######## pc_sequencer ########
==> pc_sequencer/layer_met1.png <==
The bar under the picture is 20 um long. Supply wires on this layer in gray.
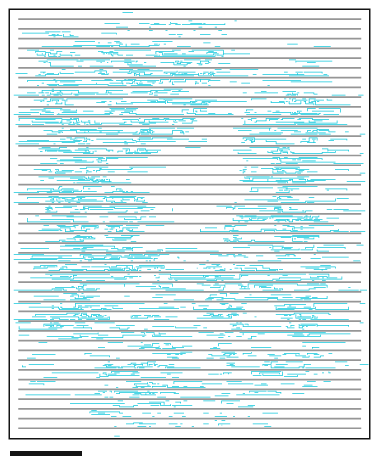
==> pc_sequencer/layer_met2.png <==
Cells faint in the background.
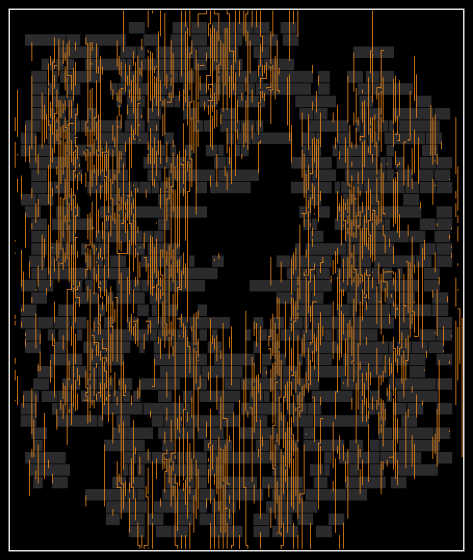
File: src/rtl/pc_pkg.sv
// Shared definitions for the program-counter sequencer.
//   pc_state_t       : sequencer FSM states
//   DEF_RESET_VECTOR : default first fetch address after reset
//   DEF_TRAP_VECTOR  : default fetch address after any trap
//   DEF_STEP         : default sequential PC increment in bytes
package pc_pkg;

  typedef enum logic [1:0] {
    BOOT  = 2'd0,
    FETCH = 2'd1,
    EXEC  = 2'd2,
    TRAP  = 2'd3
  } pc_state_t;

  localparam logic [31:0] DEF_RESET_VECTOR = 32'h0000_0000;
  localparam logic [31:0] DEF_TRAP_VECTOR  = 32'h0000_0100;
  localparam int unsigned DEF_STEP         = 4;

endpackage

File: src/rtl/pc_sequencer.sv
// Program-counter sequencer: offers a fetch address, waits for the
// instruction to complete, then selects the next PC (trap, redirect or
// sequential) and counts retired instructions.
// Ports:
//   clk, rst          : clock, asynchronous active-high reset
//   pc_ready          : instruction memory accepts pc (FETCH handshake)
//   advance           : current instruction completed (honoured in EXEC only)
//   redirect_valid    : taken branch/jump for the completing instruction
//   redirect_target   : taken branch/jump target
//   trap_req          : completing instruction raised an exception
//   pc / pc_valid     : current fetch address and its valid flag
//   misalign          : one-cycle pulse on a misaligned redirect
//   retired           : 64-bit count of instructions completed without trap
module pc_sequencer
  import pc_pkg::*;
#(
  parameter int unsigned     XLEN         = 32,
  parameter logic [XLEN-1:0] RESET_VECTOR = XLEN'(DEF_RESET_VECTOR),
  parameter logic [XLEN-1:0] TRAP_VECTOR  = XLEN'(DEF_TRAP_VECTOR),
  parameter int unsigned     STEP         = DEF_STEP
) (
  input  logic            clk,
  input  logic            rst,
  input  logic            pc_ready,
  input  logic            advance,
  input  logic            redirect_valid,
  input  logic [XLEN-1:0] redirect_target,
  input  logic            trap_req,
  output logic [XLEN-1:0] pc,
  output logic            pc_valid,
  output logic            misalign,
  output logic [63:0]     retired
);

  pc_state_t       state_q, state_d;
  logic [XLEN-1:0] pc_q, pc_d;
  logic            misalign_q, misalign_d;
  logic [63:0]     retired_q, retired_d;

  always_ff @(posedge clk or posedge rst) begin
    if (rst) begin
      state_q    <= BOOT;
      pc_q       <= RESET_VECTOR;
      misalign_q <= 1'b0;
      retired_q  <= '0;
    end else begin
      state_q    <= state_d;
      pc_q       <= pc_d;
      misalign_q <= misalign_d;
      retired_q  <= retired_d;
    end
  end

  always_comb begin
    state_d    = state_q;
    pc_d       = pc_q;
    misalign_d = 1'b0;
    retired_d  = retired_q;
    pc_valid   = 1'b0;
    unique case (state_q)
      BOOT: begin
        pc_d    = RESET_VECTOR;
        state_d = FETCH;
      end
      FETCH: begin
        pc_valid = 1'b1;
        if (pc_ready) state_d = EXEC;
      end
      EXEC: begin
        // Redirect/trap inputs only matter on the advance cycle.
        if (advance) begin
          if (trap_req) begin
            pc_d    = TRAP_VECTOR;
            state_d = TRAP;
          end else if (redirect_valid && (redirect_target[1:0] != 2'b00)) begin
            pc_d       = TRAP_VECTOR;
            misalign_d = 1'b1;
            state_d    = TRAP;
          end else if (redirect_valid) begin
            pc_d      = redirect_target;
            retired_d = retired_q + 64'd1;
            state_d   = FETCH;
          end else begin
            pc_d      = pc_q + XLEN'(STEP);
            retired_d = retired_q + 64'd1;
            state_d   = FETCH;
          end
        end
      end
      TRAP: begin
        pc_d    = TRAP_VECTOR;
        state_d = FETCH;
      end
      default: state_d = BOOT;
    endcase
  end

  assign pc       = pc_q;
  assign misalign = misalign_q;
  assign retired  = retired_q;

endmodule

File: config.mk
export PLATFORM = sky130hd
export DESIGN_NAME = pc_sequencer
export DESIGN_NICKNAME = d
export VERILOG_FILES = /design/src/rtl/pc_pkg.sv /design/src/rtl/pc_sequencer.sv
export SDC_FILE = /design/constraint.sdc
export NUM_CORES = 1
export LEC_CHECK = 0
export CAP_MARGIN = 20
export CORE_ASPECT_RATIO = 1.2
export CORE_MARGIN = 2
export CORE_UTILIZATION = 45
export CTS_BUF_LIST = sky130_fd_sc_hd__clkbuf_4
export DETAILED_ROUTE_END_ITERATION = 8
export PLACE_DENSITY = 0.8
export SLEW_MARGIN = 10
export SYNTH_ARGS = -nofsm -noshare
export SYNTH_HDL_FRONTEND = slang
export SYNTH_SLANG_ARGS = --single-unit
export TNS_END_PERCENT = 5
File: constraint.sdc
create_clock -name clk -period 3.1 [get_ports clk]
set_input_delay 0.465 -clock clk [delete_from_list [all_inputs] [get_ports clk]]
set_output_delay 0.465 -clock clk [all_outputs]
set_load 0.01 [all_outputs]
==> run summary <==
Results of the full flow below.

Run status:
- The run finished with clean final reports.

STA:
- Across the routed clock network, the largest skew measured is approximately 0.014 ns.
- Counting pins that exceed their max-slew limit in the final report gives 0.
- The run gives the least setup slack across all paths after layout as 0.466 ns.

Final layout:
- The run puts the antenna diode count at 0.
- The run gives the layout cell share with drive strength beyond 1 as between 6 and 7%.
- The run puts the final-layout clock-cell area share at 1.91%.
- After layout the signal buffers, clock cells excluded, come to between 20% and 30% of cell area.

Critical path:
- Across all register-to-register paths, the minimum setup slack is between 0.4 and 0.5 ns.

Routing:
- The run gives the first-pass iteration count of the detailed router as 4.
- The run puts the detailed-route wire length per cell at about 17 um.
- The routed layout reports a DRC error count of 0.

Run:
- The run gives the OpenROAD warning count as 26.

Synth:
- After Yosys synthesis, AND-OR and OR-AND compound gates account for about a tenth of the synthesized area.
- Yosys reported that registers with async set or reset make up 100%.
- The run gives the mapped cell area as ~5000 um2.
- The run gives the number of enable-type register cells in the synthesized netlist as 0.

CTS:
- The run puts the number of post-CTS setup repair buffers at 0.
- The run gives the number of clock sinks seen by CTS as 99.

Power and ir drop:
- The run gives the overall power as roughly 0.0025 W.
- For this design the static power due to leakage is around 2.8 nW.
- Per report_power, the top consumer among the power groups is registers.
- The flow reported a cell area power density of around 370 nW/um2.
About pc_sequencer/layer_met1.png:
longest straight run: 23.9 um
share of all routed wire: 41%
nets with wire on the layer: 616
wire length on this layer: 5490 um
main direction: horizontal
DRT Wirelength: 13.2 mm
met1 usage in global routing: 30.0%

About pc_sequencer/layer_met2.png:
main direction: vertical
share of all routed wire: 50%
DR vias: 4531
met2 GRT Util: 37.1%


######## cnn_psum_accum ########
==> cnn_psum_accum/layer_met1.png <==
The bar under the picture is 20 um long. Supply wires on this layer in gray.
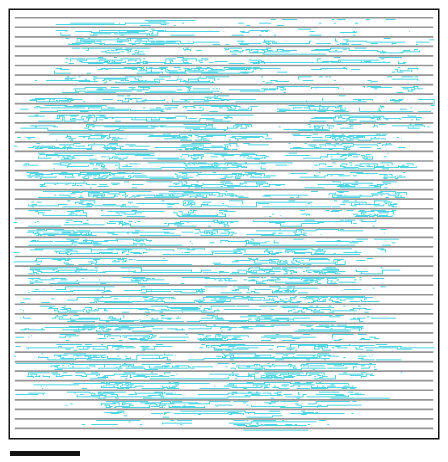
==> cnn_psum_accum/layer_met2.png <==
Cells faint in the background.
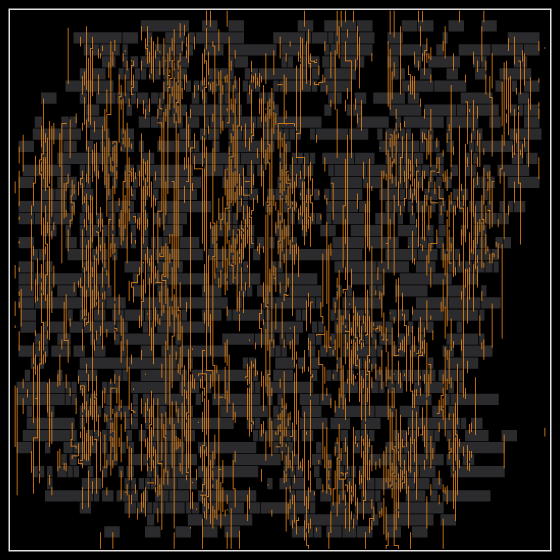
$ cat config.mk
export PLATFORM = sky130hd
export DESIGN_NAME = cnn_psum_accum
export DESIGN_NICKNAME = d
export VERILOG_FILES = /design/src/rtl/cnn_psum_accum.sv
export SDC_FILE = /design/constraint.sdc
export NUM_CORES = 1
export LEC_CHECK = 0
export ABC_AREA = 1
export CORE_MARGIN = 1
export CORE_UTILIZATION = 50
export DETAILED_ROUTE_END_ITERATION = 8
export PLACE_DENSITY = 0.69
export SYNTH_ARGS = -nofsm -noshare
export SYNTH_HDL_FRONTEND = slang
export SYNTH_SLANG_ARGS = --single-unit
$ cat constraint.sdc
create_clock -name clk -period 2.6 [get_ports clk]
set_input_delay 0.65 -clock clk [delete_from_list [all_inputs] [get_ports clk]]
set_output_delay 0.65 -clock clk [all_outputs]
set_load 0.02 [all_outputs]
$ cat src/rtl/cnn_psum_accum.sv
// Per-channel window accumulator with clamping, registered cross-channel adder tree, shift and saturate/truncate output.
// Result valid L+1 edges after the in_last beat (L = clog2(N_CH)); in_ready is low from then until the output handshake.
module cnn_psum_accum #(
  parameter int N_CH  = 4,
  parameter int IN_W  = 8,
  parameter int ACC_W = 12,
  parameter int OUT_W = 8,
  parameter int SHIFT = 4,
  parameter int SAT   = 1
) (
  input  logic                 clk,
  input  logic                 rst,
  input  logic                 in_valid,
  output logic                 in_ready,
  input  logic [N_CH*IN_W-1:0] in_data,
  input  logic                 in_last,
  output logic                 out_valid,
  input  logic                 out_ready,
  output logic [OUT_W-1:0]     out_data,
  output logic                 out_ovf
);

  localparam int L  = (N_CH > 1) ? $clog2(N_CH) : 0;
  localparam int SW = ACC_W + L;
  localparam int LT = (L == 0) ? 1 : L;
  localparam int CW = $clog2(L + 2);
  localparam int MW = ((SW > OUT_W) ? SW : OUT_W) + 1;
  localparam logic [MW-1:0] OMAX = MW'({OUT_W{1'b1}});

  typedef enum logic [1:0] {ACCUM, REDUCE, HOLD} state_t;

  state_t            state, state_d;
  logic [CW-1:0]     rcnt;
  logic              first, ovf, ovf_hit;
  logic              accept, fin;
  logic [ACC_W-1:0]  acc     [N_CH];
  logic [ACC_W-1:0]  acc_nxt [N_CH];
  logic [ACC_W:0]    acc_sum [N_CH];
  logic [SW-1:0]     lvl0    [2*N_CH];
  logic [SW-1:0]     tree    [LT][2*N_CH];
  logic [SW-1:0]     tree_d  [LT][2*N_CH];
  logic [SW-1:0]     sum_full, scaled;
  logic [MW-1:0]     scaled_w;
  logic [OUT_W-1:0]  out_next;

  assign in_ready  = (state == ACCUM);
  assign out_valid = (state == HOLD);
  assign accept    = in_valid && (state == ACCUM);
  assign fin       = (state == REDUCE) && (rcnt == CW'(L));

  always_comb begin
    state_d = state;
    unique case (state)
      ACCUM:   if (accept && in_last) state_d = REDUCE;
      REDUCE:  if (fin) state_d = HOLD;
      HOLD:    if (out_ready) state_d = ACCUM;
      default: state_d = ACCUM;
    endcase
  end

  always_ff @(posedge clk) begin
    if (rst) begin
      state <= ACCUM;
      rcnt  <= '0;
    end else begin
      state <= state_d;
      rcnt  <= (state == REDUCE) ? rcnt + 1'b1 : '0;
    end
  end

  // Clamping add: terms are unsigned, so one extra carry bit detects overflow.
  always_comb begin
    ovf_hit = 1'b0;
    for (int c = 0; c < N_CH; c++) begin
      acc_sum[c] = {1'b0, acc[c]} + (ACC_W+1)'(in_data[c*IN_W +: IN_W]);
      if (first) begin
        acc_nxt[c] = ACC_W'(in_data[c*IN_W +: IN_W]);
      end else if (acc_sum[c][ACC_W]) begin
        acc_nxt[c] = '1;
        ovf_hit    = 1'b1;
      end else begin
        acc_nxt[c] = acc_sum[c][ACC_W-1:0];
      end
    end
  end

  always_ff @(posedge clk) begin
    if (rst) begin
      first <= 1'b1;
      ovf   <= 1'b0;
      for (int c = 0; c < N_CH; c++) acc[c] <= '0;
    end else begin
      if (accept) begin
        first <= 1'b0;
        ovf   <= ovf | ovf_hit;
        for (int c = 0; c < N_CH; c++) acc[c] <= acc_nxt[c];
      end
      if (state == HOLD && out_ready) begin
        first <= 1'b1;
        ovf   <= 1'b0;
      end
    end
  end

  always_comb begin
    for (int i = 0; i < 2*N_CH; i++) lvl0[i] = '0;
    for (int i = 0; i < N_CH; i++) lvl0[i] = SW'(acc[i]);
  end

  // Level k pairs operands of level k-1; an unpaired last operand passes through.
  always_comb begin
    for (int k = 0; k < LT; k++)
      for (int i = 0; i < 2*N_CH; i++) tree_d[k][i] = '0;
    for (int k = 0; k < L; k++) begin
      for (int i = 0; i < N_CH; i++) begin
        if (2*i + 1 < ((N_CH + (1 << k) - 1) >> k))
          tree_d[k][i] = ((k == 0) ? lvl0[2*i]   : tree[(k == 0) ? 0 : k-1][2*i])
                       + ((k == 0) ? lvl0[2*i+1] : tree[(k == 0) ? 0 : k-1][2*i+1]);
        else if (2*i < ((N_CH + (1 << k) - 1) >> k))
          tree_d[k][i] = (k == 0) ? lvl0[2*i] : tree[(k == 0) ? 0 : k-1][2*i];
      end
    end
  end

  always_ff @(posedge clk) begin
    if (rst) begin
      for (int k = 0; k < LT; k++)
        for (int i = 0; i < 2*N_CH; i++) tree[k][i] <= '0;
    end else begin
      tree <= tree_d;
    end
  end

  assign sum_full = (L == 0) ? lvl0[0] : tree[LT-1][0];
  assign scaled   = sum_full >> SHIFT;
  assign scaled_w = MW'(scaled);

  always_comb begin
    out_next = scaled_w[OUT_W-1:0];
    if (SAT != 0 && scaled_w > OMAX) out_next = '1;
  end

  always_ff @(posedge clk) begin
    if (rst) begin
      out_data <= '0;
      out_ovf  <= 1'b0;
    end else if (fin) begin
      out_data <= out_next;
      out_ovf  <= ovf;
    end
  end

endmodule

==> run summary <==
Results of the full flow below.

Routing:
- The run puts the routed length on met3 at between 600 and 700 um.
- The run puts the count of unresolved DRC violations after routing at 0.

Hold path:
- The run puts the hold path depth at 1.
- STA shows the worst min-delay path finishing at rcnt[0]$_SDFF_PP0_.

Synth:
- The run gives the area fraction in mux cells as 0%.
- The run gives the mapped cell area as between 7000 and 8000 um2.
- The run puts the share of synthesized cell area in and, or, nand and nor gates at roughly 25%.
- The run gives the synthesized area divided by synthesized cell count as approximately 7.5 um2.
- The run puts the proportion of synthesized flip-flops having asynchronous set or reset at 0%.

STA:
- The run gives the number of setup violations in the final report as 0.
- The tightest hold path in the finished design has a slack of around 0.44 ns.
- The run gives the shortest period the worst path allows as ~2.4 ns.

GRT:
- The first global-routing pass estimated ~29 mm of wire.
- For this run the aggregate overflow at the end of global routing stands at 0.

Critical path:
- For this run, the slowest stage of the critical path takes about 0.44 ns.
- The script reports the combined buffer and inverter count of the critical path as 1.
- The run gives the critical path data arrival time as 2.56 ns.

CTS:
- The run puts the number of post-CTS setup repair buffers at 0.
- The run puts the number of levels in the clock H-tree at 3.

Power and ir drop:
- Per the breakdown, switching nets consume between 30% and 40% of all power.
- Total power for the finished layout comes to 0.00454 W.
- The clock network is responsible for a little under 30% of the overall power.

Place:
- The run gives the final weighted congestion in routability-driven placement as just over 0.9.
- Once detailed placement completed, the half-perimeter wirelength came to approximately 13 mm.

Floorplanning:
- The run puts the number of standard-cell rows in the floorplan at about 43.

Final layout:
- The run puts the antenna diode count at 0.
- After layout, the inverter instance count without clock inverters stands at 110.

Run status:
- The flow ran to the end, and the final reports show no timing, DRC or antenna violations.
About cnn_psum_accum/layer_met1.png:
wire length on this layer: 8580 um
share of all routed wire: 49%
main direction: horizontal
DR vias: 6525
DRT Wirelength: 17.4 mm

About cnn_psum_accum/layer_met2.png:
nets with wire on the layer: 918
main direction: vertical
wire length on this layer: 7870 um
share of all routed wire: 45%
met2 GRT Util: 40.4%


######## snowv_xor_stream ########
==> snowv_xor_stream/layer_met3.png <==
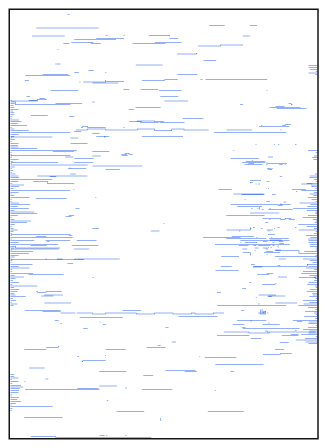
==> snowv_xor_stream/congestion.png <==
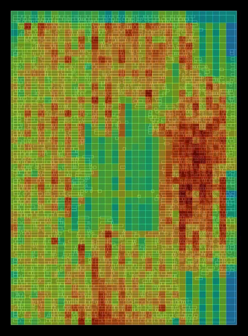
## config.mk

```make
export PLATFORM = sky130hd
export DESIGN_NAME = snowv_xor_stream
export DESIGN_NICKNAME = d
export VERILOG_FILES = /design/src/rtl/snowv_pkg.sv /design/src/rtl/snowv_ks_fifo.sv /design/src/rtl/snowv_xor_stream.sv
export SDC_FILE = /design/constraint.sdc
export NUM_CORES = 1
export LEC_CHECK = 0
export ABC_AREA = 1
export CORE_ASPECT_RATIO = 1.4
export CORE_MARGIN = 2
export CORE_UTILIZATION = 42
export CTS_BUF_LIST = sky130_fd_sc_hd__clkbuf_2 sky130_fd_sc_hd__clkbuf_4 sky130_fd_sc_hd__clkbuf_8
export CTS_CLUSTER_DIAMETER = 60
export DETAILED_ROUTE_END_ITERATION = 6
export GPL_ROUTABILITY_DRIVEN = 0
export PLACE_DENSITY = 0.66
export SYNTH_ARGS = -nofsm -noshare
export SYNTH_HDL_FRONTEND = slang
export SYNTH_SLANG_ARGS = --single-unit
```

## constraint.sdc

```tcl
create_clock -name clk -period 25 [get_ports clk]
set_input_delay 5 -clock clk [delete_from_list [all_inputs] [get_ports clk]]
set_output_delay 5 -clock clk [all_outputs]
set_load 0.005 [all_outputs]
```

## src/rtl/snowv_pkg.sv

```systemverilog
// Shared types and constants for the SNOW-V keystream XOR stage.
package snowv_pkg;

   localparam int unsigned BLOCK_BYTES = 16;
   localparam int unsigned BLOCK_W     = BLOCK_BYTES * 8;
   localparam int unsigned LEN_W       = 64;

   typedef logic [BLOCK_W-1:0]     block_t;
   typedef logic [BLOCK_BYTES-1:0] keep_t;

   typedef enum logic [1:0] {
      S_IDLE      = 2'd0,
      S_RUN       = 2'd1,
      S_LAST_WAIT = 2'd2
   } state_e;

   // Byte mask with the low n bytes valid; n==16 yields all ones.
   function automatic keep_t keep_mask(input logic [4:0] n);
      return 16'((17'(1) << n) - 17'(1));
   endfunction

endpackage

```

## src/rtl/snowv_ks_fifo.sv

```systemverilog
// Synchronous keystream FIFO; a push at full succeeds only alongside a pop.
module snowv_ks_fifo
   import snowv_pkg::*;
#(
   parameter int unsigned KS_DEPTH = 4
) (
   input  logic   clk,
   input  logic   rst,
   input  logic   flush,
   input  logic   push,
   input  block_t wdata,
   input  logic   pop,
   output block_t rdata,
   output logic   full,
   output logic   empty
);

   localparam int unsigned AW = $clog2(KS_DEPTH);

   block_t          mem [KS_DEPTH];
   logic [AW-1:0]   wr_ptr;
   logic [AW-1:0]   rd_ptr;
   logic [AW:0]     count;
   logic            do_push;
   logic            do_pop;

   assign full    = (count == (AW+1)'(KS_DEPTH));
   assign empty   = (count == '0);
   assign do_pop  = pop & ~empty;
   assign do_push = push & (~full | do_pop);
   assign rdata   = mem[rd_ptr];

   always_ff @(posedge clk) begin
      if (rst || flush) begin
         wr_ptr <= '0;
         rd_ptr <= '0;
         count  <= '0;
      end else begin
         if (do_push) wr_ptr <= wr_ptr + AW'(1);
         if (do_pop)  rd_ptr <= rd_ptr + AW'(1);
         count <= count + (AW+1)'(do_push) - (AW+1)'(do_pop);
      end
   end

   // Storage has no reset; occupancy tracking alone defines validity.
   always_ff @(posedge clk) begin
      if (do_push && !flush && !rst) mem[wr_ptr] <= wdata;
   end

endmodule

```

## src/rtl/snowv_xor_stream.sv

```systemverilog
// XORs plaintext blocks with buffered SNOW-V keystream words into framed output.
// Optional build macro SNOWV_XOR_ZERO_MASK_EN zeroes output bytes outside dout_keep.
module snowv_xor_stream
   import snowv_pkg::*;
#(
   parameter int unsigned KS_DEPTH = 4
) (
   input  logic                   clk,
   input  logic                   rst,
   input  logic                   ks_valid,
   input  logic [BLOCK_W-1:0]     ks_z,
   input  logic                   msg_start,
   input  logic [LEN_W-1:0]       msg_len,
   input  logic                   din_valid,
   output logic                   din_ready,
   input  logic [BLOCK_W-1:0]     din_data,
   output logic                   dout_valid,
   input  logic                   dout_ready,
   output logic [BLOCK_W-1:0]     dout_data,
   output logic [BLOCK_BYTES-1:0] dout_keep,
   output logic                   dout_last,
   output logic                   ks_overflow,
   output logic                   busy
);

   localparam logic [1:0] ST_IDLE      = 2'(S_IDLE);
   localparam logic [1:0] ST_RUN       = 2'(S_RUN);
   localparam logic [1:0] ST_LAST_WAIT = 2'(S_LAST_WAIT);

   logic [1:0]       state, state_nxt;
   logic [LEN_W-1:0] remaining, remaining_nxt;
   logic             dout_valid_nxt, dout_last_nxt, ks_overflow_nxt, busy_nxt;
   block_t           dout_data_nxt, data_load, fifo_rdata;
   keep_t            dout_keep_nxt, keep_load;
   logic             fifo_full, fifo_empty, fifo_flush;
   logic             accept, out_done, ks_push, is_last;

   assign din_ready  = (state == ST_RUN) & ~fifo_empty & (~dout_valid | dout_ready);
   assign accept     = din_valid & din_ready & ~msg_start;
   assign out_done   = dout_valid & dout_ready;
   assign ks_push    = ks_valid & (state == ST_RUN) & ~msg_start;
   assign fifo_flush = msg_start | ((state == ST_LAST_WAIT) & out_done);
   assign is_last    = (remaining <= LEN_W'(BLOCK_BYTES));

   snowv_ks_fifo #(
      .KS_DEPTH (KS_DEPTH)
   ) u_ks_fifo (
      .clk   (clk),
      .rst   (rst),
      .flush (fifo_flush),
      .push  (ks_push),
      .wdata (ks_z),
      .pop   (accept),
      .rdata (fifo_rdata),
      .full  (fifo_full),
      .empty (fifo_empty)
   );

   // Next-state, counter and output-register logic.
   always_comb begin
      state_nxt       = state;
      remaining_nxt   = remaining;
      dout_valid_nxt  = dout_valid & ~dout_ready;
      dout_data_nxt   = dout_data;
      dout_keep_nxt   = dout_keep;
      dout_last_nxt   = dout_last;
      ks_overflow_nxt = ks_overflow | (ks_push & fifo_full & ~accept);
      data_load       = din_data ^ fifo_rdata;
      keep_load       = is_last ? keep_mask(remaining[4:0]) : '1;
`ifdef SNOWV_XOR_ZERO_MASK_EN
      for (int unsigned i = 0; i < BLOCK_BYTES; i++) begin
         if (!keep_load[i]) data_load[8*i +: 8] = 8'h00;
      end
`endif
      if (msg_start) begin
         state_nxt       = (msg_len != '0) ? ST_RUN : ST_IDLE;
         remaining_nxt   = msg_len;
         dout_valid_nxt  = 1'b0;
         ks_overflow_nxt = 1'b0;
      end else begin
         case (state)
            ST_RUN: begin
               if (accept) begin
                  dout_valid_nxt = 1'b1;
                  dout_data_nxt  = data_load;
                  dout_keep_nxt  = keep_load;
                  dout_last_nxt  = is_last;
                  if (is_last) state_nxt = ST_LAST_WAIT;
                  else         remaining_nxt = remaining - LEN_W'(BLOCK_BYTES);
               end
            end
            ST_LAST_WAIT: begin
               if (out_done) state_nxt = ST_IDLE;
            end
            default: ;
         endcase
      end
      busy_nxt = (state_nxt != ST_IDLE);
   end

   always_ff @(posedge clk) begin
      if (rst) begin
         state       <= ST_IDLE;
         remaining   <= '0;
         dout_valid  <= 1'b0;
         dout_data   <= '0;
         dout_keep   <= '0;
         dout_last   <= 1'b0;
         ks_overflow <= 1'b0;
         busy        <= 1'b0;
      end else begin
         state       <= state_nxt;
         remaining   <= remaining_nxt;
         dout_valid  <= dout_valid_nxt;
         dout_data   <= dout_data_nxt;
         dout_keep   <= dout_keep_nxt;
         dout_last   <= dout_last_nxt;
         ks_overflow <= ks_overflow_nxt;
         busy        <= busy_nxt;
      end
   end

endmodule

```

==> run summary <==
Results of the full flow below.

STA:
- The run gives the number of setup violations in the final report as 0.
- The run gives the max-slew violation count as 0.
- The run puts the actual slew at the worst max-slew pin at between 1 and 1.5 ns.
- The run gives the normalized max-slew margin as between 20% and 30%.

Synth:
- Counting flops and latches in the post-synthesis netlist gives between 700 and 800.
- For this run the top cell type by instance count after synthesis was sky130_fd_sc_hd__edfxtp_1.
- The run puts the area fraction in xor and xnor cells at around 5%.
- The run puts the area fraction in full adders, half adders and majority gates at less than 1%.
- The cell type that accounts for the most area after synthesis is sky130_fd_sc_hd__edfxtp_1.

Run:
- The run puts the OpenROAD warning count at 39.
- The run reported a max-capacitance violation count of 0.

Power and ir drop:
- Per the OpenROAD power report, switching power amounts to a little under 0.0006 W.

Critical path:
- The run gives the critical path's largest stage delay as 0.51 ns.
- The launch point of the critical path was reported as dout_ready.
- The run puts the critical path data arrival time at 6.20 ns.

Hold path:
- The run gives the source of the worst hold timing path as remaining[5]$_SDFFE_PP0P_.
- According to the hold report, the worst path is of the flop to flop type.

Place:
- The run puts the total of buffers placed on input and output ports at about 470.

Routing:
- The run puts the count of unresolved DRC violations after routing at 0.
- The run gives the top layer reached by signal wires as met5.

Floorplanning:
- ~480 I/O pins were placed.
- After floorplanning, the core was sized to cover 71700 um2.
- The run puts the initial cell density of the core at roughly 42%.
- The run gives the overall die width as between 200 and 250 um.

Final layout:
- The run gives the flip-flop and latch area as 19800 um2.
- The run puts the design area at roughly 38000 um2.
- In the final layout, the share of cells above drive strength 1 is about 7.3%.

Run status:
- The run finished with clean final reports.
About snowv_xor_stream/layer_met3.png:
main direction: horizontal
wire length on this layer: 5510 um
DRT Wirelength: 86.0 mm
met3 usage in global routing: 5.08%
DR vias: 22800

About snowv_xor_stream/congestion.png:
met1 usage in global routing: 26.2%
most used routing layer: met2
final core utilization: 53.5%


######## flash_sequence_player_flat ########
==> flash_sequence_player_flat/layer_met1.png <==
The bar under the picture is 20 um long. Supply wires on this layer in gray.
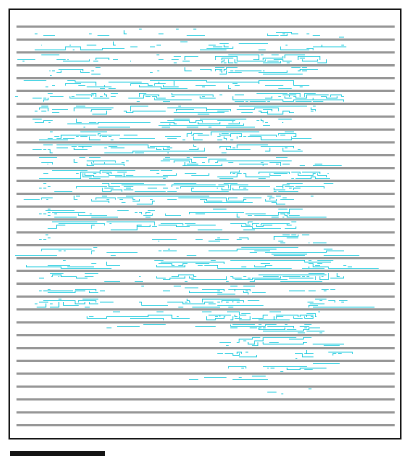
==> flash_sequence_player_flat/layer_met2.png <==
Cells faint in the background.
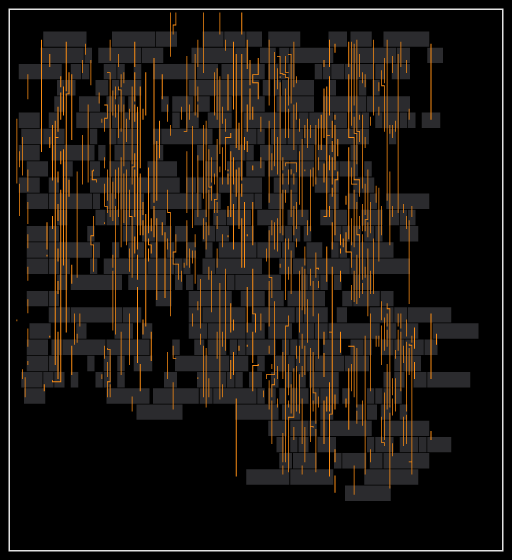
File: config.mk
export PLATFORM = sky130hd
export DESIGN_NAME = flash_sequence_player_flat
export DESIGN_NICKNAME = d
export VERILOG_FILES = /design/src/rtl/flash_sequence_player_if.sv /design/src/rtl/flash_sequence_player.sv /design/src/flat_wrapper.sv
export SDC_FILE = /design/constraint.sdc
export NUM_CORES = 1
export LEC_CHECK = 0
export ABC_AREA = 1
export CORE_ASPECT_RATIO = 1.1
export CORE_UTILIZATION = 35
export CTS_CLUSTER_DIAMETER = 120
export DETAILED_ROUTE_END_ITERATION = 7
export GPL_ROUTABILITY_DRIVEN = 0
export GPL_TIMING_DRIVEN = 0
export HOLD_SLACK_MARGIN = 0.02
export PLACE_DENSITY = 0.62
export SLEW_MARGIN = 40
export SYNTH_ARGS = -nofsm -noshare
export SYNTH_HDL_FRONTEND = slang
export SYNTH_SLANG_ARGS = --single-unit
File: constraint.sdc
create_clock -name clk -period 1.9 [get_ports clk]
set_input_delay 0.19 -clock clk [delete_from_list [all_inputs] [get_ports clk]]
set_output_delay 0.19 -clock clk [all_outputs]
set_load 0.005 [all_outputs]
File: src/rtl/flash_sequence_player_if.sv
// Handshake and status bundle between the game controller and the LED flash sequencer.
// The controller owns start/abort/round/pattern; the sequencer owns the playback status.
interface flash_sequence_player_if;
  logic       start;
  logic       abort;
  logic [2:0] round;
  logic [7:0] pattern;
  logic       busy;
  logic       done;
  logic [1:0] led_flash;
  logic [2:0] idx;

  modport master (
    output start, abort, round, pattern,
    input  busy, done, led_flash, idx
  );

  modport slave (
    input  start, abort, round, pattern,
    output busy, done, led_flash, idx
  );
endinterface

File: src/rtl/flash_sequence_player.sv
// Simon LED flash sequencer: latches a pattern and round on start, then plays
// bits 0..round as timed lit/dark phases on two LEDs and pulses done at the end.
module flash_sequence_player #(
  parameter int TICK_DIV   = 100000,
  parameter int LEAD_TICKS = 500,
  parameter int ON_TICKS   = 400,
  parameter int GAP_TICKS  = 200
) (
  input  logic                   clk,
  input  logic                   rst_n,
  flash_sequence_player_if.slave bus
);

  localparam int PRE_W     = (TICK_DIV > 1) ? $clog2(TICK_DIV) : 1;
  localparam int MAX_TICKS = (LEAD_TICKS > ON_TICKS)
                           ? ((LEAD_TICKS > GAP_TICKS) ? LEAD_TICKS : GAP_TICKS)
                           : ((ON_TICKS > GAP_TICKS) ? ON_TICKS : GAP_TICKS);
  localparam int TICK_W    = (MAX_TICKS > 1) ? $clog2(MAX_TICKS) : 1;

  localparam logic [PRE_W-1:0]  PRE_LAST  = PRE_W'(TICK_DIV - 1);
  localparam logic [TICK_W-1:0] LEAD_LAST = TICK_W'(LEAD_TICKS - 1);
  localparam logic [TICK_W-1:0] ON_LAST   = TICK_W'(ON_TICKS - 1);
  localparam logic [TICK_W-1:0] GAP_LAST  = TICK_W'(GAP_TICKS - 1);

  typedef enum logic [2:0] {
    S_IDLE,
    S_LEAD,
    S_ON,
    S_GAP,
    S_DONE
  } state_t;

  state_t              state, state_d;
  logic [PRE_W-1:0]    pre_cnt;
  logic [TICK_W-1:0]   tick_cnt;
  logic [TICK_W-1:0]   phase_last;
  logic [2:0]          round_lat;
  logic [7:0]          pattern_lat;
  logic [2:0]          idx_q, idx_d;
  logic                latch_en;
  logic                tick;
  logic                phase_end;
  logic                busy_q, busy_d;
  logic                done_q, done_d;
  logic [1:0]          led_q, led_d;

  assign tick      = (pre_cnt == PRE_LAST);
  assign phase_end = tick && (tick_cnt == phase_last);

  always_comb begin
    // NOTE: every always_comb output gets a default first so no path can infer a latch.
    phase_last = '0;
    case (state)
      S_LEAD:  phase_last = LEAD_LAST;
      S_ON:    phase_last = ON_LAST;
      S_GAP:   phase_last = GAP_LAST;
      default: phase_last = '0;
    endcase
  end

  always_comb begin
    state_d  = state;
    idx_d    = idx_q;
    latch_en = 1'b0;

    case (state)
      S_IDLE: begin
        if (bus.start && !bus.abort) begin
          state_d  = S_LEAD;
          idx_d    = '0;
          latch_en = 1'b1;
        end
      end
      S_LEAD: if (phase_end) state_d = S_ON;
      S_ON:   if (phase_end) state_d = S_GAP;
      S_GAP: begin
        if (phase_end) begin
          if (idx_q == round_lat) begin
            state_d = S_DONE;
          end else begin
            idx_d   = idx_q + 3'd1;
            state_d = S_ON;
          end
        end
      end
      S_DONE:  state_d = S_IDLE;
      default: state_d = S_IDLE;
    endcase

    // Abort overrides any phase transition and leaves idx where playback stopped.
    if (state != S_IDLE && bus.abort) begin
      state_d = S_IDLE;
      idx_d   = idx_q;
    end
  end

  // Outputs are decoded from the next state so they are registered alongside it.
  always_comb begin
    busy_d = (state_d != S_IDLE);
    done_d = (state_d == S_DONE);
    led_d  = 2'b00;
    if (state_d == S_ON) begin
      led_d = pattern_lat[idx_d] ? 2'b10 : 2'b01;
    end
  end

  always_ff @(posedge clk) begin
    // NOTE: sequential state uses non-blocking assignments so every flop samples pre-edge values.
    if (!rst_n) begin
      state       <= S_IDLE;
      pre_cnt     <= '0;
      tick_cnt    <= '0;
      round_lat   <= '0;
      pattern_lat <= '0;
      idx_q       <= '0;
      busy_q      <= 1'b0;
      done_q      <= 1'b0;
      led_q       <= 2'b00;
    end else begin
      state  <= state_d;
      idx_q  <= idx_d;
      busy_q <= busy_d;
      done_q <= done_d;
      led_q  <= led_d;

      if (latch_en) begin
        round_lat   <= bus.round;
        pattern_lat <= bus.pattern;
      end

      // Timing restarts on every state entry so each phase is exactly N ticks long.
      if (state_d != state || state == S_IDLE) begin
        pre_cnt  <= '0;
        tick_cnt <= '0;
      end else if (tick) begin
        pre_cnt  <= '0;
        tick_cnt <= tick_cnt + TICK_W'(1);
      end else begin
        pre_cnt  <= pre_cnt + PRE_W'(1);
      end
    end
  end

  assign bus.busy      = busy_q;
  assign bus.done      = done_q;
  assign bus.led_flash = led_q;
  assign bus.idx       = idx_q;

endmodule

File: src/flat_wrapper.sv
// flat-port wrapper written by rule: the top's interface ports become plain ports
module flash_sequence_player_flat 
#(
  parameter int TICK_DIV   = 100000,
  parameter int LEAD_TICKS = 500,
  parameter int ON_TICKS   = 400,
  parameter int GAP_TICKS  = 200
)
  (clk, rst_n, bus_start, bus_abort, bus_round, bus_pattern, bus_busy, bus_done, bus_led_flash, bus_idx);
  flash_sequence_player_if bus_i ();
  input  logic clk;
  input  logic rst_n;
  input wire logic [$bits(bus_i.start)-1:0] bus_start;
  input wire logic [$bits(bus_i.abort)-1:0] bus_abort;
  input wire logic [$bits(bus_i.round)-1:0] bus_round;
  input wire logic [$bits(bus_i.pattern)-1:0] bus_pattern;
  output wire logic [$bits(bus_i.busy)-1:0] bus_busy;
  output wire logic [$bits(bus_i.done)-1:0] bus_done;
  output wire logic [$bits(bus_i.led_flash)-1:0] bus_led_flash;
  output wire logic [$bits(bus_i.idx)-1:0] bus_idx;
  assign bus_i.start = bus_start;
  assign bus_i.abort = bus_abort;
  assign bus_i.round = bus_round;
  assign bus_i.pattern = bus_pattern;
  assign bus_busy = bus_i.busy;
  assign bus_done = bus_i.done;
  assign bus_led_flash = bus_i.led_flash;
  assign bus_idx = bus_i.idx;
  flash_sequence_player #(.TICK_DIV(TICK_DIV), .LEAD_TICKS(LEAD_TICKS), .ON_TICKS(ON_TICKS), .GAP_TICKS(GAP_TICKS)) u_core (.clk(clk), .rst_n(rst_n), .bus(bus_i));
endmodule
==> run summary <==
Results of the full flow below.

Run status:
- The run finished, with violations left.
- The checks that failed: setup timing.

Final layout:
- The run puts the layout buffer count excluding clock buffers at approximately 50.
- The run puts the number of ordinary inverters in the final layout at 43.
- Leaving out fill and tap cells, the most frequent cells in the layout are 59 x sky130_fd_sc_hd__nand2_1, 39 x sky130_fd_sc_hd__nor2_1, 34 x sky130_fd_sc_hd__inv_1, 34 x sky130_fd_sc_hd__dfxtp_1.

Critical path:
- The critical path ends at u_core.pre_cnt[8]$_SDFF_PP0_.

Synth:
- The run gives the post-synthesis net count as roughly 380.
- The run gives the total cells reported by yosys after synthesis as about 360.

Routing:
- The run gives the number of violations reported at the end of detailed-routing iteration 0 as around 140.
- For this block, wires on met1 add up to around 2.5 mm.

STA:
- The run puts the number of setup violations in the final report at 28.
- The run gives the post-route worst hold slack as between 0.4 and 0.5 ns.
- The run gives the shortest period the worst path allows as just over 2 ns.
- The run gives the least setup slack across all paths after layout as -0.178 ns.
- The run gives the portion of the clock cycle consumed by the worst path in the final layout as 109%.

GRT:
- met2 is the most crowded layer.
- The run gives the first-pass GRT wire length as 9.45 mm.
- The run puts the number of global-route vias before repair at 2220.
- The run gives the pin count of the biggest net entering global routing as 15.

Run:
- The run reported a max-capacitance violation count of 0.

CTS:
- In this run, post-CTS hold repair placed 0 buffers.

Power and ir drop:
- Net switching is roughly a quarter of the power.
- The run gives the standby leakage power as between 1 and 1.5 nW.
- The run puts the reported clock group power at approximately 0.00067 W.

Floorplanning:
- The run gives the number of top-level pins as 22.
- The run gives the overall die width as between 80 and 90 um.
Notes on flash_sequence_player_flat/layer_met1.png above:
wire length on this layer: 2470 um
longest straight run: 19.3 um
met1 usage in global routing: 19.8%
DRT Wirelength: 5.54 mm
DR vias: 2364

Notes on flash_sequence_player_flat/layer_met2.png above:
share of all routed wire: 51%
longest straight run: 40.8 um
nets with wire on the layer: 346
met2 GRT Util: 27.0%


######## mem_port_arbiter_flat ########
`config.mk`:
```
export PLATFORM = sky130hd
export DESIGN_NAME = mem_port_arbiter_flat
export DESIGN_NICKNAME = d
export VERILOG_FILES = /design/src/rtl/mem_arb_pkg.sv /design/src/rtl/mem_port_arbiter_if.sv /design/src/rtl/mem_arb_tag_table.sv /design/src/rtl/mem_port_arbiter.sv /design/src/flat_wrapper.sv
export SDC_FILE = /design/constraint.sdc
export NUM_CORES = 1
export LEC_CHECK = 0
export CORE_MARGIN = 2
export CORE_UTILIZATION = 40
export CTS_CLUSTER_DIAMETER = 80
export CTS_CLUSTER_SIZE = 40
export DETAILED_ROUTE_END_ITERATION = 7
export PLACE_DENSITY = 0.69
export SLEW_MARGIN = 15
export SYNTH_ARGS = -nofsm -noshare
export SYNTH_HDL_FRONTEND = slang
export SYNTH_SLANG_ARGS = --single-unit
export TNS_END_PERCENT = 10
```
`constraint.sdc`:
```
create_clock -name clk -period 6.6 [get_ports clk]
set_input_delay 1.32 -clock clk [delete_from_list [all_inputs] [get_ports clk]]
set_output_delay 1.32 -clock clk [all_outputs]
set_load 0.03 [all_outputs]
```
`src/rtl/mem_arb_pkg.sv`:
```
// mem_arb_pkg
//   Shared constants and types for the data-cache port arbiter.
//   AW/DW/IDW     : address, data and id/tag widths
//   NUM_TAGS      : number of memory tags (2**IDW)
//   tag_t         : memory tag / requester id
//   tag_entry_t   : one tag-table slot {busy, owner, orig_id}
//   popcount()    : number of set bits in a busy vector
package mem_arb_pkg;
    localparam int AW       = 32;
    localparam int DW       = 32;
    localparam int IDW      = 4;
    localparam int NUM_TAGS = 2 ** IDW;

    typedef logic [IDW-1:0] tag_t;

    typedef struct packed {
        logic busy;
        logic owner;    // 0 = R0, 1 = R1
        tag_t orig_id;
    } tag_entry_t;

    function automatic logic [IDW:0] popcount(input logic [NUM_TAGS-1:0] v);
        logic [IDW:0] cnt;
        cnt = '0;
        for (int i = 0; i < NUM_TAGS; i++) cnt = cnt + (IDW+1)'(v[i]);
        return cnt;
    endfunction
endpackage

```
`src/rtl/mem_port_arbiter_if.sv`:
```
// mem_port_arbiter_if
//   Bundles both requester ports, the memory port and the tag occupancy count.
//   slave  : arbiter side (takes requests and memory responses, drives grants/issue/responses)
//   master : environment side (requesters + memory model)
interface mem_port_arbiter_if;
    import mem_arb_pkg::*;

    logic          r0_valid, r0_rw, r0_grant, r0_rsp_valid;
    logic [AW-1:0] r0_addr;
    logic [DW-1:0] r0_wdata, r0_rsp_data;
    tag_t          r0_id, r0_rsp_id;

    logic          r1_valid, r1_rw, r1_grant, r1_rsp_valid;
    logic [AW-1:0] r1_addr;
    logic [DW-1:0] r1_wdata, r1_rsp_data;
    tag_t          r1_id, r1_rsp_id;

    logic          m_valid, m_rw, m_stall, m_ready;
    logic [AW-1:0] m_addr;
    logic [DW-1:0] m_wdata, m_rdata;
    tag_t          m_tag, m_rtag;
    logic [IDW:0]  tags_busy;

    modport slave (
        input  r0_valid, r0_rw, r0_addr, r0_wdata, r0_id,
        output r0_grant, r0_rsp_valid, r0_rsp_data, r0_rsp_id,
        input  r1_valid, r1_rw, r1_addr, r1_wdata, r1_id,
        output r1_grant, r1_rsp_valid, r1_rsp_data, r1_rsp_id,
        output m_valid, m_rw, m_addr, m_wdata, m_tag, tags_busy,
        input  m_stall, m_ready, m_rdata, m_rtag
    );

    modport master (
        output r0_valid, r0_rw, r0_addr, r0_wdata, r0_id,
        input  r0_grant, r0_rsp_valid, r0_rsp_data, r0_rsp_id,
        output r1_valid, r1_rw, r1_addr, r1_wdata, r1_id,
        input  r1_grant, r1_rsp_valid, r1_rsp_data, r1_rsp_id,
        input  m_valid, m_rw, m_addr, m_wdata, m_tag, tags_busy,
        output m_stall, m_ready, m_rdata, m_rtag
    );
endinterface

```
`src/rtl/mem_arb_tag_table.sv`:
```
// mem_arb_tag_table
//   Tag table: per-tag {busy, owner, orig_id}, lowest-free-tag encoder, busy count.
//   clk, rst                         : clock, async active-low reset
//   i_alloc/i_alloc_owner/i_alloc_id : claim o_free_tag for a requester
//   o_free_avail/o_free_tag          : lowest free tag from registered state
//   i_free/i_free_tag                : release a busy tag
//   i_lookup_tag/o_lookup            : combinational read of one entry
//   o_busy_cnt                       : registered number of busy tags
module mem_arb_tag_table
    import mem_arb_pkg::*;
(
    input  logic         clk,
    input  logic         rst,
    input  logic         i_alloc,
    input  logic         i_alloc_owner,
    input  tag_t         i_alloc_id,
    output logic         o_free_avail,
    output tag_t         o_free_tag,
    input  logic         i_free,
    input  tag_t         i_free_tag,
    input  tag_t         i_lookup_tag,
    output tag_entry_t   o_lookup,
    output logic [IDW:0] o_busy_cnt
);
    tag_entry_t          r_tab [NUM_TAGS];
    logic [IDW:0]        r_busy_cnt;
    logic [NUM_TAGS-1:0] w_busy_nxt;

    // Scan downward so the lowest free index is the last one written.
    always_comb begin
        o_free_avail = 1'b0;
        o_free_tag   = '0;
        for (int i = NUM_TAGS - 1; i >= 0; i--) begin
            if (!r_tab[i].busy) begin
                o_free_avail = 1'b1;
                o_free_tag   = tag_t'(i);
            end
        end
    end

    // Alloc and free never target the same tag (one is free, the other busy).
    always_comb begin
        for (int i = 0; i < NUM_TAGS; i++) w_busy_nxt[i] = r_tab[i].busy;
        if (i_alloc) w_busy_nxt[o_free_tag] = 1'b1;
        if (i_free)  w_busy_nxt[i_free_tag] = 1'b0;
    end

    always_ff @(posedge clk or negedge rst) begin
        if (!rst) begin
            for (int i = 0; i < NUM_TAGS; i++) r_tab[i] <= '0;
            r_busy_cnt <= '0;
        end else begin
            if (i_alloc) r_tab[o_free_tag] <= '{busy: 1'b1, owner: i_alloc_owner, orig_id: i_alloc_id};
            if (i_free)  r_tab[i_free_tag].busy <= 1'b0;
            r_busy_cnt <= popcount(w_busy_nxt);
        end
    end

    assign o_lookup   = r_tab[i_lookup_tag];
    assign o_busy_cnt = r_busy_cnt;
endmodule

```
`src/rtl/mem_port_arbiter.sv`:
```
// mem_port_arbiter
//   Shares the data-cache request port between R0 (ld/st queue) and R1 (fetch-miss/debug).
//   Requests get the lowest free memory tag; responses are routed back by tag with the
//   requester's original id.
//   clk  : clock, rising edge
//   rst  : asynchronous reset, active-low
//   bus  : mem_port_arbiter_if.slave (requester ports, memory port, tags_busy)
//   Build option MEM_ARB_R0_PRIO_EN: fixed priority to R0 instead of round-robin.
module mem_port_arbiter
    import mem_arb_pkg::*;
(
    input logic               clk,
    input logic               rst,
    mem_port_arbiter_if.slave bus
);
    logic        w_can, w_sel1, w_gnt0, w_gnt1, w_gnt_any;
    logic        w_free_avail, w_rsp_hit;
    tag_t        w_free_tag;
    tag_entry_t  w_entry;

    logic                   r_m_valid, r_m_rw;
    logic [AW-1:0]          r_m_addr;
    logic [DW-1:0]          r_m_wdata;
    tag_t                   r_m_tag;
    logic [1:0]             r_rsp_valid;
    logic [1:0][DW-1:0]     r_rsp_data;
    logic [1:0][IDW-1:0]    r_rsp_id;

    assign w_can = !bus.m_stall && w_free_avail;

`ifdef MEM_ARB_R0_PRIO_EN
    assign w_sel1 = bus.r1_valid && !bus.r0_valid;
`else
    logic r_ptr;    // 1 = R1 favoured on contention

    assign w_sel1 = bus.r1_valid && (!bus.r0_valid || r_ptr);

    always_ff @(posedge clk or negedge rst) begin
        if (!rst)           r_ptr <= 1'b0;
        else if (w_gnt_any) r_ptr <= w_gnt0;    // favour whoever just lost
    end
`endif

    assign w_gnt0    = w_can && bus.r0_valid && !w_sel1;
    assign w_gnt1    = w_can && w_sel1;
    assign w_gnt_any = w_gnt0 || w_gnt1;

    // Stray responses on a free tag (including ones crossing a reset) fall out here.
    assign w_rsp_hit = bus.m_ready && w_entry.busy;

    mem_arb_tag_table u_tag_table (
        .clk           (clk),
        .rst           (rst),
        .i_alloc       (w_gnt_any),
        .i_alloc_owner (w_gnt1),
        .i_alloc_id    (w_gnt1 ? bus.r1_id : bus.r0_id),
        .o_free_avail  (w_free_avail),
        .o_free_tag    (w_free_tag),
        .i_free        (w_rsp_hit),
        .i_free_tag    (bus.m_rtag),
        .i_lookup_tag  (bus.m_rtag),
        .o_lookup      (w_entry),
        .o_busy_cnt    (bus.tags_busy)
    );

    always_ff @(posedge clk or negedge rst) begin
        if (!rst) begin
            r_m_valid   <= 1'b0;
            r_m_rw      <= 1'b0;
            r_m_addr    <= '0;
            r_m_wdata   <= '0;
            r_m_tag     <= '0;
            r_rsp_valid <= '0;
            r_rsp_data  <= '0;
            r_rsp_id    <= '0;
        end else begin
            r_m_valid <= w_gnt_any;
            if (w_gnt_any) begin
                r_m_rw    <= w_gnt1 ? bus.r1_rw    : bus.r0_rw;
                r_m_addr  <= w_gnt1 ? bus.r1_addr  : bus.r0_addr;
                r_m_wdata <= w_gnt1 ? bus.r1_wdata : bus.r0_wdata;
                r_m_tag   <= w_free_tag;
            end
            r_rsp_valid <= '0;
            if (w_rsp_hit) begin
                r_rsp_valid[w_entry.owner] <= 1'b1;
                r_rsp_data[w_entry.owner]  <= bus.m_rdata;
                r_rsp_id[w_entry.owner]    <= w_entry.orig_id;
            end
        end
    end

    assign bus.r0_grant     = w_gnt0;
    assign bus.r1_grant     = w_gnt1;
    assign bus.m_valid      = r_m_valid;
    assign bus.m_rw         = r_m_rw;
    assign bus.m_addr       = r_m_addr;
    assign bus.m_wdata      = r_m_wdata;
    assign bus.m_tag        = r_m_tag;
    assign bus.r0_rsp_valid = r_rsp_valid[0];
    assign bus.r0_rsp_data  = r_rsp_data[0];
    assign bus.r0_rsp_id    = r_rsp_id[0];
    assign bus.r1_rsp_valid = r_rsp_valid[1];
    assign bus.r1_rsp_data  = r_rsp_data[1];
    assign bus.r1_rsp_id    = r_rsp_id[1];
endmodule

```
`src/flat_wrapper.sv`:
```
// flat-port wrapper written by rule: the top's interface ports become plain ports
module mem_port_arbiter_flat import mem_arb_pkg::*;
  (clk, rst, bus_r0_valid, bus_r0_rw, bus_r0_addr, bus_r0_wdata, bus_r0_id, bus_r0_grant, bus_r0_rsp_valid, bus_r0_rsp_data, bus_r0_rsp_id, bus_r1_valid, bus_r1_rw, bus_r1_addr, bus_r1_wdata, bus_r1_id, bus_r1_grant, bus_r1_rsp_valid, bus_r1_rsp_data, bus_r1_rsp_id, bus_m_valid, bus_m_rw, bus_m_addr, bus_m_wdata, bus_m_tag, bus_tags_busy, bus_m_stall, bus_m_ready, bus_m_rdata, bus_m_rtag);
  mem_port_arbiter_if bus_i ();
  input logic clk;
  input logic rst;
  input wire logic [$bits(bus_i.r0_valid)-1:0] bus_r0_valid;
  input wire logic [$bits(bus_i.r0_rw)-1:0] bus_r0_rw;
  input wire logic [$bits(bus_i.r0_addr)-1:0] bus_r0_addr;
  input wire logic [$bits(bus_i.r0_wdata)-1:0] bus_r0_wdata;
  input wire logic [$bits(bus_i.r0_id)-1:0] bus_r0_id;
  output wire logic [$bits(bus_i.r0_grant)-1:0] bus_r0_grant;
  output wire logic [$bits(bus_i.r0_rsp_valid)-1:0] bus_r0_rsp_valid;
  output wire logic [$bits(bus_i.r0_rsp_data)-1:0] bus_r0_rsp_data;
  output wire logic [$bits(bus_i.r0_rsp_id)-1:0] bus_r0_rsp_id;
  input wire logic [$bits(bus_i.r1_valid)-1:0] bus_r1_valid;
  input wire logic [$bits(bus_i.r1_rw)-1:0] bus_r1_rw;
  input wire logic [$bits(bus_i.r1_addr)-1:0] bus_r1_addr;
  input wire logic [$bits(bus_i.r1_wdata)-1:0] bus_r1_wdata;
  input wire logic [$bits(bus_i.r1_id)-1:0] bus_r1_id;
  output wire logic [$bits(bus_i.r1_grant)-1:0] bus_r1_grant;
  output wire logic [$bits(bus_i.r1_rsp_valid)-1:0] bus_r1_rsp_valid;
  output wire logic [$bits(bus_i.r1_rsp_data)-1:0] bus_r1_rsp_data;
  output wire logic [$bits(bus_i.r1_rsp_id)-1:0] bus_r1_rsp_id;
  output wire logic [$bits(bus_i.m_valid)-1:0] bus_m_valid;
  output wire logic [$bits(bus_i.m_rw)-1:0] bus_m_rw;
  output wire logic [$bits(bus_i.m_addr)-1:0] bus_m_addr;
  output wire logic [$bits(bus_i.m_wdata)-1:0] bus_m_wdata;
  output wire logic [$bits(bus_i.m_tag)-1:0] bus_m_tag;
  output wire logic [$bits(bus_i.tags_busy)-1:0] bus_tags_busy;
  input wire logic [$bits(bus_i.m_stall)-1:0] bus_m_stall;
  input wire logic [$bits(bus_i.m_ready)-1:0] bus_m_ready;
  input wire logic [$bits(bus_i.m_rdata)-1:0] bus_m_rdata;
  input wire logic [$bits(bus_i.m_rtag)-1:0] bus_m_rtag;
  assign bus_i.r0_valid = bus_r0_valid;
  assign bus_i.r0_rw = bus_r0_rw;
  assign bus_i.r0_addr = bus_r0_addr;
  assign bus_i.r0_wdata = bus_r0_wdata;
  assign bus_i.r0_id = bus_r0_id;
  assign bus_r0_grant = bus_i.r0_grant;
  assign bus_r0_rsp_valid = bus_i.r0_rsp_valid;
  assign bus_r0_rsp_data = bus_i.r0_rsp_data;
  assign bus_r0_rsp_id = bus_i.r0_rsp_id;
  assign bus_i.r1_valid = bus_r1_valid;
  assign bus_i.r1_rw = bus_r1_rw;
  assign bus_i.r1_addr = bus_r1_addr;
  assign bus_i.r1_wdata = bus_r1_wdata;
  assign bus_i.r1_id = bus_r1_id;
  assign bus_r1_grant = bus_i.r1_grant;
  assign bus_r1_rsp_valid = bus_i.r1_rsp_valid;
  assign bus_r1_rsp_data = bus_i.r1_rsp_data;
  assign bus_r1_rsp_id = bus_i.r1_rsp_id;
  assign bus_m_valid = bus_i.m_valid;
  assign bus_m_rw = bus_i.m_rw;
  assign bus_m_addr = bus_i.m_addr;
  assign bus_m_wdata = bus_i.m_wdata;
  assign bus_m_tag = bus_i.m_tag;
  assign bus_tags_busy = bus_i.tags_busy;
  assign bus_i.m_stall = bus_m_stall;
  assign bus_i.m_ready = bus_m_ready;
  assign bus_i.m_rdata = bus_m_rdata;
  assign bus_i.m_rtag = bus_m_rtag;
  mem_port_arbiter u_core (.clk(clk), .rst(rst), .bus(bus_i));
endmodule
```
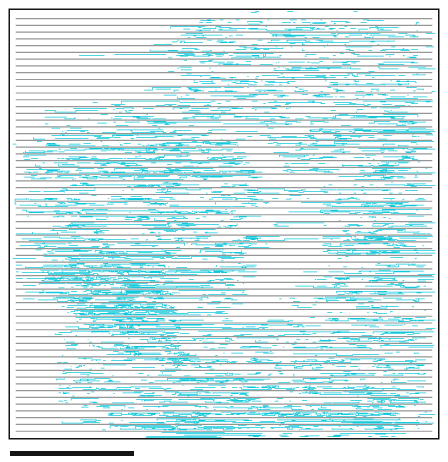
(mem_port_arbiter_flat/layer_met1.png)
The bar under the picture is 50 um long. Supply wires on this layer in gray.
main direction: horizontal
longest straight run: 49.7 um
share of all routed wire: 41%
DR vias: 7904
DRT Wirelength: 32.0 mm
met1 usage in global routing: 28.2%

==> run summary <==
Results of the full flow below.

Run status:
- The run finished with clean final reports.

STA:
- Of the available clock period, the critical path in the final layout requires a little under nine tenths.
- The run gives the post-route worst hold slack as roughly 0.50 ns.

Routing:
- The run puts the wire length on met1 at approximately 13 mm.
- Per the log, the first TritonRoute iteration ended with a DRC count of around 540.

GRT:
- The run gives the aggregate global routing overflow as 0.
- The run gives the global-route track usage on met3 as just over 4%.

Final layout:
- The flow measured a signed area growth from synthesis to layout of 36.8%.
- The run puts the antenna diode count at 6.
- The run puts the number of inserted filler cells in the final layout at 2378.
- The run gives the layout cell share with drive strength beyond 1 as between 10% and 20%.
- The run gives the net total in the final layout as 1353.

Synth:
- The run puts the share of synthesized cell area in and, or, nand and nor gates at under 10%.
- The cell-mix breakdown from Yosys lists the adder-cell area share as 2.32%.
- The synthesis run shows the most used standard cells to be 246 x sky130_fd_sc_hd__dfrtp_1, 100 x sky130_fd_sc_hd__mux2_2, 75 x sky130_fd_sc_hd__nand2_1, 70 x sky130_fd_sc_hd__o21ai_0, 66 x sky130_fd_sc_hd__mux2i_1.
- The run puts the number of enable-type register cells in the synthesized netlist at 0.

Floorplanning:
- The run gives the vertical die dimension as approximately 170 um.

CTS:
- The run puts the number of gates resized after cts at 0.

######## clz_normalizer_flat ########
==> clz_normalizer_flat/metal_density.png <==
21 x 21 tiles, from dark blue (low) to red (high), scaled to the fullest tile. Values are wire area over tile area, all layers added.
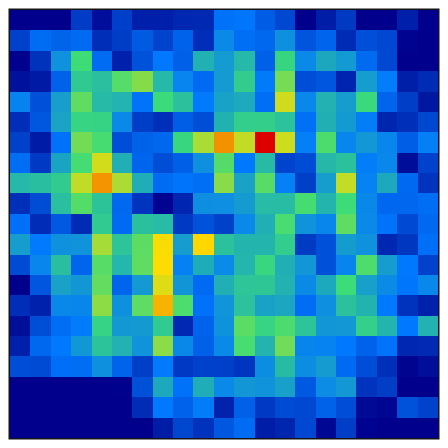
==> clz_normalizer_flat/layer_met3.png <==
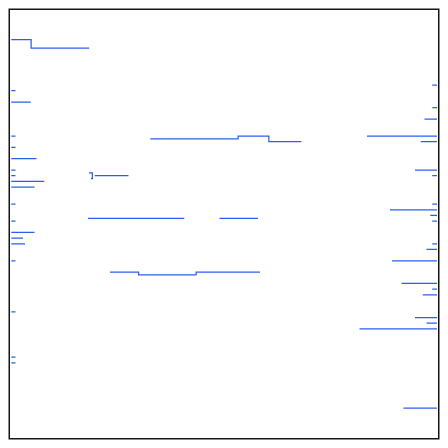
<file path="src/rtl/clz_normalizer_if.sv">
// Request/result bundle for the leading-zero/one counter and normalizer.
interface clz_normalizer_if #(
  parameter int WIDTH = 32,
  parameter int CW    = 6
);
  logic             start;
  logic             op;
  logic [WIDTH-1:0] i_data;
  logic             busy;
  logic             done;
  logic [CW-1:0]    count;
  logic [WIDTH-1:0] o_norm;

  // Requester side: issues operations, observes handshake and results.
  modport master (
    output start, op, i_data,
    input  busy, done, count, o_norm
  );

  // Counter side: accepts operations, produces handshake and results.
  modport slave (
    input  start, op, i_data,
    output busy, done, count, o_norm
  );
endinterface

</file>
<file path="src/rtl/clz_normalizer.sv">
// Iterative CLZ/CLO counter and normalizer: one bit position per clock.
// Returns the leading-bit count and the operand left-shifted by that count.
module clz_normalizer #(
  parameter int WIDTH = 32,
  parameter int CW    = 6
) (
  input  logic            clk,
  input  logic            rst_n,
  clz_normalizer_if.slave bus
);

  typedef enum logic [1:0] {
    IDLE = 2'd0,
    RUN  = 2'd1,
    DONE = 2'd2
  } state_t;

  localparam logic [CW-1:0] FULL = CW'(WIDTH);

  state_t           state_q, state_d;
  logic [WIDTH-1:0] shreg_q, shreg_d;
  logic [CW-1:0]    cnt_q,   cnt_d;
  logic             tgt_q,   tgt_d;
  logic [CW-1:0]    count_q, count_d;
  logic [WIDTH-1:0] norm_q,  norm_d;

  // State, working registers and result registers.
  always_ff @(posedge clk or negedge rst_n) begin
    if (!rst_n) begin
      state_q <= IDLE;
      shreg_q <= '0;
      cnt_q   <= '0;
      tgt_q   <= 1'b0;
      count_q <= '0;
      norm_q  <= '0;
    end else begin
      state_q <= state_d;
      shreg_q <= shreg_d;
      cnt_q   <= cnt_d;
      tgt_q   <= tgt_d;
      count_q <= count_d;
      norm_q  <= norm_d;
    end
  end

  // Next-state: accept in IDLE/DONE, shift-and-count in RUN.
  // Saturation at WIDTH is checked before the bit test so an all-target
  // operand stops without an extra shift.
  always_comb begin
    state_d = state_q;
    shreg_d = shreg_q;
    cnt_d   = cnt_q;
    tgt_d   = tgt_q;
    count_d = count_q;
    norm_d  = norm_q;
    case (state_q)
      IDLE, DONE: begin
        if (bus.start) begin
          shreg_d = bus.i_data;
          tgt_d   = bus.op;
          cnt_d   = '0;
          state_d = RUN;
        end else begin
          state_d = IDLE;
        end
      end
      RUN: begin
        if ((cnt_q == FULL) || (shreg_q[WIDTH-1] != tgt_q)) begin
          count_d = cnt_q;
          norm_d  = shreg_q;
          state_d = DONE;
        end else begin
          shreg_d = {shreg_q[WIDTH-2:0], 1'b0};
          cnt_d   = cnt_q + 1'b1;
        end
      end
      default: state_d = IDLE;
    endcase
  end

  assign bus.busy   = (state_q == RUN);
  assign bus.done   = (state_q == DONE);
  assign bus.count  = count_q;
  assign bus.o_norm = norm_q;

endmodule

</file>
<file path="src/flat_wrapper.sv">
// flat-port wrapper written by rule: the top's interface ports become plain ports
module clz_normalizer_flat 
#(
  parameter int WIDTH = 32,
  parameter int CW    = 6
)
  (clk, rst_n, bus_start, bus_op, bus_i_data, bus_busy, bus_done, bus_count, bus_o_norm);
  clz_normalizer_if #(.WIDTH(WIDTH), .CW(CW)) bus_i ();
  input  logic clk;
  input  logic rst_n;
  input wire logic [$bits(bus_i.start)-1:0] bus_start;
  input wire logic [$bits(bus_i.op)-1:0] bus_op;
  input wire logic [$bits(bus_i.i_data)-1:0] bus_i_data;
  output wire logic [$bits(bus_i.busy)-1:0] bus_busy;
  output wire logic [$bits(bus_i.done)-1:0] bus_done;
  output wire logic [$bits(bus_i.count)-1:0] bus_count;
  output wire logic [$bits(bus_i.o_norm)-1:0] bus_o_norm;
  assign bus_i.start = bus_start;
  assign bus_i.op = bus_op;
  assign bus_i.i_data = bus_i_data;
  assign bus_busy = bus_i.busy;
  assign bus_done = bus_i.done;
  assign bus_count = bus_i.count;
  assign bus_o_norm = bus_i.o_norm;
  clz_normalizer #(.WIDTH(WIDTH), .CW(CW)) u_core (.clk(clk), .rst_n(rst_n), .bus(bus_i));
endmodule
</file>
<file path="config.mk">
export PLATFORM = sky130hd
export DESIGN_NAME = clz_normalizer_flat
export DESIGN_NICKNAME = d
export VERILOG_FILES = /design/src/rtl/clz_normalizer_if.sv /design/src/rtl/clz_normalizer.sv /design/src/flat_wrapper.sv
export SDC_FILE = /design/constraint.sdc
export NUM_CORES = 1
export LEC_CHECK = 0
export CAP_MARGIN = 20
export CELL_PAD_IN_SITES_DETAIL_PLACEMENT = 0
export CELL_PAD_IN_SITES_GLOBAL_PLACEMENT = 2
export CORE_MARGIN = 2
export CORE_UTILIZATION = 37
export DETAILED_ROUTE_END_ITERATION = 6
export PLACE_DENSITY_LB_ADDON = 0.1
export SYNTH_ARGS = -nofsm -noshare
export SYNTH_HDL_FRONTEND = slang
export SYNTH_SLANG_ARGS = --single-unit
</file>
<file path="constraint.sdc">
create_clock -name clk -period 4.4 [get_ports clk]
set_input_delay 0.88 -clock clk [delete_from_list [all_inputs] [get_ports clk]]
set_output_delay 0.88 -clock clk [all_outputs]
set_load 0.05 [all_outputs]
</file>
==> run summary <==
Results of the full flow below.

Run status:
- The run finished with clean final reports.

Synth:
- Synthesis produced a netlist whose cell count is roughly 270.
- During synthesis, Yosys emitted a total of 0 warnings.
- Per the synth stats, the proportion of register bits with asynchronous set or reset is 100%.
- The run gives the compound-gate portion of the synthesized area as between 10% and 20%.

Final layout:
- The run puts the non-clock buffer share of cell area at 17.5%.
- The final layout report lists a non-clock inverter count of 5.
- The run puts the net total in the final layout at roughly 390.
- The run gives the count of flip-flops and latches as 79.

Critical path:
- In this run the critical path is formed by nand2b_1 > inv_2 > clkdlybuf4s50_1.
- The worst setup path is launched from a flop.
- For reference, the most critical setup path is categorized as flop to output pin.
- The run gives the startpoint of the most critical setup path as u_core.state_q[1]$_DFFE_PN0P_.

CTS:
- The run gives the insertion delay at the late pin of the worst-skew pair as 0.35 ns.
- Clock-pin slew was measured on the worst setup and hold paths at ~0.080 ns.

Power and ir drop:
- The run gives the overall power as ~0.0040 W.

GRT:
- The run puts the routing usage on met1 at 22.2%.

Routing:
- The run puts the wire length on met1 at between 3 and 4 mm.

STA:
- From the final report, the count of setup violators was given as 0.
- The run gives the final-report hold violation count as 0.
About clz_normalizer_flat/metal_density.png:
emptiest ninth of the die: lower left
nearly empty tiles: 9.5%
mean over tiles: 0.11
detailed-route wire length per cell: 16.0 um
total routing resource utilization after global routing: 15.8%
DRT Wirelength: 7.75 mm
DR vias: 2359

About clz_normalizer_flat/layer_met3.png:
main direction: horizontal
share of all routed wire: 3.6%
nets with wire on the layer: 43
wire length on this layer: 281 um
longest straight run: 22.8 um
met3 usage in global routing: 4.47%


######## mmcam_fire_packer ########
File: src/rtl/mmcam_fire_packer_pkg.sv
// mmcam_fire_packer_pkg
// Shared definitions for the MMCAM read-side fire packer:
//   - default MMCAM field widths and entry count
//   - operand side encoding (LR_LEFT / LR_RIGHT)
//   - packer FSM state encoding
// No ports (package).
package mmcam_fire_packer_pkg;

  localparam int MMCAM_ENTRIES   = 8;
  localparam int MMCAM_CGD_W     = 16;
  localparam int MMCAM_DATA_W    = 16;
  localparam int PAIR_FIFO_DEPTH = 2;

  // Side of an incoming token within its instruction's operand pair.
  localparam logic LR_LEFT  = 1'b0;
  localparam logic LR_RIGHT = 1'b1;

  typedef enum logic {
    ST_IDLE = 1'b0,
    ST_READ = 1'b1
  } fsm_state_e;

endpackage

File: src/rtl/mmcam_pair_fifo.sv
// mmcam_pair_fifo
// Small synchronous FIFO holding assembled operand-pair packets.
// Ports:
//   clk, rst_n        clock (rising edge), asynchronous active-low reset
//   push, push_data   write request and packet; ignored when full unless popping
//   pop               read request; ignored when empty
//   head_data         oldest entry, held stable until popped
//   count             number of stored entries (0..DEPTH)
module mmcam_pair_fifo #(
  parameter  int DATA_W = 48,
  parameter  int DEPTH  = 2,
  localparam int PTR_W  = (DEPTH > 1) ? $clog2(DEPTH) : 1,
  localparam int CNT_W  = $clog2(DEPTH + 1)
) (
  input  logic              clk,
  input  logic              rst_n,
  input  logic              push,
  input  logic [DATA_W-1:0] push_data,
  input  logic              pop,
  output logic [DATA_W-1:0] head_data,
  output logic [CNT_W-1:0]  count
);

  logic [DATA_W-1:0] mem_q [DEPTH];
  logic [PTR_W-1:0]  wr_ptr_q, wr_ptr_d;
  logic [PTR_W-1:0]  rd_ptr_q, rd_ptr_d;
  logic [CNT_W-1:0]  count_q, count_d;
  logic              do_push_s, do_pop_s;

  // Pointers wrap modulo DEPTH, so DEPTH need not be a power of two.
  function automatic logic [PTR_W-1:0] ptr_inc(input logic [PTR_W-1:0] p);
    return (p == PTR_W'(DEPTH - 1)) ? '0 : p + PTR_W'(1);
  endfunction

  // Next-state for pointers and occupancy; a full FIFO may still push when popping.
  always_comb begin
    do_pop_s  = pop && (count_q != '0);
    do_push_s = push && ((count_q != CNT_W'(DEPTH)) || do_pop_s);
    wr_ptr_d  = do_push_s ? ptr_inc(wr_ptr_q) : wr_ptr_q;
    rd_ptr_d  = do_pop_s ? ptr_inc(rd_ptr_q) : rd_ptr_q;
    case ({do_push_s, do_pop_s})
      2'b10:   count_d = count_q + CNT_W'(1);
      2'b01:   count_d = count_q - CNT_W'(1);
      default: count_d = count_q;
    endcase
  end

  // Storage and pointer registers.
  always_ff @(posedge clk or negedge rst_n) begin
    if (!rst_n) begin
      for (int i = 0; i < DEPTH; i++) begin
        mem_q[i] <= '0;
      end
      wr_ptr_q <= '0;
      rd_ptr_q <= '0;
      count_q  <= '0;
    end else begin
      if (do_push_s) begin
        mem_q[wr_ptr_q] <= push_data;
      end
      wr_ptr_q <= wr_ptr_d;
      rd_ptr_q <= rd_ptr_d;
      count_q  <= count_d;
    end
  end

  assign head_data = mem_q[rd_ptr_q];
  assign count     = count_q;

endmodule

File: src/rtl/mmcam_fire_packer.sv
// mmcam_fire_packer
// Read-side companion of the MMCAM entry array. A token that misses is handed to
// the MMCAM via STORE; a token that hits has its partner operand read from the
// hit entry (RD_IDX / RD_DATA) one cycle later, the entry is released with a
// one-hot CLR pulse, and an ordered {CGD, left, right} packet is queued for the
// firing stage.
// Ports:
//   CP, MR_N                      clock, asynchronous active-low reset
//   IN_REQ/IN_ACK                 token handshake; IN_CGD, IN_LR, IN_DATA token fields
//   HIT                           per-entry FIRE vector, valid with IN_*
//   STORE                         MMCAM write enable for a missing token (combinational)
//   RD_IDX / RD_DATA              partner read port (combinational read by the MMCAM)
//   CLR                           one-hot release of the consumed entry
//   OUT_REQ/OUT_ACK               packet handshake; OUT_CGD, OUT_L, OUT_R packet fields
//   HIT_ERR                       sticky flag: a multi-hot HIT was accepted
module mmcam_fire_packer
  import mmcam_fire_packer_pkg::*;
#(
  parameter  int ENTRIES    = MMCAM_ENTRIES,
  parameter  int CGD_W      = MMCAM_CGD_W,
  parameter  int DATA_W     = MMCAM_DATA_W,
  parameter  int FIFO_DEPTH = PAIR_FIFO_DEPTH,
  localparam int IDX_W      = (ENTRIES > 1) ? $clog2(ENTRIES) : 1
) (
  input  logic               CP,
  input  logic               MR_N,
  input  logic               IN_REQ,
  output logic               IN_ACK,
  input  logic [CGD_W-1:0]   IN_CGD,
  input  logic               IN_LR,
  input  logic [DATA_W-1:0]  IN_DATA,
  input  logic [ENTRIES-1:0] HIT,
  output logic               STORE,
  output logic [IDX_W-1:0]   RD_IDX,
  input  logic [DATA_W-1:0]  RD_DATA,
  output logic [ENTRIES-1:0] CLR,
  output logic               OUT_REQ,
  input  logic               OUT_ACK,
  output logic [CGD_W-1:0]   OUT_CGD,
  output logic [DATA_W-1:0]  OUT_L,
  output logic [DATA_W-1:0]  OUT_R,
  output logic               HIT_ERR
);

  localparam int PAIR_W = CGD_W + 2 * DATA_W;
  localparam int CNT_W  = $clog2(FIFO_DEPTH + 1);

  fsm_state_e         state_q, state_d;
  logic [CGD_W-1:0]   cgd_q, cgd_d;
  logic               lr_q, lr_d;
  logic [DATA_W-1:0]  data_q, data_d;
  logic [IDX_W-1:0]   rd_idx_q, rd_idx_d;
  logic [ENTRIES-1:0] clr_q, clr_d;
  logic               hit_err_q, hit_err_d;

  logic [IDX_W-1:0]   hit_idx_s;
  logic               hit_any_s;
  logic               multi_hot_s;
  logic               accept_s;
  logic               push_s;
  logic [PAIR_W-1:0]  push_data_s;
  logic [PAIR_W-1:0]  head_s;
  logic [CNT_W-1:0]   fifo_count_s;

  // Lowest-index priority encode of HIT; scanning downward lets the lowest set bit win.
  always_comb begin
    hit_idx_s = '0;
    for (int i = ENTRIES - 1; i >= 0; i--) begin
      hit_idx_s = HIT[i] ? IDX_W'(i) : hit_idx_s;
    end
    hit_any_s   = (HIT != '0);
    multi_hot_s = ((HIT & (HIT - ENTRIES'(1))) != '0);
  end

  // Only IDLE accepts, and only with a free FIFO slot, so the READ push can never overflow.
  assign IN_ACK   = MR_N && (state_q == ST_IDLE) && (fifo_count_s < CNT_W'(FIFO_DEPTH));
  assign accept_s = IN_REQ && IN_ACK;
  assign STORE    = accept_s && !hit_any_s;

  // FSM next-state: a hit latches the token and schedules the one-cycle READ with its CLR pulse.
  always_comb begin
    state_d   = state_q;
    cgd_d     = cgd_q;
    lr_d      = lr_q;
    data_d    = data_q;
    rd_idx_d  = rd_idx_q;
    clr_d     = '0;
    hit_err_d = hit_err_q;
    case (state_q)
      ST_IDLE: begin
        if (accept_s && hit_any_s) begin
          state_d   = ST_READ;
          cgd_d     = IN_CGD;
          lr_d      = IN_LR;
          data_d    = IN_DATA;
          rd_idx_d  = hit_idx_s;
          clr_d     = ENTRIES'(1) << hit_idx_s;
          hit_err_d = hit_err_q | multi_hot_s;
        end else begin
          state_d = ST_IDLE;
        end
      end
      ST_READ: state_d = ST_IDLE;
      default: state_d = ST_IDLE;
    endcase
  end

  // FSM and token latch registers; CLR is registered so it is high exactly during READ.
  always_ff @(posedge CP or negedge MR_N) begin
    if (!MR_N) begin
      state_q   <= ST_IDLE;
      cgd_q     <= '0;
      lr_q      <= LR_LEFT;
      data_q    <= '0;
      rd_idx_q  <= '0;
      clr_q     <= '0;
      hit_err_q <= 1'b0;
    end else begin
      state_q   <= state_d;
      cgd_q     <= cgd_d;
      lr_q      <= lr_d;
      data_q    <= data_d;
      rd_idx_q  <= rd_idx_d;
      clr_q     <= clr_d;
      hit_err_q <= hit_err_d;
    end
  end

  // Order the pair by the latched token side: a left token keeps its data on the left.
  always_comb begin
    push_s = (state_q == ST_READ);
    if (lr_q == LR_LEFT) begin
      push_data_s = {cgd_q, data_q, RD_DATA};
    end else begin
      push_data_s = {cgd_q, RD_DATA, data_q};
    end
  end

  mmcam_pair_fifo #(
    .DATA_W (PAIR_W),
    .DEPTH  (FIFO_DEPTH)
  ) u_pair_fifo (
    .clk       (CP),
    .rst_n     (MR_N),
    .push      (push_s),
    .push_data (push_data_s),
    .pop       (OUT_ACK),
    .head_data (head_s),
    .count     (fifo_count_s)
  );

  assign OUT_REQ                = (fifo_count_s != '0);
  assign {OUT_CGD, OUT_L, OUT_R} = head_s;
  assign RD_IDX                 = rd_idx_q;
  assign CLR                    = clr_q;
  assign HIT_ERR                = hit_err_q;

endmodule

File: config.mk
export PLATFORM = sky130hd
export DESIGN_NAME = mmcam_fire_packer
export DESIGN_NICKNAME = d
export VERILOG_FILES = /design/src/rtl/mmcam_fire_packer_pkg.sv /design/src/rtl/mmcam_pair_fifo.sv /design/src/rtl/mmcam_fire_packer.sv
export SDC_FILE = /design/constraint.sdc
export NUM_CORES = 1
export LEC_CHECK = 0
export ABC_AREA = 1
export ABC_CLOCK_PERIOD_IN_PS = 1800
export CAP_MARGIN = 20
export CORE_UTILIZATION = 40
export CTS_BUF_LIST = sky130_fd_sc_hd__clkbuf_8
export DETAILED_ROUTE_END_ITERATION = 6
export PLACE_DENSITY = 0.59
export SETUP_SLACK_MARGIN = 0.1
export SYNTH_ARGS = -nofsm -noshare
export SYNTH_HDL_FRONTEND = slang
export SYNTH_HIERARCHICAL = 1
export SYNTH_SLANG_ARGS = --single-unit
File: constraint.sdc
create_clock -name CP -period 1.8 [get_ports CP]
set_input_delay 0.45 -clock CP [delete_from_list [all_inputs] [get_ports CP]]
set_output_delay 0.45 -clock CP [all_outputs]
set_load 0.01 [all_outputs]
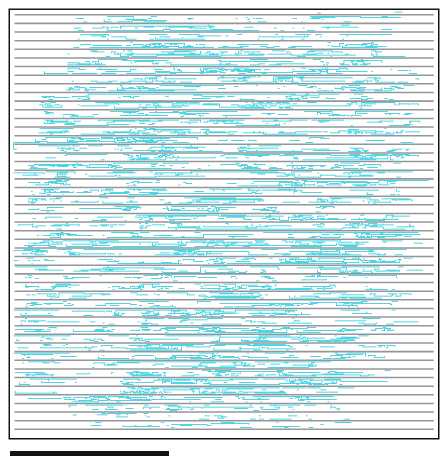
(mmcam_fire_packer/layer_met1.png)
The bar under the picture is 50 um long. Supply wires on this layer in gray.
wire length on this layer: 9060 um
share of all routed wire: 46%
longest straight run: 65.3 um
met1 usage in global routing: 30.7%
DR vias: 6364
DRT Wirelength: 19.9 mm

==> run summary <==
Results of the full flow below.

Run status:
- The final reports fail on setup timing.
- The flow ran to the end, but the final reports show violations.

GRT:
- The run puts the aggregate global routing overflow at 0.
- In this run the most used layer during global routing was met2.

Synth:
- The run puts the total cells reported by yosys after synthesis at a little over 900.
- The run puts the area figure in the yosys stat output at approximately 7100 um2.
- The commonest register cell is sky130_fd_sc_hd__dfrtp_1.

STA:
- Setup repair after global routing could not meet its margin everywhere.
- The run puts the least setup slack across all paths after layout at -0.169 ns.
- The run puts the actual slew at the worst max-slew pin at approximately 0.9 ns.
- The run gives the number of setup violations in the final report as roughly 51.
- The run gives the final-layout setup total negative slack as -5.25 ns.

Final layout:
- The run puts the design area at 9580 um2.
- The run gives the count of flip-flops and latches as ~150.
- The run puts the net total in the final layout at roughly 1100.

Routing:
- The run gives the number of violations reported at the end of detailed-routing iteration 0 as around 380.
- Dividing the detail-routed wire length by the instance count gives roughly 15 um.

Critical path:
- The run gives the number of buffer and inverter stages on the critical path as 3.
- Looking at the reg2reg group, the worst path ends at data_q[11]$_DFFE_PN0P_.
- The run puts the critical path depth at 5.

CTS:
- The run gives the cell at the root of the clock tree as sky130_fd_sc_hd__clkbuf_8.
- The run puts the clock input transition at the sequential cells of the worst setup and hold paths at 0.09 ns.
- The run puts the number of buffers created by CTS at 17.

Floorplanning:
- The run gives the number of standard-cell rows in the floorplan as approximately 48.
- According to the floorplan report, the die width is 135 um.

Power and ir drop:
- The run gives the power of the sequential group as 0.00563 W.
- The run puts the clock network fraction of design power at 17.3%.
- Of all power groups, the one with the highest power is combinational cells.

######## ark_round_sequencer ########
==> ark_round_sequencer/layer_met1.png <==
The bar under the picture is 20 um long. Supply wires on this layer in gray.
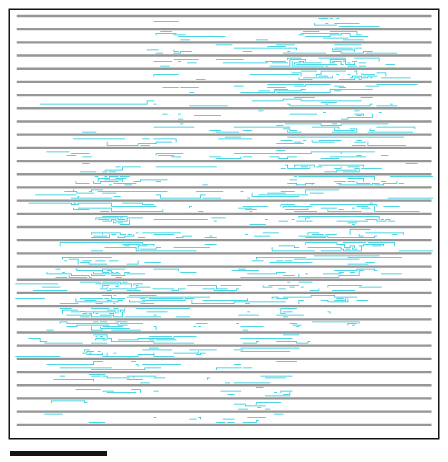
==> ark_round_sequencer/layer_met2.png <==
Cells faint in the background.
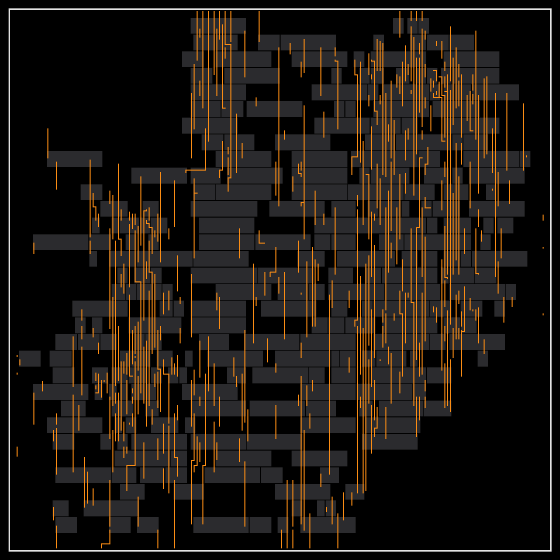
==> ark_round_sequencer/layer_met3.png <==
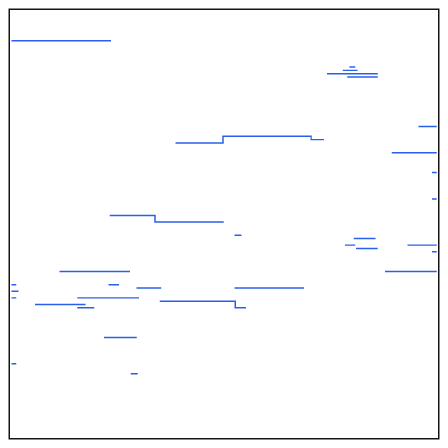
[src/rtl/aes_pkg.sv]
// Shared AES-128 AddRoundKey sequencing types: round/byte indices, pipeline entry and FSM states.
package aes_pkg;

    localparam int AES_ROUNDS       = 10;
    localparam int AES_BYTES        = 16;
    localparam int AES_LAST_KEY_LAT = 2;

    typedef logic [3:0] round_t;
    typedef logic [3:0] byte_idx_t;

    typedef enum logic [1:0] {
        IDLE  = 2'd0,
        RUN   = 2'd1,
        DRAIN = 2'd2,
        DONE  = 2'd3
    } seq_state_t;

    // One tagged byte travelling down the key-latency delay line.
    typedef struct packed {
        logic      valid;
        round_t    round;
        byte_idx_t idx;
        logic [7:0] data;
    } ark_entry_t;

endpackage

[src/rtl/ark_delay_line.sv]
// Tagged shift line that delays each state byte to meet its key byte; normal rounds tap
// stage 1, the final round taps stage LAST_KEY_LAT, and the outputs hold when nothing is selected.
module ark_delay_line
    import aes_pkg::*;
#(
    parameter int NUM_ROUNDS   = AES_ROUNDS,
    parameter int LAST_KEY_LAT = AES_LAST_KEY_LAT
) (
    input  logic       clk,
    input  logic       rst,
    input  logic       flush,
    input  logic       push,
    input  round_t     push_round,
    input  byte_idx_t  push_idx,
    input  logic [7:0] push_data,
    output logic       out_valid,
    output round_t     out_sel,
    output byte_idx_t  out_idx,
    output logic [7:0] out_data,
    output logic       pending
);

    localparam int DEPTH = LAST_KEY_LAT + 1;

    ark_entry_t stage_q [DEPTH];
    ark_entry_t stage_d [DEPTH];
    round_t     hold_sel_q, hold_sel_d;
    logic [7:0] hold_data_q, hold_data_d;
    ark_entry_t tap;

    // NOTE: every signal written here gets a value before any condition, so no latch is inferred.
    always_comb begin
        stage_d[0] = '{valid: push, round: push_round, idx: push_idx, data: push_data};
        for (int i = 1; i < DEPTH; i++) begin
            stage_d[i] = stage_q[i-1];
        end
        if (flush) begin
            for (int i = 0; i < DEPTH; i++) begin
                stage_d[i].valid = 1'b0;
            end
        end

        tap = '0;
        if (stage_q[1].valid && stage_q[1].round != round_t'(NUM_ROUNDS)) begin
            tap = stage_q[1];
        end else if (stage_q[LAST_KEY_LAT].valid &&
                     stage_q[LAST_KEY_LAT].round == round_t'(NUM_ROUNDS)) begin
            tap = stage_q[LAST_KEY_LAT];
        end
        hold_sel_d  = tap.valid ? tap.round : hold_sel_q;
        hold_data_d = tap.valid ? tap.data  : hold_data_q;

        // Entries that will still emit after this cycle; the last stage is emitting now.
        pending = 1'b0;
        for (int i = 0; i < DEPTH - 1; i++) begin
            pending = pending | stage_q[i].valid;
        end
    end

    // NOTE: the line is only a few entries deep, so every entry is reset; a reset
    // mid-block must discard in-flight bytes rather than let stale valids emerge.
    always_ff @(posedge clk or negedge rst) begin
        if (!rst) begin
            for (int i = 0; i < DEPTH; i++) begin
                stage_q[i] <= '0;
            end
            hold_sel_q  <= '0;
            hold_data_q <= '0;
        end else begin
            for (int i = 0; i < DEPTH; i++) begin
                stage_q[i] <= stage_d[i];
            end
            hold_sel_q  <= hold_sel_d;
            hold_data_q <= hold_data_d;
        end
    end

    assign out_valid = tap.valid;
    assign out_idx   = tap.idx;
    assign out_sel   = tap.valid ? tap.round : hold_sel_q;
    assign out_data  = tap.valid ? tap.data  : hold_data_q;

endmodule

[src/rtl/ark_round_sequencer.sv]
// Byte-serial AddRoundKey sequencer for one AES-128 block (11 rounds x 16 bytes).
// Optional abort input enabled by defining ARK_SEQ_ABORT_EN.
module ark_round_sequencer
    import aes_pkg::*;
#(
    parameter int NUM_ROUNDS      = AES_ROUNDS,
    parameter int BYTES_PER_ROUND = AES_BYTES,
    parameter int LAST_KEY_LAT    = AES_LAST_KEY_LAT
) (
    input  logic       clk,
    input  logic       rst,
    input  logic       start,
    input  logic       in_valid,
`ifdef ARK_SEQ_ABORT_EN
    input  logic       abort,
`endif
    input  logic [7:0] in_data,
    output logic       in_ready,
    output logic [3:0] ark_addr,
    output logic [3:0] ark_sel,
    output logic [7:0] ark_data,
    output logic       ark_valid,
    output logic       round_done,
    output logic       busy,
    output logic       done
);

    seq_state_t state_q, state_d;
    round_t     round_q, round_d;
    byte_idx_t  byte_q, byte_d;
    byte_idx_t  addr_q, addr_d;
    logic       in_ready_q, in_ready_d;
    logic       busy_q, busy_d;
    logic       done_q, done_d;

    logic       abort_w;
    logic       xfer;
    logic       pending;
    byte_idx_t  out_idx;

`ifdef ARK_SEQ_ABORT_EN
    assign abort_w = abort & (state_q == RUN || state_q == DRAIN);
`else
    assign abort_w = 1'b0;
`endif

    // Abort must block the handshake in the very cycle it is raised.
    assign in_ready = in_ready_q & ~abort_w;
    assign xfer     = in_valid & in_ready;

    always_comb begin
        state_d = state_q;
        round_d = round_q;
        byte_d  = byte_q;
        addr_d  = addr_q;

        case (state_q)
            IDLE: begin
                if (start) begin
                    state_d = RUN;
                    round_d = '0;
                    byte_d  = '0;
                end
            end
            RUN: begin
                if (xfer) begin
                    if (byte_q == byte_idx_t'(BYTES_PER_ROUND - 1)) begin
                        byte_d = '0;
                        if (round_q == round_t'(NUM_ROUNDS)) begin
                            state_d = DRAIN;
                        end else begin
                            round_d = round_q + round_t'(1);
                        end
                    end else begin
                        byte_d = byte_q + byte_idx_t'(1);
                    end
                end
            end
            DRAIN: begin
                if (!pending) begin
                    state_d = DONE;
                end
            end
            DONE:    state_d = IDLE;
            default: state_d = IDLE;
        endcase

        if (abort_w) begin
            state_d = IDLE;
        end
        if (xfer) begin
            addr_d = byte_q;
        end

        in_ready_d = (state_d == RUN);
        busy_d     = (state_d != IDLE);
        done_d     = (state_d == DONE);
    end

    // NOTE: state registers use non-blocking assignments so every flop samples
    // the pre-edge values computed above, independent of statement order.
    always_ff @(posedge clk or negedge rst) begin
        if (!rst) begin
            state_q    <= IDLE;
            round_q    <= '0;
            byte_q     <= '0;
            addr_q     <= '0;
            in_ready_q <= 1'b0;
            busy_q     <= 1'b0;
            done_q     <= 1'b0;
        end else begin
            state_q    <= state_d;
            round_q    <= round_d;
            byte_q     <= byte_d;
            addr_q     <= addr_d;
            in_ready_q <= in_ready_d;
            busy_q     <= busy_d;
            done_q     <= done_d;
        end
    end

    ark_delay_line #(
        .NUM_ROUNDS   (NUM_ROUNDS),
        .LAST_KEY_LAT (LAST_KEY_LAT)
    ) u_delay (
        .clk        (clk),
        .rst        (rst),
        .flush      (abort_w),
        .push       (xfer),
        .push_round (round_q),
        .push_idx   (byte_q),
        .push_data  (in_data),
        .out_valid  (ark_valid),
        .out_sel    (ark_sel),
        .out_idx    (out_idx),
        .out_data   (ark_data),
        .pending    (pending)
    );

    assign round_done = ark_valid && (out_idx == byte_idx_t'(BYTES_PER_ROUND - 1));
    assign ark_addr   = addr_q;
    assign busy       = busy_q;
    assign done       = done_q;

endmodule

[config.mk]
export PLATFORM = sky130hd
export DESIGN_NAME = ark_round_sequencer
export DESIGN_NICKNAME = d
export VERILOG_FILES = /design/src/rtl/aes_pkg.sv /design/src/rtl/ark_delay_line.sv /design/src/rtl/ark_round_sequencer.sv
export SDC_FILE = /design/constraint.sdc
export NUM_CORES = 1
export LEC_CHECK = 0
export ABC_CLOCK_PERIOD_IN_PS = 1900
export CORE_UTILIZATION = 37
export CTS_CLUSTER_DIAMETER = 200
export DETAILED_ROUTE_END_ITERATION = 7
export HOLD_SLACK_MARGIN = 0.12
export PLACE_DENSITY = 0.58
export SYNTH_ARGS = -nofsm -noshare
export SYNTH_HDL_FRONTEND = slang
export SYNTH_SLANG_ARGS = --single-unit
[constraint.sdc]
create_clock -name clk -period 1.9 [get_ports clk]
set_input_delay 0.285 -clock clk [delete_from_list [all_inputs] [get_ports clk]]
set_output_delay 0.285 -clock clk [all_outputs]
set_load 0.005 [all_outputs]
==> run summary <==
Results of the full flow below.

Critical path:
- In this run the critical register-to-register path is launched from byte_q[0]$_DFFE_PN0P_.
- For the worst reg-to-reg path, the endpoint reported by OpenROAD is round_q[3]$_DFFE_PN0P_.
- The run gives the worst-path maximum fanout as 2.
- The run puts the cell count of the worst reg-to-reg path at 4.
- Per the post-run analysis, buffers plus inverters along the critical path come to 4.
- The arrival time of data at the worst endpoint is listed as ~1.9 ns.

STA:
- After layout, the worst setup slack is -0.233 ns.
- The run puts the shortest period the worst path allows at between 2 and 2.5 ns.
- The run gives the normalized max-slew margin as roughly two thirds.
- The run puts the number of setup violations in the final report at 13.

Floorplanning:
- The core region is 7210 um2.

Run status:
- The run finished, with violations left.
- The checks that failed: setup timing.

CTS:
- The run gives the number of post-CTS setup repair buffers as 11.
- The run puts the number of gates resized after cts at between 70 and 80.
- The run gives the clock input transition at the sequential cells of the worst setup and hold paths as ~0.080 ns.
- TritonCTS built the clock tree.
- The H-tree was split into 3 levels.

Routing:
- The run puts the wire length on met1 at between 2 and 3 mm.

Power and ir drop:
- The run puts the net switching component of the power at around 0.0010 W.

Synth:
- Sorting the synthesized cells by how often they occur yields 80 x sky130_fd_sc_hd__dfrtp_1, 15 x sky130_fd_sc_hd__o21ai_0, 13 x sky130_fd_sc_hd__nand3_1, 10 x sky130_fd_sc_hd__nor3_1, 8 x sky130_fd_sc_hd__a31oi_1.
- During synthesis, Yosys emitted a total of 0 warnings.
- The mapped netlist covers 2750 um2.
- Of all flip-flops after synthesis, the portion carrying an async set or reset was 100%.

GRT:
- The run gives the first-pass GRT wire length as roughly 9 mm.
Notes on ark_round_sequencer/layer_met1.png above:
wire length on this layer: 2580 um
longest straight run: 23.9 um
share of all routed wire: 46%
nets with wire on the layer: 251
met1 usage in global routing: 21.5%
DR vias: 1774
DRT Wirelength: 5.57 mm

Notes on ark_round_sequencer/layer_met2.png above:
main direction: vertical
share of all routed wire: 48%
met2 GRT Util: 23.6%

Notes on ark_round_sequencer/layer_met3.png above:
share of all routed wire: 4.1%
longest straight run: 20.2 um
main direction: horizontal
nets with wire on the layer: 25
wire length on this layer: 229 um
met3 usage in global routing: 5.50%


######## timer_counter ########
==> timer_counter/layer_met1.png <==
The bar under the picture is 20 um long. Supply wires on this layer in gray.
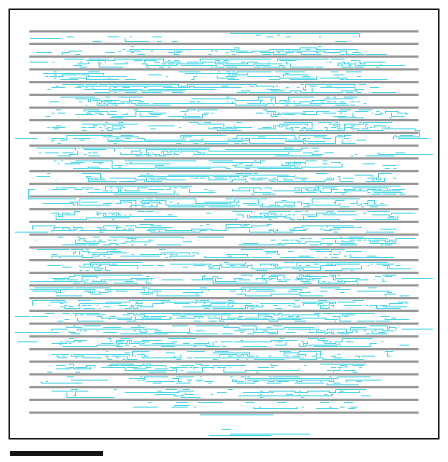
`src/rtl/timer_counter.sv`:
```
`default_nettype none
// ============================================================================
//  Module   : timer_counter
//  Brief    : Programmable down-counting timer with one-shot / auto-reload
//             modes and a maskable interrupt line for CP0 hwInt[0].
//             Register map (word select on addr):
//               0 = CTRL   [0] EN, [2:1] MODE, [3] IM
//               1 = PRESET reload value
//               2 = COUNT  current value, read-only
//               3 = reserved, reads 0
//  Revision : 1.0  initial release
// ============================================================================
module timer_counter #(
  parameter int CNT_W = 32
) (
  input  logic        clk,
  input  logic        reset,
  input  logic [1:0]  addr,
  input  logic        we,
  input  logic [31:0] wdata,
  output logic [31:0] rdata,
  output logic        irq
);

  localparam logic [1:0]       c_addr_ctrl   = 2'd0;
  localparam logic [1:0]       c_addr_preset = 2'd1;
  localparam logic [1:0]       c_addr_count  = 2'd2;
  localparam logic [1:0]       c_mode_auto   = 2'b01;
  localparam logic [CNT_W-1:0] c_one         = CNT_W'(1);

  typedef enum logic [1:0] {
    S_IDLE = 2'd0,
    S_LOAD = 2'd1,
    S_CNT  = 2'd2,
    S_INT  = 2'd3
  } state_t;

  state_t           r_state;
  state_t           w_state_nxt;

  logic             r_en;
  logic [1:0]       r_mode;
  logic             r_im;
  logic [CNT_W-1:0] r_preset;
  logic [CNT_W-1:0] r_count;
  logic             r_pending;

  logic [CNT_W-1:0] w_count_nxt;
  logic             w_set_pend;
  logic             w_clr_pend_fsm;
  logic             w_clr_en;
  logic             w_wr_ctrl;
  logic             w_wr_preset;
  logic             w_auto;
  logic [31:0]      w_preset_ext;
  logic [31:0]      w_count_ext;

  assign w_wr_ctrl   = we && (addr == c_addr_ctrl);
  assign w_wr_preset = we && (addr == c_addr_preset);
  // MODE 1x falls back to one-shot, so only 01 means auto-reload.
  assign w_auto      = (r_mode == c_mode_auto);

  // Zero-extend the counter-width registers onto the 32-bit read bus.
  generate
    if (CNT_W < 32) begin : g_ext_pad
      assign w_preset_ext = {{(32-CNT_W){1'b0}}, r_preset};
      assign w_count_ext  = {{(32-CNT_W){1'b0}}, r_count};
    end else begin : g_ext_full
      assign w_preset_ext = r_preset;
      assign w_count_ext  = r_count;
    end
  endgenerate

  // State register.
  always_ff @(posedge clk) begin
    if (reset) begin
      r_state <= S_IDLE;
    end else begin
      r_state <= w_state_nxt;
    end
  end

  // Next-state and datapath control; EN is the registered value, so a CTRL
  // write only influences the FSM from the following cycle on.
  always_comb begin
    w_state_nxt    = r_state;
    w_count_nxt    = r_count;
    w_set_pend     = 1'b0;
    w_clr_pend_fsm = 1'b0;
    w_clr_en       = 1'b0;
    case (r_state)
      S_IDLE: begin
        if (r_en) begin
          w_state_nxt = S_LOAD;
        end
      end
      S_LOAD: begin
        if (r_en) begin
          w_count_nxt = r_preset;
          w_state_nxt = S_CNT;
        end else begin
          w_state_nxt = S_IDLE;
        end
      end
      S_CNT: begin
        if (!r_en) begin
          w_state_nxt = S_IDLE;
        end else if (r_count > c_one) begin
          w_count_nxt = r_count - c_one;
        end else begin
          // Covers COUNT of 1 and of 0, so PRESET=0 behaves like 1.
          w_count_nxt = '0;
          w_set_pend  = 1'b1;
          w_state_nxt = S_INT;
        end
      end
      S_INT: begin
        if (w_auto) begin
          w_clr_pend_fsm = 1'b1;
          w_state_nxt    = r_en ? S_LOAD : S_IDLE;
        end else begin
          w_clr_en    = 1'b1;
          w_state_nxt = S_IDLE;
        end
      end
      default: begin
        w_state_nxt = S_IDLE;
      end
    endcase
  end

  // Software-visible registers; a CTRL write beats the FSM's EN clear and the
  // FSM's pending set beats a same-edge acknowledge.
  always_ff @(posedge clk) begin
    if (reset) begin
      r_en      <= 1'b0;
      r_mode    <= 2'b00;
      r_im      <= 1'b0;
      r_preset  <= '0;
      r_count   <= '0;
      r_pending <= 1'b0;
    end else begin
      if (w_wr_ctrl) begin
        r_en   <= wdata[0];
        r_mode <= wdata[2:1];
        r_im   <= wdata[3];
      end else if (w_clr_en) begin
        r_en <= 1'b0;
      end

      if (w_wr_preset) begin
        r_preset <= wdata[CNT_W-1:0];
      end

      r_count <= w_count_nxt;

      if (w_set_pend) begin
        r_pending <= 1'b1;
      end else if (w_wr_ctrl || w_wr_preset || w_clr_pend_fsm) begin
        r_pending <= 1'b0;
      end
    end
  end

  // Combinational register read-back.
  always_comb begin
    rdata = 32'd0;
    case (addr)
      c_addr_ctrl:   rdata = {28'd0, r_im, r_mode, r_en};
      c_addr_preset: rdata = w_preset_ext;
      c_addr_count:  rdata = w_count_ext;
      default:       rdata = 32'd0;
    endcase
  end

  assign irq = r_pending & r_im;

endmodule
`default_nettype wire

```
`config.mk`:
```
export PLATFORM = sky130hd
export DESIGN_NAME = timer_counter
export DESIGN_NICKNAME = d
export VERILOG_FILES = /design/src/rtl/timer_counter.sv
export SDC_FILE = /design/constraint.sdc
export NUM_CORES = 1
export LEC_CHECK = 0
export ABC_AREA = 1
export CORE_MARGIN = 4
export CORE_UTILIZATION = 57
export DETAILED_ROUTE_END_ITERATION = 7
export PLACE_DENSITY = 0.85
export SLEW_MARGIN = 0
export SYNTH_ARGS = -nofsm -noshare
export SYNTH_HDL_FRONTEND = slang
export SYNTH_SLANG_ARGS = --single-unit
```
`constraint.sdc`:
```
create_clock -name clk -period 3.04 [get_ports clk]
set_clock_uncertainty 0.2 [all_clocks]
set_input_delay 0.608 -clock clk [delete_from_list [all_inputs] [get_ports clk]]
set_output_delay 0.608 -clock clk [all_outputs]
set_load 0.03 [all_outputs]
```
==> run summary <==
Results of the full flow below.

Routing:
- The run puts the via count normalized by instance count at approximately 5.6.
- The first detailed-routing pass ran for 4 iterations.

Power and ir drop:
- The run puts the switching share of power at 26.3%.
- The run puts the overall power at roughly 0.0022 W.

STA:
- The run puts the max-slew violation count at 0.
- The run puts the actual slew at the worst max-slew pin at 0.365 ns.
- The last timing report of the flow puts the setup violation total at 0.
- The run puts the portion of the clock cycle consumed by the worst path in the final layout at 93.2%.

Critical path:
- The timing report attributes the biggest portion of critical-path delay to buffers and inverters.
- In this run the number of cells on the critical path is 7.
- The startpoint identified for the worst register-to-register timing path is r_count[0]$_SDFFE_PP0P_.

Final layout:
- The top cell types in the final layout, fill and taps aside, are 100 x sky130_fd_sc_hd__a21oi_1, 78 x sky130_fd_sc_hd__nand2_1, 76 x sky130_fd_sc_hd__o21ai_0.
- The registers reported with the highest flop counts are r_count x32, r_preset x32.
- For this run, combinational gates with multiple inputs come to about 420.
- The run gives the post-route non-filler standard cell count as 761.
- Leaving out the clock tree, the finished layout contains an inverter count of ~75.
- The run gives the layout buffer count excluding clock buffers as 83.
- The run puts the design area at slightly below 5000 um2.

Synth:
- The number of nets handed over by synthesis was ~640.

GRT:
- The run puts the global router's overall resource usage at a little over a quarter.
- The run puts the initial antenna violation count at 0.
- The run gives the layer with the highest usage as met2.

Floorplanning:
- The run puts the vertical die dimension at a little over 90 um.
- The run puts the initial cell density of the core at between 50% and 60%.
- The run puts the area inside the core boundary at 6790 um2.

CTS:
- The run puts the number of gates resized after cts at 0.
- The run puts the worst-case clock buffer depth at 2.

Place:
- Setup slack on the worst path after placement came out at about 0.23 ns.
- The run gives the total of buffers placed on input and output ports as 69.

Run status:
- The flow ran to the end, and the final reports show no timing, DRC or antenna violations.
Notes on timer_counter/layer_met1.png above:
nets with wire on the layer: 636
main direction: horizontal
share of all routed wire: 44%
longest straight run: 27.6 um
DR vias: 4225
met1 usage in global routing: 33.3%
DRT Wirelength: 11.2 mm


######## stream_unpacker ########
$ cat src/rtl/stream_unpacker.sv
// stream_unpacker: splits each IN_W-bit input word into IN_W/OUT_W lanes of
// OUT_W bits and emits them one per cycle, LSB lane first. The next word is
// accepted on the cycle its predecessor's last lane leaves, so back-to-back
// words stream with no bubble.
//
// Handshake (both sides): a beat transfers on a posedge where valid && ready.
// A producer holds valid/data stable until the beat is taken. ms_valid is
// purely registered and never looks at ms_ready. ss_ready is combinational.
//
// Optional feature: define UNPACK_LAST_EN to add the ms_last output, which
// marks the final lane of each word.
module stream_unpacker #(
    parameter int IN_W  = 72,
    parameter int OUT_W = 8
) (
    input  logic             clk,
    input  logic             reset,
    input  logic [IN_W-1:0]  ss_data,
    input  logic             ss_valid,
    output logic             ss_ready,
    output logic [OUT_W-1:0] ms_data,
    output logic             ms_valid,
    input  logic             ms_ready
`ifdef UNPACK_LAST_EN
    ,
    output logic             ms_last
`endif
);

    localparam int RATIO = IN_W / OUT_W;
    localparam int CW    = (RATIO > 1) ? $clog2(RATIO) : 1;
    localparam logic [CW-1:0] LAST = CW'(RATIO - 1);

    if ((IN_W % OUT_W) != 0) begin : g_bad_ratio
        $error("stream_unpacker: IN_W must be a multiple of OUT_W");
    end

    // EMPTY: no word held. HOLD: sreg holds a word, lane cnt is on ms_data.
    typedef enum logic {
        EMPTY = 1'b0,
        HOLD  = 1'b1
    } state_t;

    state_t            state_q, state_d;
    logic [IN_W-1:0]   sreg_q, sreg_d;
    logic [CW-1:0]     cnt_q, cnt_d;
    logic              last_lane;
    logic              accept;

    assign last_lane = (state_q == HOLD) && (cnt_q == LAST);
    assign ss_ready  = !reset && ((state_q == EMPTY) || (ms_ready && last_lane));
    assign accept    = ss_valid && ss_ready;
    assign ms_valid  = (state_q == HOLD);
    assign ms_data   = sreg_q[OUT_W-1:0];
`ifdef UNPACK_LAST_EN
    assign ms_last   = last_lane;
`endif

    // Next-state logic: load a new word, shift to the next lane, or freeze.
    always_comb begin
        state_d = state_q;
        sreg_d  = sreg_q;
        cnt_d   = cnt_q;
        case (state_q)
            EMPTY: begin
                if (accept) begin
                    sreg_d  = ss_data;
                    cnt_d   = '0;
                    state_d = HOLD;
                end
            end
            HOLD: begin
                if (ms_ready) begin
                    if (cnt_q != LAST) begin
                        sreg_d = sreg_q >> OUT_W;
                        cnt_d  = cnt_q + CW'(1);
                    end else if (accept) begin
                        // Zero-bubble handover: the new word replaces the
                        // one whose last lane is leaving this cycle.
                        sreg_d = ss_data;
                        cnt_d  = '0;
                    end else begin
                        state_d = EMPTY;
                    end
                end
            end
            default: state_d = EMPTY;
        endcase
    end

    // State register; reset discards any partially emitted word.
    always_ff @(posedge clk) begin
        if (reset) begin
            state_q <= EMPTY;
            sreg_q  <= '0;
            cnt_q   <= '0;
        end else begin
            state_q <= state_d;
            sreg_q  <= sreg_d;
            cnt_q   <= cnt_d;
        end
    end

endmodule
$ cat config.mk
export PLATFORM = sky130hd
export DESIGN_NAME = stream_unpacker
export DESIGN_NICKNAME = d
export VERILOG_FILES = /design/src/rtl/stream_unpacker.sv
export SDC_FILE = /design/constraint.sdc
export NUM_CORES = 1
export LEC_CHECK = 0
export CAP_MARGIN = 10
export CORE_MARGIN = 1
export CORE_UTILIZATION = 40
export CTS_CLUSTER_DIAMETER = 150
export CTS_CLUSTER_SIZE = 24
export DETAILED_ROUTE_END_ITERATION = 8
export PLACE_DENSITY = 0.68
export SLEW_MARGIN = 15
export SYNTH_ARGS = -nofsm -noshare
export SYNTH_HDL_FRONTEND = slang
export SYNTH_SLANG_ARGS = --single-unit
$ cat constraint.sdc
create_clock -name clk -period 3.8 [get_ports clk]
set_input_delay 0.76 -clock clk [delete_from_list [all_inputs] [get_ports clk]]
set_output_delay 0.76 -clock clk [all_outputs]
set_load 0.02 [all_outputs]
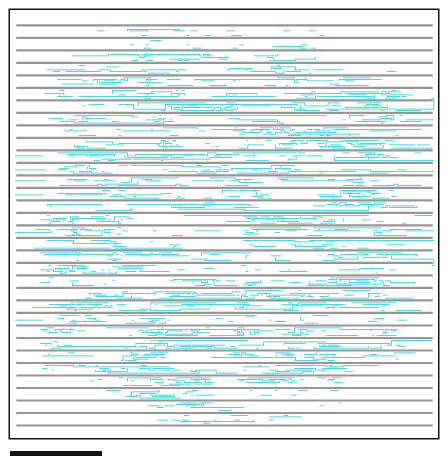
(stream_unpacker/layer_met1.png)
The bar under the picture is 20 um long. Supply wires on this layer in gray.
main direction: horizontal
nets with wire on the layer: 461
longest straight run: 40.0 um
wire length on this layer: 3930 um
share of all routed wire: 49%
DR vias: 2895
DRT Wirelength: 8.09 mm
met1 usage in global routing: 25.8%

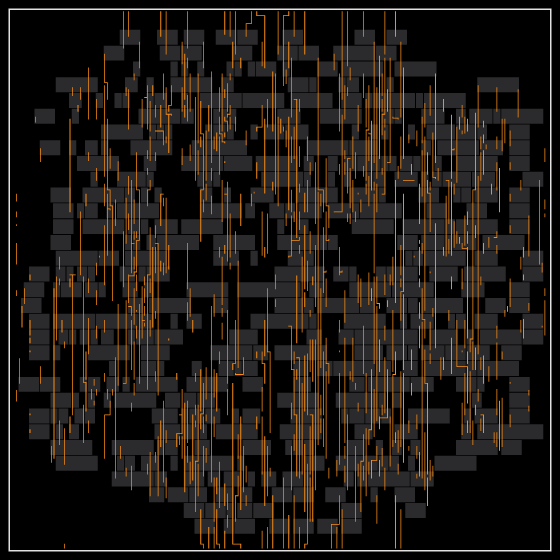
(stream_unpacker/layer_met2.png)
Cells faint in the background.
nets with wire on the layer: 426
longest straight run: 43.5 um
share of all routed wire: 46%
met2 GRT Util: 31.0%

==> run summary <==
Results of the full flow below.

STA:
- The run puts the least setup slack across all paths after layout at a little over 0.7 ns.
- The run puts the timing-limited maximum frequency at 324 MHz.

Critical path:
- The run gives the startpoint of the most critical setup path as ms_ready.
- The timing report shows the most common cell along the critical path to be sky130_fd_sc_hd__clkdlybuf4s50_1.

Place:
- The run puts the total of buffers placed on input and output ports at 85.

Floorplanning:
- The run gives the die area as roughly 8700 um2.
- The die is approximately 93 um tall.

Final layout:
- The run gives the combined area of the multi-input logic cells as between 1000 and 1500 um2.
- The run gives the post-route non-filler standard cell count as 547.
- Clock cells make up 5.60% of the layout cell area.
- Between the synthesized netlist and the finished layout, the area growth was recorded as 31.3%.

GRT:
- The run gives the first-pass GRT wire length as 13.1 mm.

Synth:
- After Yosys synthesis, AND-OR and OR-AND compound gates account for between 20% and 30% of the synthesized area.
- The run puts the number of enable-type register cells in the synthesized netlist at 0.
- The run gives the library cell with the largest summed area after synthesis as sky130_fd_sc_hd__dfxtp_1.
- The run gives the area fraction in xor and xnor cells as less than 1%.

Routing:
- In this run, the number of DRC markers left after iteration 0 of detailed routing was roughly 120.
- The run puts the total length of routed met2 wires at between 3 and 4 mm.

Power and ir drop:
- Per the breakdown, switching nets consume roughly a quarter of all power.

Hold path:
- The run puts the hold path depth at 1.

CTS:
- The longest clock path from root to sink contains 2 buffers.

Run status:
- The flow ran to the end, and the final reports show no timing, DRC or antenna violations.

######## lsu_mem_access ########
==> lsu_mem_access/layer_met1.png <==
The bar under the picture is 50 um long. Supply wires on this layer in gray.
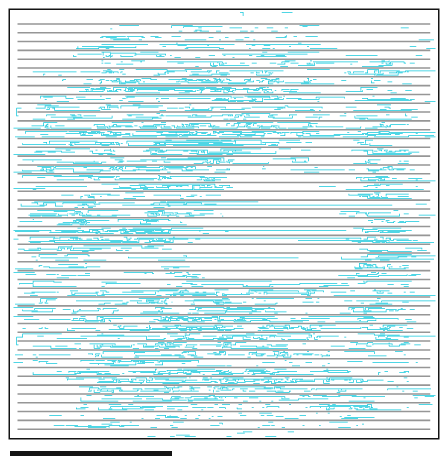
==> lsu_mem_access/layer_met2.png <==
Cells faint in the background.
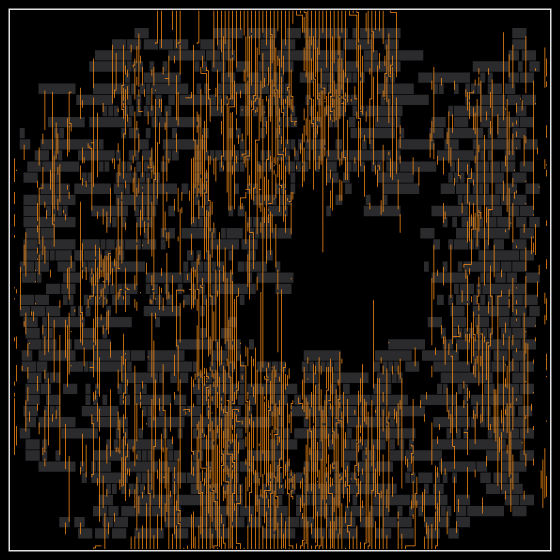
==> config.mk <==
export PLATFORM = sky130hd
export DESIGN_NAME = lsu_mem_access
export DESIGN_NICKNAME = d
export VERILOG_FILES = /design/src/rtl/lsu_pkg.sv /design/src/rtl/lsu_align.sv /design/src/rtl/lsu_mem_access.sv
export SDC_FILE = /design/constraint.sdc
export NUM_CORES = 1
export LEC_CHECK = 0
export ABC_AREA = 1
export CAP_MARGIN = 5
export CORE_MARGIN = 2
export CORE_UTILIZATION = 35
export DETAILED_ROUTE_END_ITERATION = 10
export GPL_TIMING_DRIVEN = 0
export PLACE_DENSITY = 0.73
export RECOVER_POWER = 50
export SETUP_SLACK_MARGIN = 0.2
export SLEW_MARGIN = 20
export SYNTH_ARGS = -nofsm -noshare
export SYNTH_HDL_FRONTEND = slang
export SYNTH_SLANG_ARGS = --single-unit
==> constraint.sdc <==
create_clock -name clock -period 3.33 [get_ports clock]
set_input_delay 0.666 -clock clock [delete_from_list [all_inputs] [get_ports clock]]
set_output_delay 0.666 -clock clock [all_outputs]
set_load 0.01 [all_outputs]
==> src/rtl/lsu_pkg.sv <==
// Shared definitions for the load/store unit: funct3 encodings,
// FSM states and datapath widths.
package lsu_pkg;

    localparam int ADDR_W = 32;
    localparam int DATA_W = 32;

    localparam logic [2:0] F3_B  = 3'b000;
    localparam logic [2:0] F3_H  = 3'b001;
    localparam logic [2:0] F3_W  = 3'b010;
    localparam logic [2:0] F3_BU = 3'b100;
    localparam logic [2:0] F3_HU = 3'b101;

    typedef enum logic [1:0] {
        IDLE,
        ACCESS,
        CAPTURE,
        RESP
    } state_e;

endpackage

==> src/rtl/lsu_align.sv <==
// Byte-lane steering for the LSU: legality check on the incoming
// request, store mask/data shifting and load extraction/extension.
module lsu_align
    import lsu_pkg::*;
(
    input  logic        chk_write_i,
    input  logic [2:0]  chk_f3_i,
    input  logic [1:0]  chk_off_i,
    output logic        legal_o,
    input  logic [2:0]  f3_i,
    input  logic [1:0]  off_i,
    input  logic [31:0] wdata_i,
    input  logic [31:0] rdata_i,
    output logic [3:0]  mask_o,
    output logic [31:0] wdata_o,
    output logic [31:0] rdata_o
);

    logic [4:0]  sh;
    logic [31:0] rshift;

    assign sh     = {off_i, 3'b000};
    assign rshift = rdata_i >> sh;

    always_comb begin
        legal_o = 1'b0;
        unique case (chk_f3_i)
            F3_B:    legal_o = 1'b1;
            F3_H:    legal_o = !chk_off_i[0];
            F3_W:    legal_o = (chk_off_i == 2'b00);
            F3_BU:   legal_o = !chk_write_i;
            F3_HU:   legal_o = !chk_write_i && !chk_off_i[0];
            default: legal_o = 1'b0;
        endcase
    end

    always_comb begin
        mask_o  = 4'b1111;
        wdata_o = wdata_i;
        unique case (f3_i)
            F3_B: begin
                mask_o  = 4'b0001 << off_i;
                wdata_o = {24'h0, wdata_i[7:0]} << sh;
            end
            F3_H: begin
                mask_o  = 4'b0011 << off_i;
                wdata_o = {16'h0, wdata_i[15:0]} << sh;
            end
            default: begin
                mask_o  = 4'b1111;
                wdata_o = wdata_i;
            end
        endcase
    end

    always_comb begin
        rdata_o = rshift;
        unique case (f3_i)
            F3_B:    rdata_o = {{24{rshift[7]}}, rshift[7:0]};
            F3_BU:   rdata_o = {24'h0, rshift[7:0]};
            F3_H:    rdata_o = {{16{rshift[15]}}, rshift[15:0]};
            F3_HU:   rdata_o = {16'h0, rshift[15:0]};
            default: rdata_o = rshift;
        endcase
    end

endmodule

==> src/rtl/lsu_mem_access.sv <==
// Non-pipelined load/store unit: one request at a time, a single-cycle
// RAM strobe, then a registered and extended result to writeback.
module lsu_mem_access
    import lsu_pkg::*;
#(
    parameter int ADDR_WIDTH = ADDR_W,
    parameter int DATA_WIDTH = DATA_W
) (
    input  logic                  clock,
    input  logic                  reset,
    input  logic                  reqValid,
    output logic                  reqReady,
    input  logic                  reqWrite,
    input  logic [2:0]            reqFunct3,
    input  logic [ADDR_WIDTH-1:0] reqAddr,
    input  logic [DATA_WIDTH-1:0] reqWdata,
    output logic                  memValid,
    output logic                  memWriteEnable,
    output logic [ADDR_WIDTH-1:0] memWriteAddr,
    output logic [DATA_WIDTH-1:0] memWriteData,
    output logic [3:0]            memWriteMask,
    output logic [ADDR_WIDTH-1:0] memReadAddr,
    input  logic [DATA_WIDTH-1:0] memReadData,
    output logic                  respValid,
    input  logic                  respReady,
    output logic [DATA_WIDTH-1:0] respData,
    output logic                  respErr
);

    if (DATA_WIDTH != 32) begin : g_bad_width
        $error("lsu_mem_access: DATA_WIDTH must be 32");
    end

    state_e                state_q, state_d;
    logic                  write_q, write_d;
    logic [2:0]            f3_q, f3_d;
    logic [ADDR_WIDTH-1:0] addr_q, addr_d;
    logic [31:0]           wdata_q, wdata_d;
    logic [31:0]           data_q, data_d;
    logic                  err_q, err_d;

    logic        legal;
    logic [3:0]  mask;
    logic [31:0] st_data;
    logic [31:0] ld_data;

    lsu_align u_align (
        .chk_write_i (reqWrite),
        .chk_f3_i    (reqFunct3),
        .chk_off_i   (reqAddr[1:0]),
        .legal_o     (legal),
        .f3_i        (f3_q),
        .off_i       (addr_q[1:0]),
        .wdata_i     (wdata_q),
        .rdata_i     (memReadData),
        .mask_o      (mask),
        .wdata_o     (st_data),
        .rdata_o     (ld_data)
    );

    always_ff @(posedge clock or posedge reset) begin
        if (reset) begin
            state_q <= IDLE;
            write_q <= 1'b0;
            f3_q    <= 3'b000;
            addr_q  <= '0;
            wdata_q <= '0;
            data_q  <= '0;
            err_q   <= 1'b0;
        end else begin
            state_q <= state_d;
            write_q <= write_d;
            f3_q    <= f3_d;
            addr_q  <= addr_d;
            wdata_q <= wdata_d;
            data_q  <= data_d;
            err_q   <= err_d;
        end
    end

    always_comb begin
        state_d = state_q;
        write_d = write_q;
        f3_d    = f3_q;
        addr_d  = addr_q;
        wdata_d = wdata_q;
        data_d  = data_q;
        err_d   = err_q;
        unique case (state_q)
            IDLE: begin
                if (reqValid && reqReady) begin
                    write_d = reqWrite;
                    f3_d    = reqFunct3;
                    addr_d  = reqAddr;
                    wdata_d = reqWdata;
                    // Illegal requests skip the RAM entirely.
                    if (!legal) begin
                        err_d   = 1'b1;
                        data_d  = '0;
                        state_d = RESP;
                    end else begin
                        err_d   = 1'b0;
                        state_d = ACCESS;
                    end
                end
            end
            ACCESS:  state_d = CAPTURE;
            CAPTURE: begin
                data_d  = write_q ? 32'h0 : ld_data;
                state_d = RESP;
            end
            RESP: begin
                if (respReady) state_d = IDLE;
            end
            default: state_d = IDLE;
        endcase
    end

    assign reqReady       = (state_q == IDLE) && !reset;
    assign memValid       = (state_q == ACCESS);
    assign memWriteEnable = memValid && write_q;
    assign memWriteMask   = memValid ? mask : 4'b0000;
    assign memWriteAddr   = {addr_q[ADDR_WIDTH-1:2], 2'b00};
    assign memReadAddr    = {addr_q[ADDR_WIDTH-1:2], 2'b00};
    assign memWriteData   = st_data;
    assign respValid      = (state_q == RESP);
    assign respData       = data_q;
    assign respErr        = err_q;

endmodule
==> run summary <==
Results of the full flow below.

Hold path:
- Note that the worst hold path type here is flop to flop.

Run status:
- The run finished, with violations left.
- The checks that failed: capacitance limit, slew limit.

Power and ir drop:
- Per report_power, the Sequential row totals 0.00212 W.
- The run gives the net switching component of the power as between 0.003 and 0.004 W.
- Cell internal power was estimated by the tool at ~0.0049 W.
- The switching portion of total power comes to 41.4%.

STA:
- The clock arrives with between 0.006 and 0.007 ns of skew.
- The run gives the least setup slack across all paths after layout as roughly 0.23 ns.
- Counting pins that exceed their max-slew limit in the final report gives 34.

Synth:
- After synthesis the cells add up to approximately 5700 um2.
- The run puts the number of enable-type register cells in the synthesized netlist at 0.

Final layout:
- The run gives the layout buffer count excluding clock buffers as approximately 340.
- The run gives the final-layout clock-cell area share as under 10%.

Run:
- Max-cap violations in this run came to 1.

Critical path:
- In the setup report, the worst path falls into the class input port to output pin.

Floorplanning:
- The run puts the number of standard-cell rows in the floorplan at about 46.

Place:
- Per the post-place timing report, worst setup slack is -0.0553 ns.
Notes on lsu_mem_access/layer_met1.png above:
share of all routed wire: 44%
wire length on this layer: 8320 um
DRT Wirelength: 18.8 mm
DR vias: 5667
met1 usage in global routing: 27.8%

Notes on lsu_mem_access/layer_met2.png above:
longest straight run: 65.6 um
nets with wire on the layer: 862
main direction: vertical
met2 GRT Util: 35.0%


######## adc_serial_responder ########
==> src/rtl/adc_serial_responder.sv <==
// adc_serial_responder: 3-wire serial write target that deserialises 32-bit frames into a 16x16 register image.
module adc_serial_responder #(
  parameter logic [11:0] HEADER   = 12'h001,
  parameter logic [3:0]  DES_ADDR = 4'hF,
  parameter int          DES_BIT  = 7
) (
  input  logic        Clock,
  input  logic        Reset,
  input  logic        Enable,
  input  logic        InSclk,
  input  logic        InSdata,
  input  logic        InSelect,
  input  logic [3:0]  RdAddr,
  output logic [15:0] RdData,
  output logic        FrameValid,
  output logic        FrameError,
  output logic [3:0]  LastAddr,
  output logic [1:0]  LastError,
  output logic [15:0] FrameCount,
  output logic [7:0]  ErrorCount,
  output logic        DesEnabled
);
  typedef enum logic [1:0] {IDLE, SHIFT, OVERRUN} state_t;
  state_t      r_state, w_state_n;
  logic [2:0]  r_sclk, r_sel;
  logic [1:0]  r_sdata;
  logic [5:0]  r_cnt, w_cnt;
  logic [31:0] r_shift, w_shift;
  logic [15:0] r_regs [16];
  logic [15:0] r_rd, r_fcnt;
  logic [7:0]  r_ecnt;
  logic [3:0]  r_last_addr;
  logic [1:0]  r_last_err, w_code;
  logic        r_fv, r_fe;
  logic        w_rise, w_sel_fall, w_sel_rise, w_start, w_take, w_over, w_end, w_ok, w_err;
  always_ff @(posedge Clock) begin
    if (Reset) begin
      r_sclk  <= 3'b000;
      r_sdata <= 2'b00;
      r_sel   <= 3'b111;
    end else begin
      r_sclk  <= {r_sclk[1:0], InSclk};
      r_sdata <= {r_sdata[0], InSdata};
      r_sel   <= {r_sel[1:0], InSelect};
    end
  end
  assign w_rise     = r_sclk[1] & ~r_sclk[2];
  assign w_sel_fall = ~r_sel[1] & r_sel[2];
  assign w_sel_rise = r_sel[1] & ~r_sel[2];
  // A same-cycle Sclk rise is folded into the count before the frame is judged.
  assign w_start = Enable && r_state == IDLE && w_sel_fall;
  assign w_take  = Enable && r_state == SHIFT && w_rise && r_cnt != 6'd32;
  assign w_over  = r_state == OVERRUN || (r_state == SHIFT && w_rise && r_cnt == 6'd32);
  assign w_cnt   = r_cnt + {5'd0, w_take};
  assign w_shift = w_take ? {r_shift[30:0], r_sdata[1]} : r_shift;
  assign w_end   = Enable && r_state != IDLE && w_sel_rise;
  assign w_ok    = w_end && !w_over && w_cnt == 6'd32 && w_shift[31:20] == HEADER;
  assign w_err   = w_end && !w_ok;
  assign w_code  = w_over ? 2'd2 : w_cnt != 6'd32 ? 2'd1 : 2'd3;
  always_comb begin
    w_state_n = r_state;
    if (!Enable) w_state_n = IDLE;
    else if (r_state == IDLE) w_state_n = w_sel_fall ? SHIFT : IDLE;
    else if (w_sel_rise) w_state_n = IDLE;
    else if (w_over) w_state_n = OVERRUN;
  end
  always_ff @(posedge Clock) begin
    if (Reset) r_state <= IDLE;
    else r_state <= w_state_n;
  end
  always_ff @(posedge Clock) begin
    if (Reset) begin
      for (int i = 0; i < 16; i++) r_regs[i] <= '0;
      r_cnt       <= '0;
      r_shift     <= '0;
      r_rd        <= '0;
      r_fcnt      <= '0;
      r_ecnt      <= '0;
      r_last_addr <= '0;
      r_last_err  <= '0;
      r_fv        <= 1'b0;
      r_fe        <= 1'b0;
    end else begin
      r_fv <= w_ok;
      r_fe <= w_err;
      r_rd <= r_regs[RdAddr];
      if (w_start) begin
        r_cnt   <= '0;
        r_shift <= '0;
      end else if (w_take) begin
        r_cnt   <= w_cnt;
        r_shift <= w_shift;
      end
      if (w_ok) begin
        r_regs[w_shift[19:16]] <= w_shift[15:0];
        r_last_addr            <= w_shift[19:16];
        r_last_err             <= 2'd0;
        r_fcnt                 <= r_fcnt + {15'd0, r_fcnt != 16'hFFFF};
      end
      if (w_err) begin
        r_last_err <= w_code;
        r_ecnt     <= r_ecnt + {7'd0, r_ecnt != 8'hFF};
      end
    end
  end
  assign RdData     = r_rd;
  assign FrameValid = r_fv;
  assign FrameError = r_fe;
  assign LastAddr   = r_last_addr;
  assign LastError  = r_last_err;
  assign FrameCount = r_fcnt;
  assign ErrorCount = r_ecnt;
  assign DesEnabled = r_regs[DES_ADDR][DES_BIT];
endmodule

==> config.mk <==
export PLATFORM = sky130hd
export DESIGN_NAME = adc_serial_responder
export DESIGN_NICKNAME = d
export VERILOG_FILES = /design/src/rtl/adc_serial_responder.sv
export SDC_FILE = /design/constraint.sdc
export NUM_CORES = 1
export LEC_CHECK = 0
export CAP_MARGIN = 5
export CORE_UTILIZATION = 50
export CTS_CLUSTER_SIZE = 12
export DETAILED_ROUTE_END_ITERATION = 10
export DONT_BUFFER_PORTS = 1
export PLACE_DENSITY = 0.64
export SYNTH_ARGS = -nofsm -noshare
export SYNTH_HDL_FRONTEND = slang
export SYNTH_SLANG_ARGS = --single-unit
==> constraint.sdc <==
create_clock -name Clock -period 8.1 [get_ports Clock]
set_input_delay 0.81 -clock Clock [delete_from_list [all_inputs] [get_ports Clock]]
set_output_delay 0.81 -clock Clock [all_outputs]
set_load 0.02 [all_outputs]
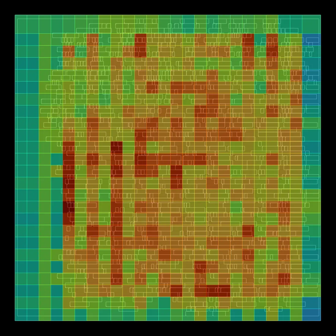
(adc_serial_responder/congestion.png)
most used routing layer: met1
met2 GRT Util: 34.8%
met3 usage in global routing: 5.66%
detailed-route wire length per cell: 23.5 um

==> run summary <==
Results of the full flow below.

Routing:
- The run puts the first-pass iteration count of the detailed router at 7.

CTS:
- The run gives the clock input transition at the sequential cells of the worst setup and hold paths as 0.06 ns.
- TritonCTS built the clock tree.

Place:
- The run gives the half-perimeter wire length after detailed placement as 22.3 mm.
- Counting tap cells, the placed design contains a total of between 1000 and 1500 instances.

Critical path:
- The run gives the endpoint of the most critical register-to-register path as r_regs[12][14]$_SDFFCE_PN0P_.
- The run gives the critical setup path kind as flop to flop.
- Of all nets on the critical path, the largest fanout is approximately 41.
- The run gives the element type at the critical path end as a flop.
- The run gives the critical path's largest stage delay as about 1.1 ns.

Run status:
- The run finished with clean final reports.

Synth:
- Counting flops with an async set or reset pin after synthesis yields a share of 0%.

Final layout:
- In the final layout, the registers with the most flip-flops are r_regs x256, r_shift x32.
- Among all cell classes, the greatest summed area belongs to sequential cells.

STA:
- Per the final report, max-transition violations number 0.
- The run gives the shortest period the worst path allows as between 6 and 7 ns.
- The run gives the final-report hold violation count as 0.

Floorplanning:
- The run puts the vertical die dimension at between 150 and 200 um.

GRT:
- The run gives the first-pass GRT wire length as around 55 mm.
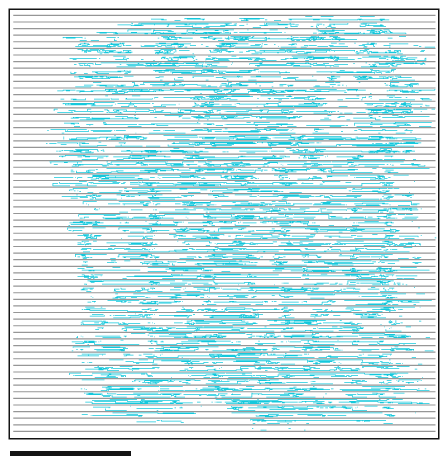
(adc_serial_responder/layer_met1.png)
The bar under the picture is 50 um long. Supply wires on this layer in gray.
main direction: horizontal
nets with wire on the layer: 1086
DR vias: 9363
met1 usage in global routing: 34.9%
DRT Wirelength: 35.7 mm



==> gallery <==
Metal 3.
picture 1
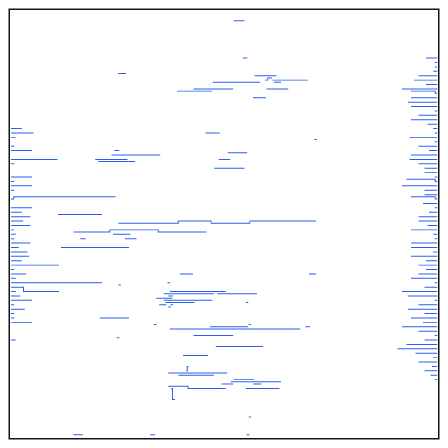
picture 2
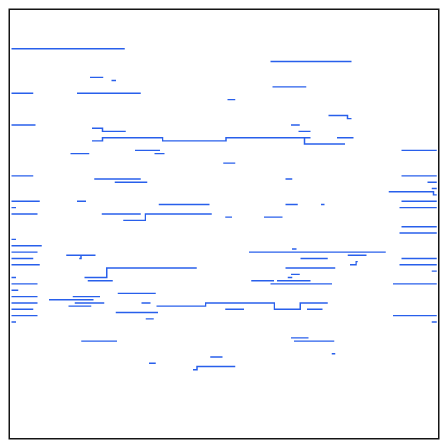
picture 3
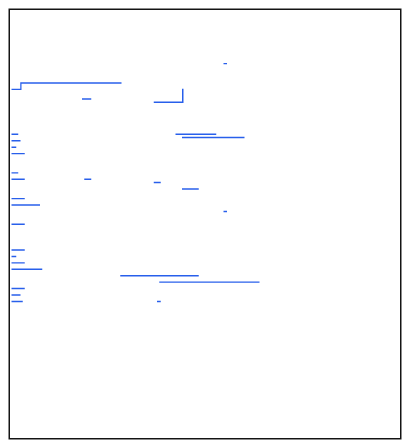
picture 4
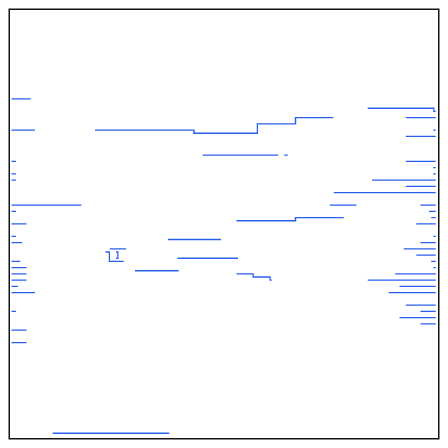
picture 5
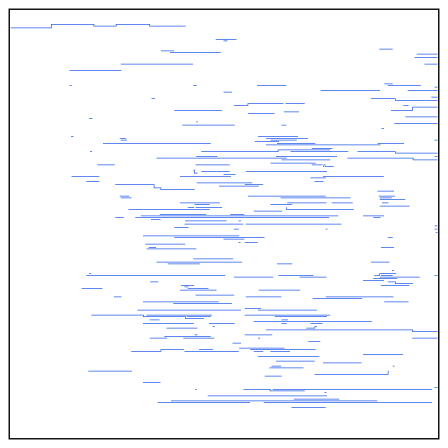
picture 6
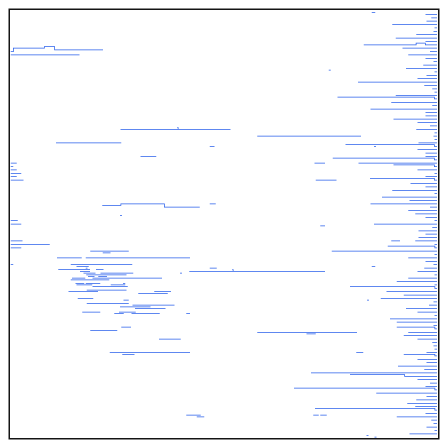
flash_sequence_player_flat is picture 3.
adc_serial_responder is picture 5.
lsu_mem_access is picture 1.
timer_counter is picture 2.
mem_port_arbiter_flat is picture 6.
stream_unpacker is picture 4.


==> screenshots <==
Signal metal coverage by tile.
panel A
17 x 18 tiles, from dark blue (low) to red (high), scaled to the fullest tile. Values are wire area over tile area, all layers added.
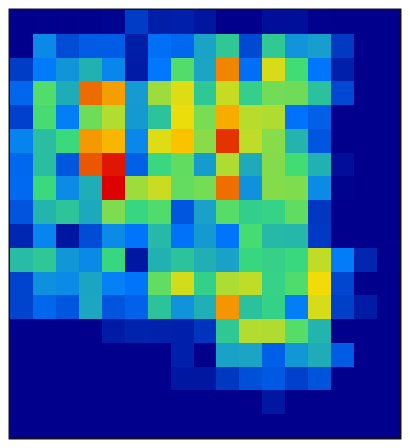
panel B
18 x 18 tiles, from dark blue (low) to red (high), scaled to the fullest tile. Values are wire area over tile area, all layers added.
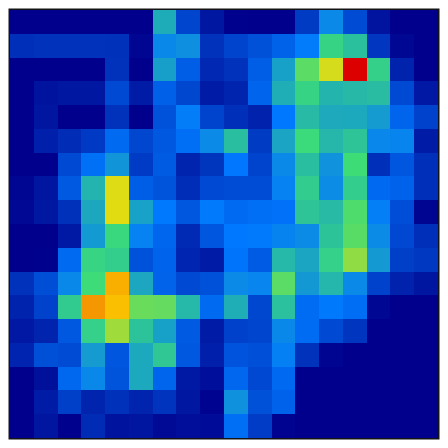
panel C
19 x 19 tiles, from dark blue (low) to red (high), scaled to the fullest tile. Values are wire area over tile area, all layers added.
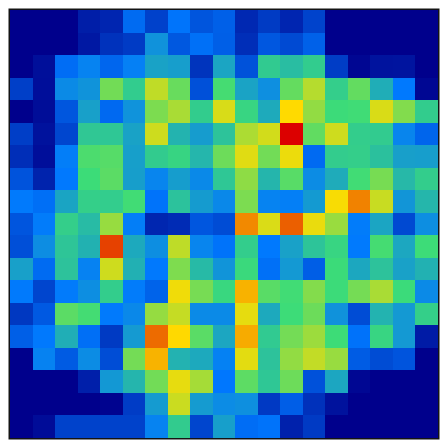
panel D
27 x 27 tiles, from dark blue (low) to red (high), scaled to the fullest tile. Values are wire area over tile area, all layers added.
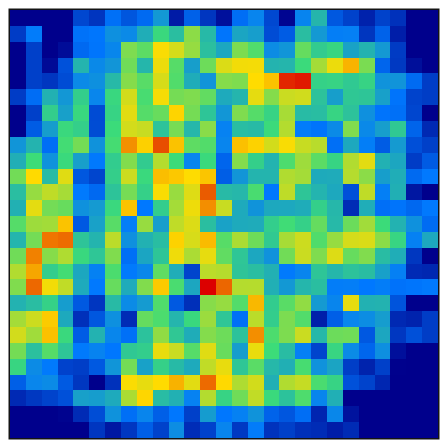
stream_unpacker is panel C.
ark_round_sequencer is panel B.
mmcam_fire_packer is panel D.
flash_sequence_player_flat is panel A.

Key to panel A:
fullest tile: 0.45
mean over tiles: 0.12
tiles over half the peak: 19%
emptiest ninth of the die: lower left
nearly empty tiles: 32%

Power is estimated from default activity; no workload was simulated.
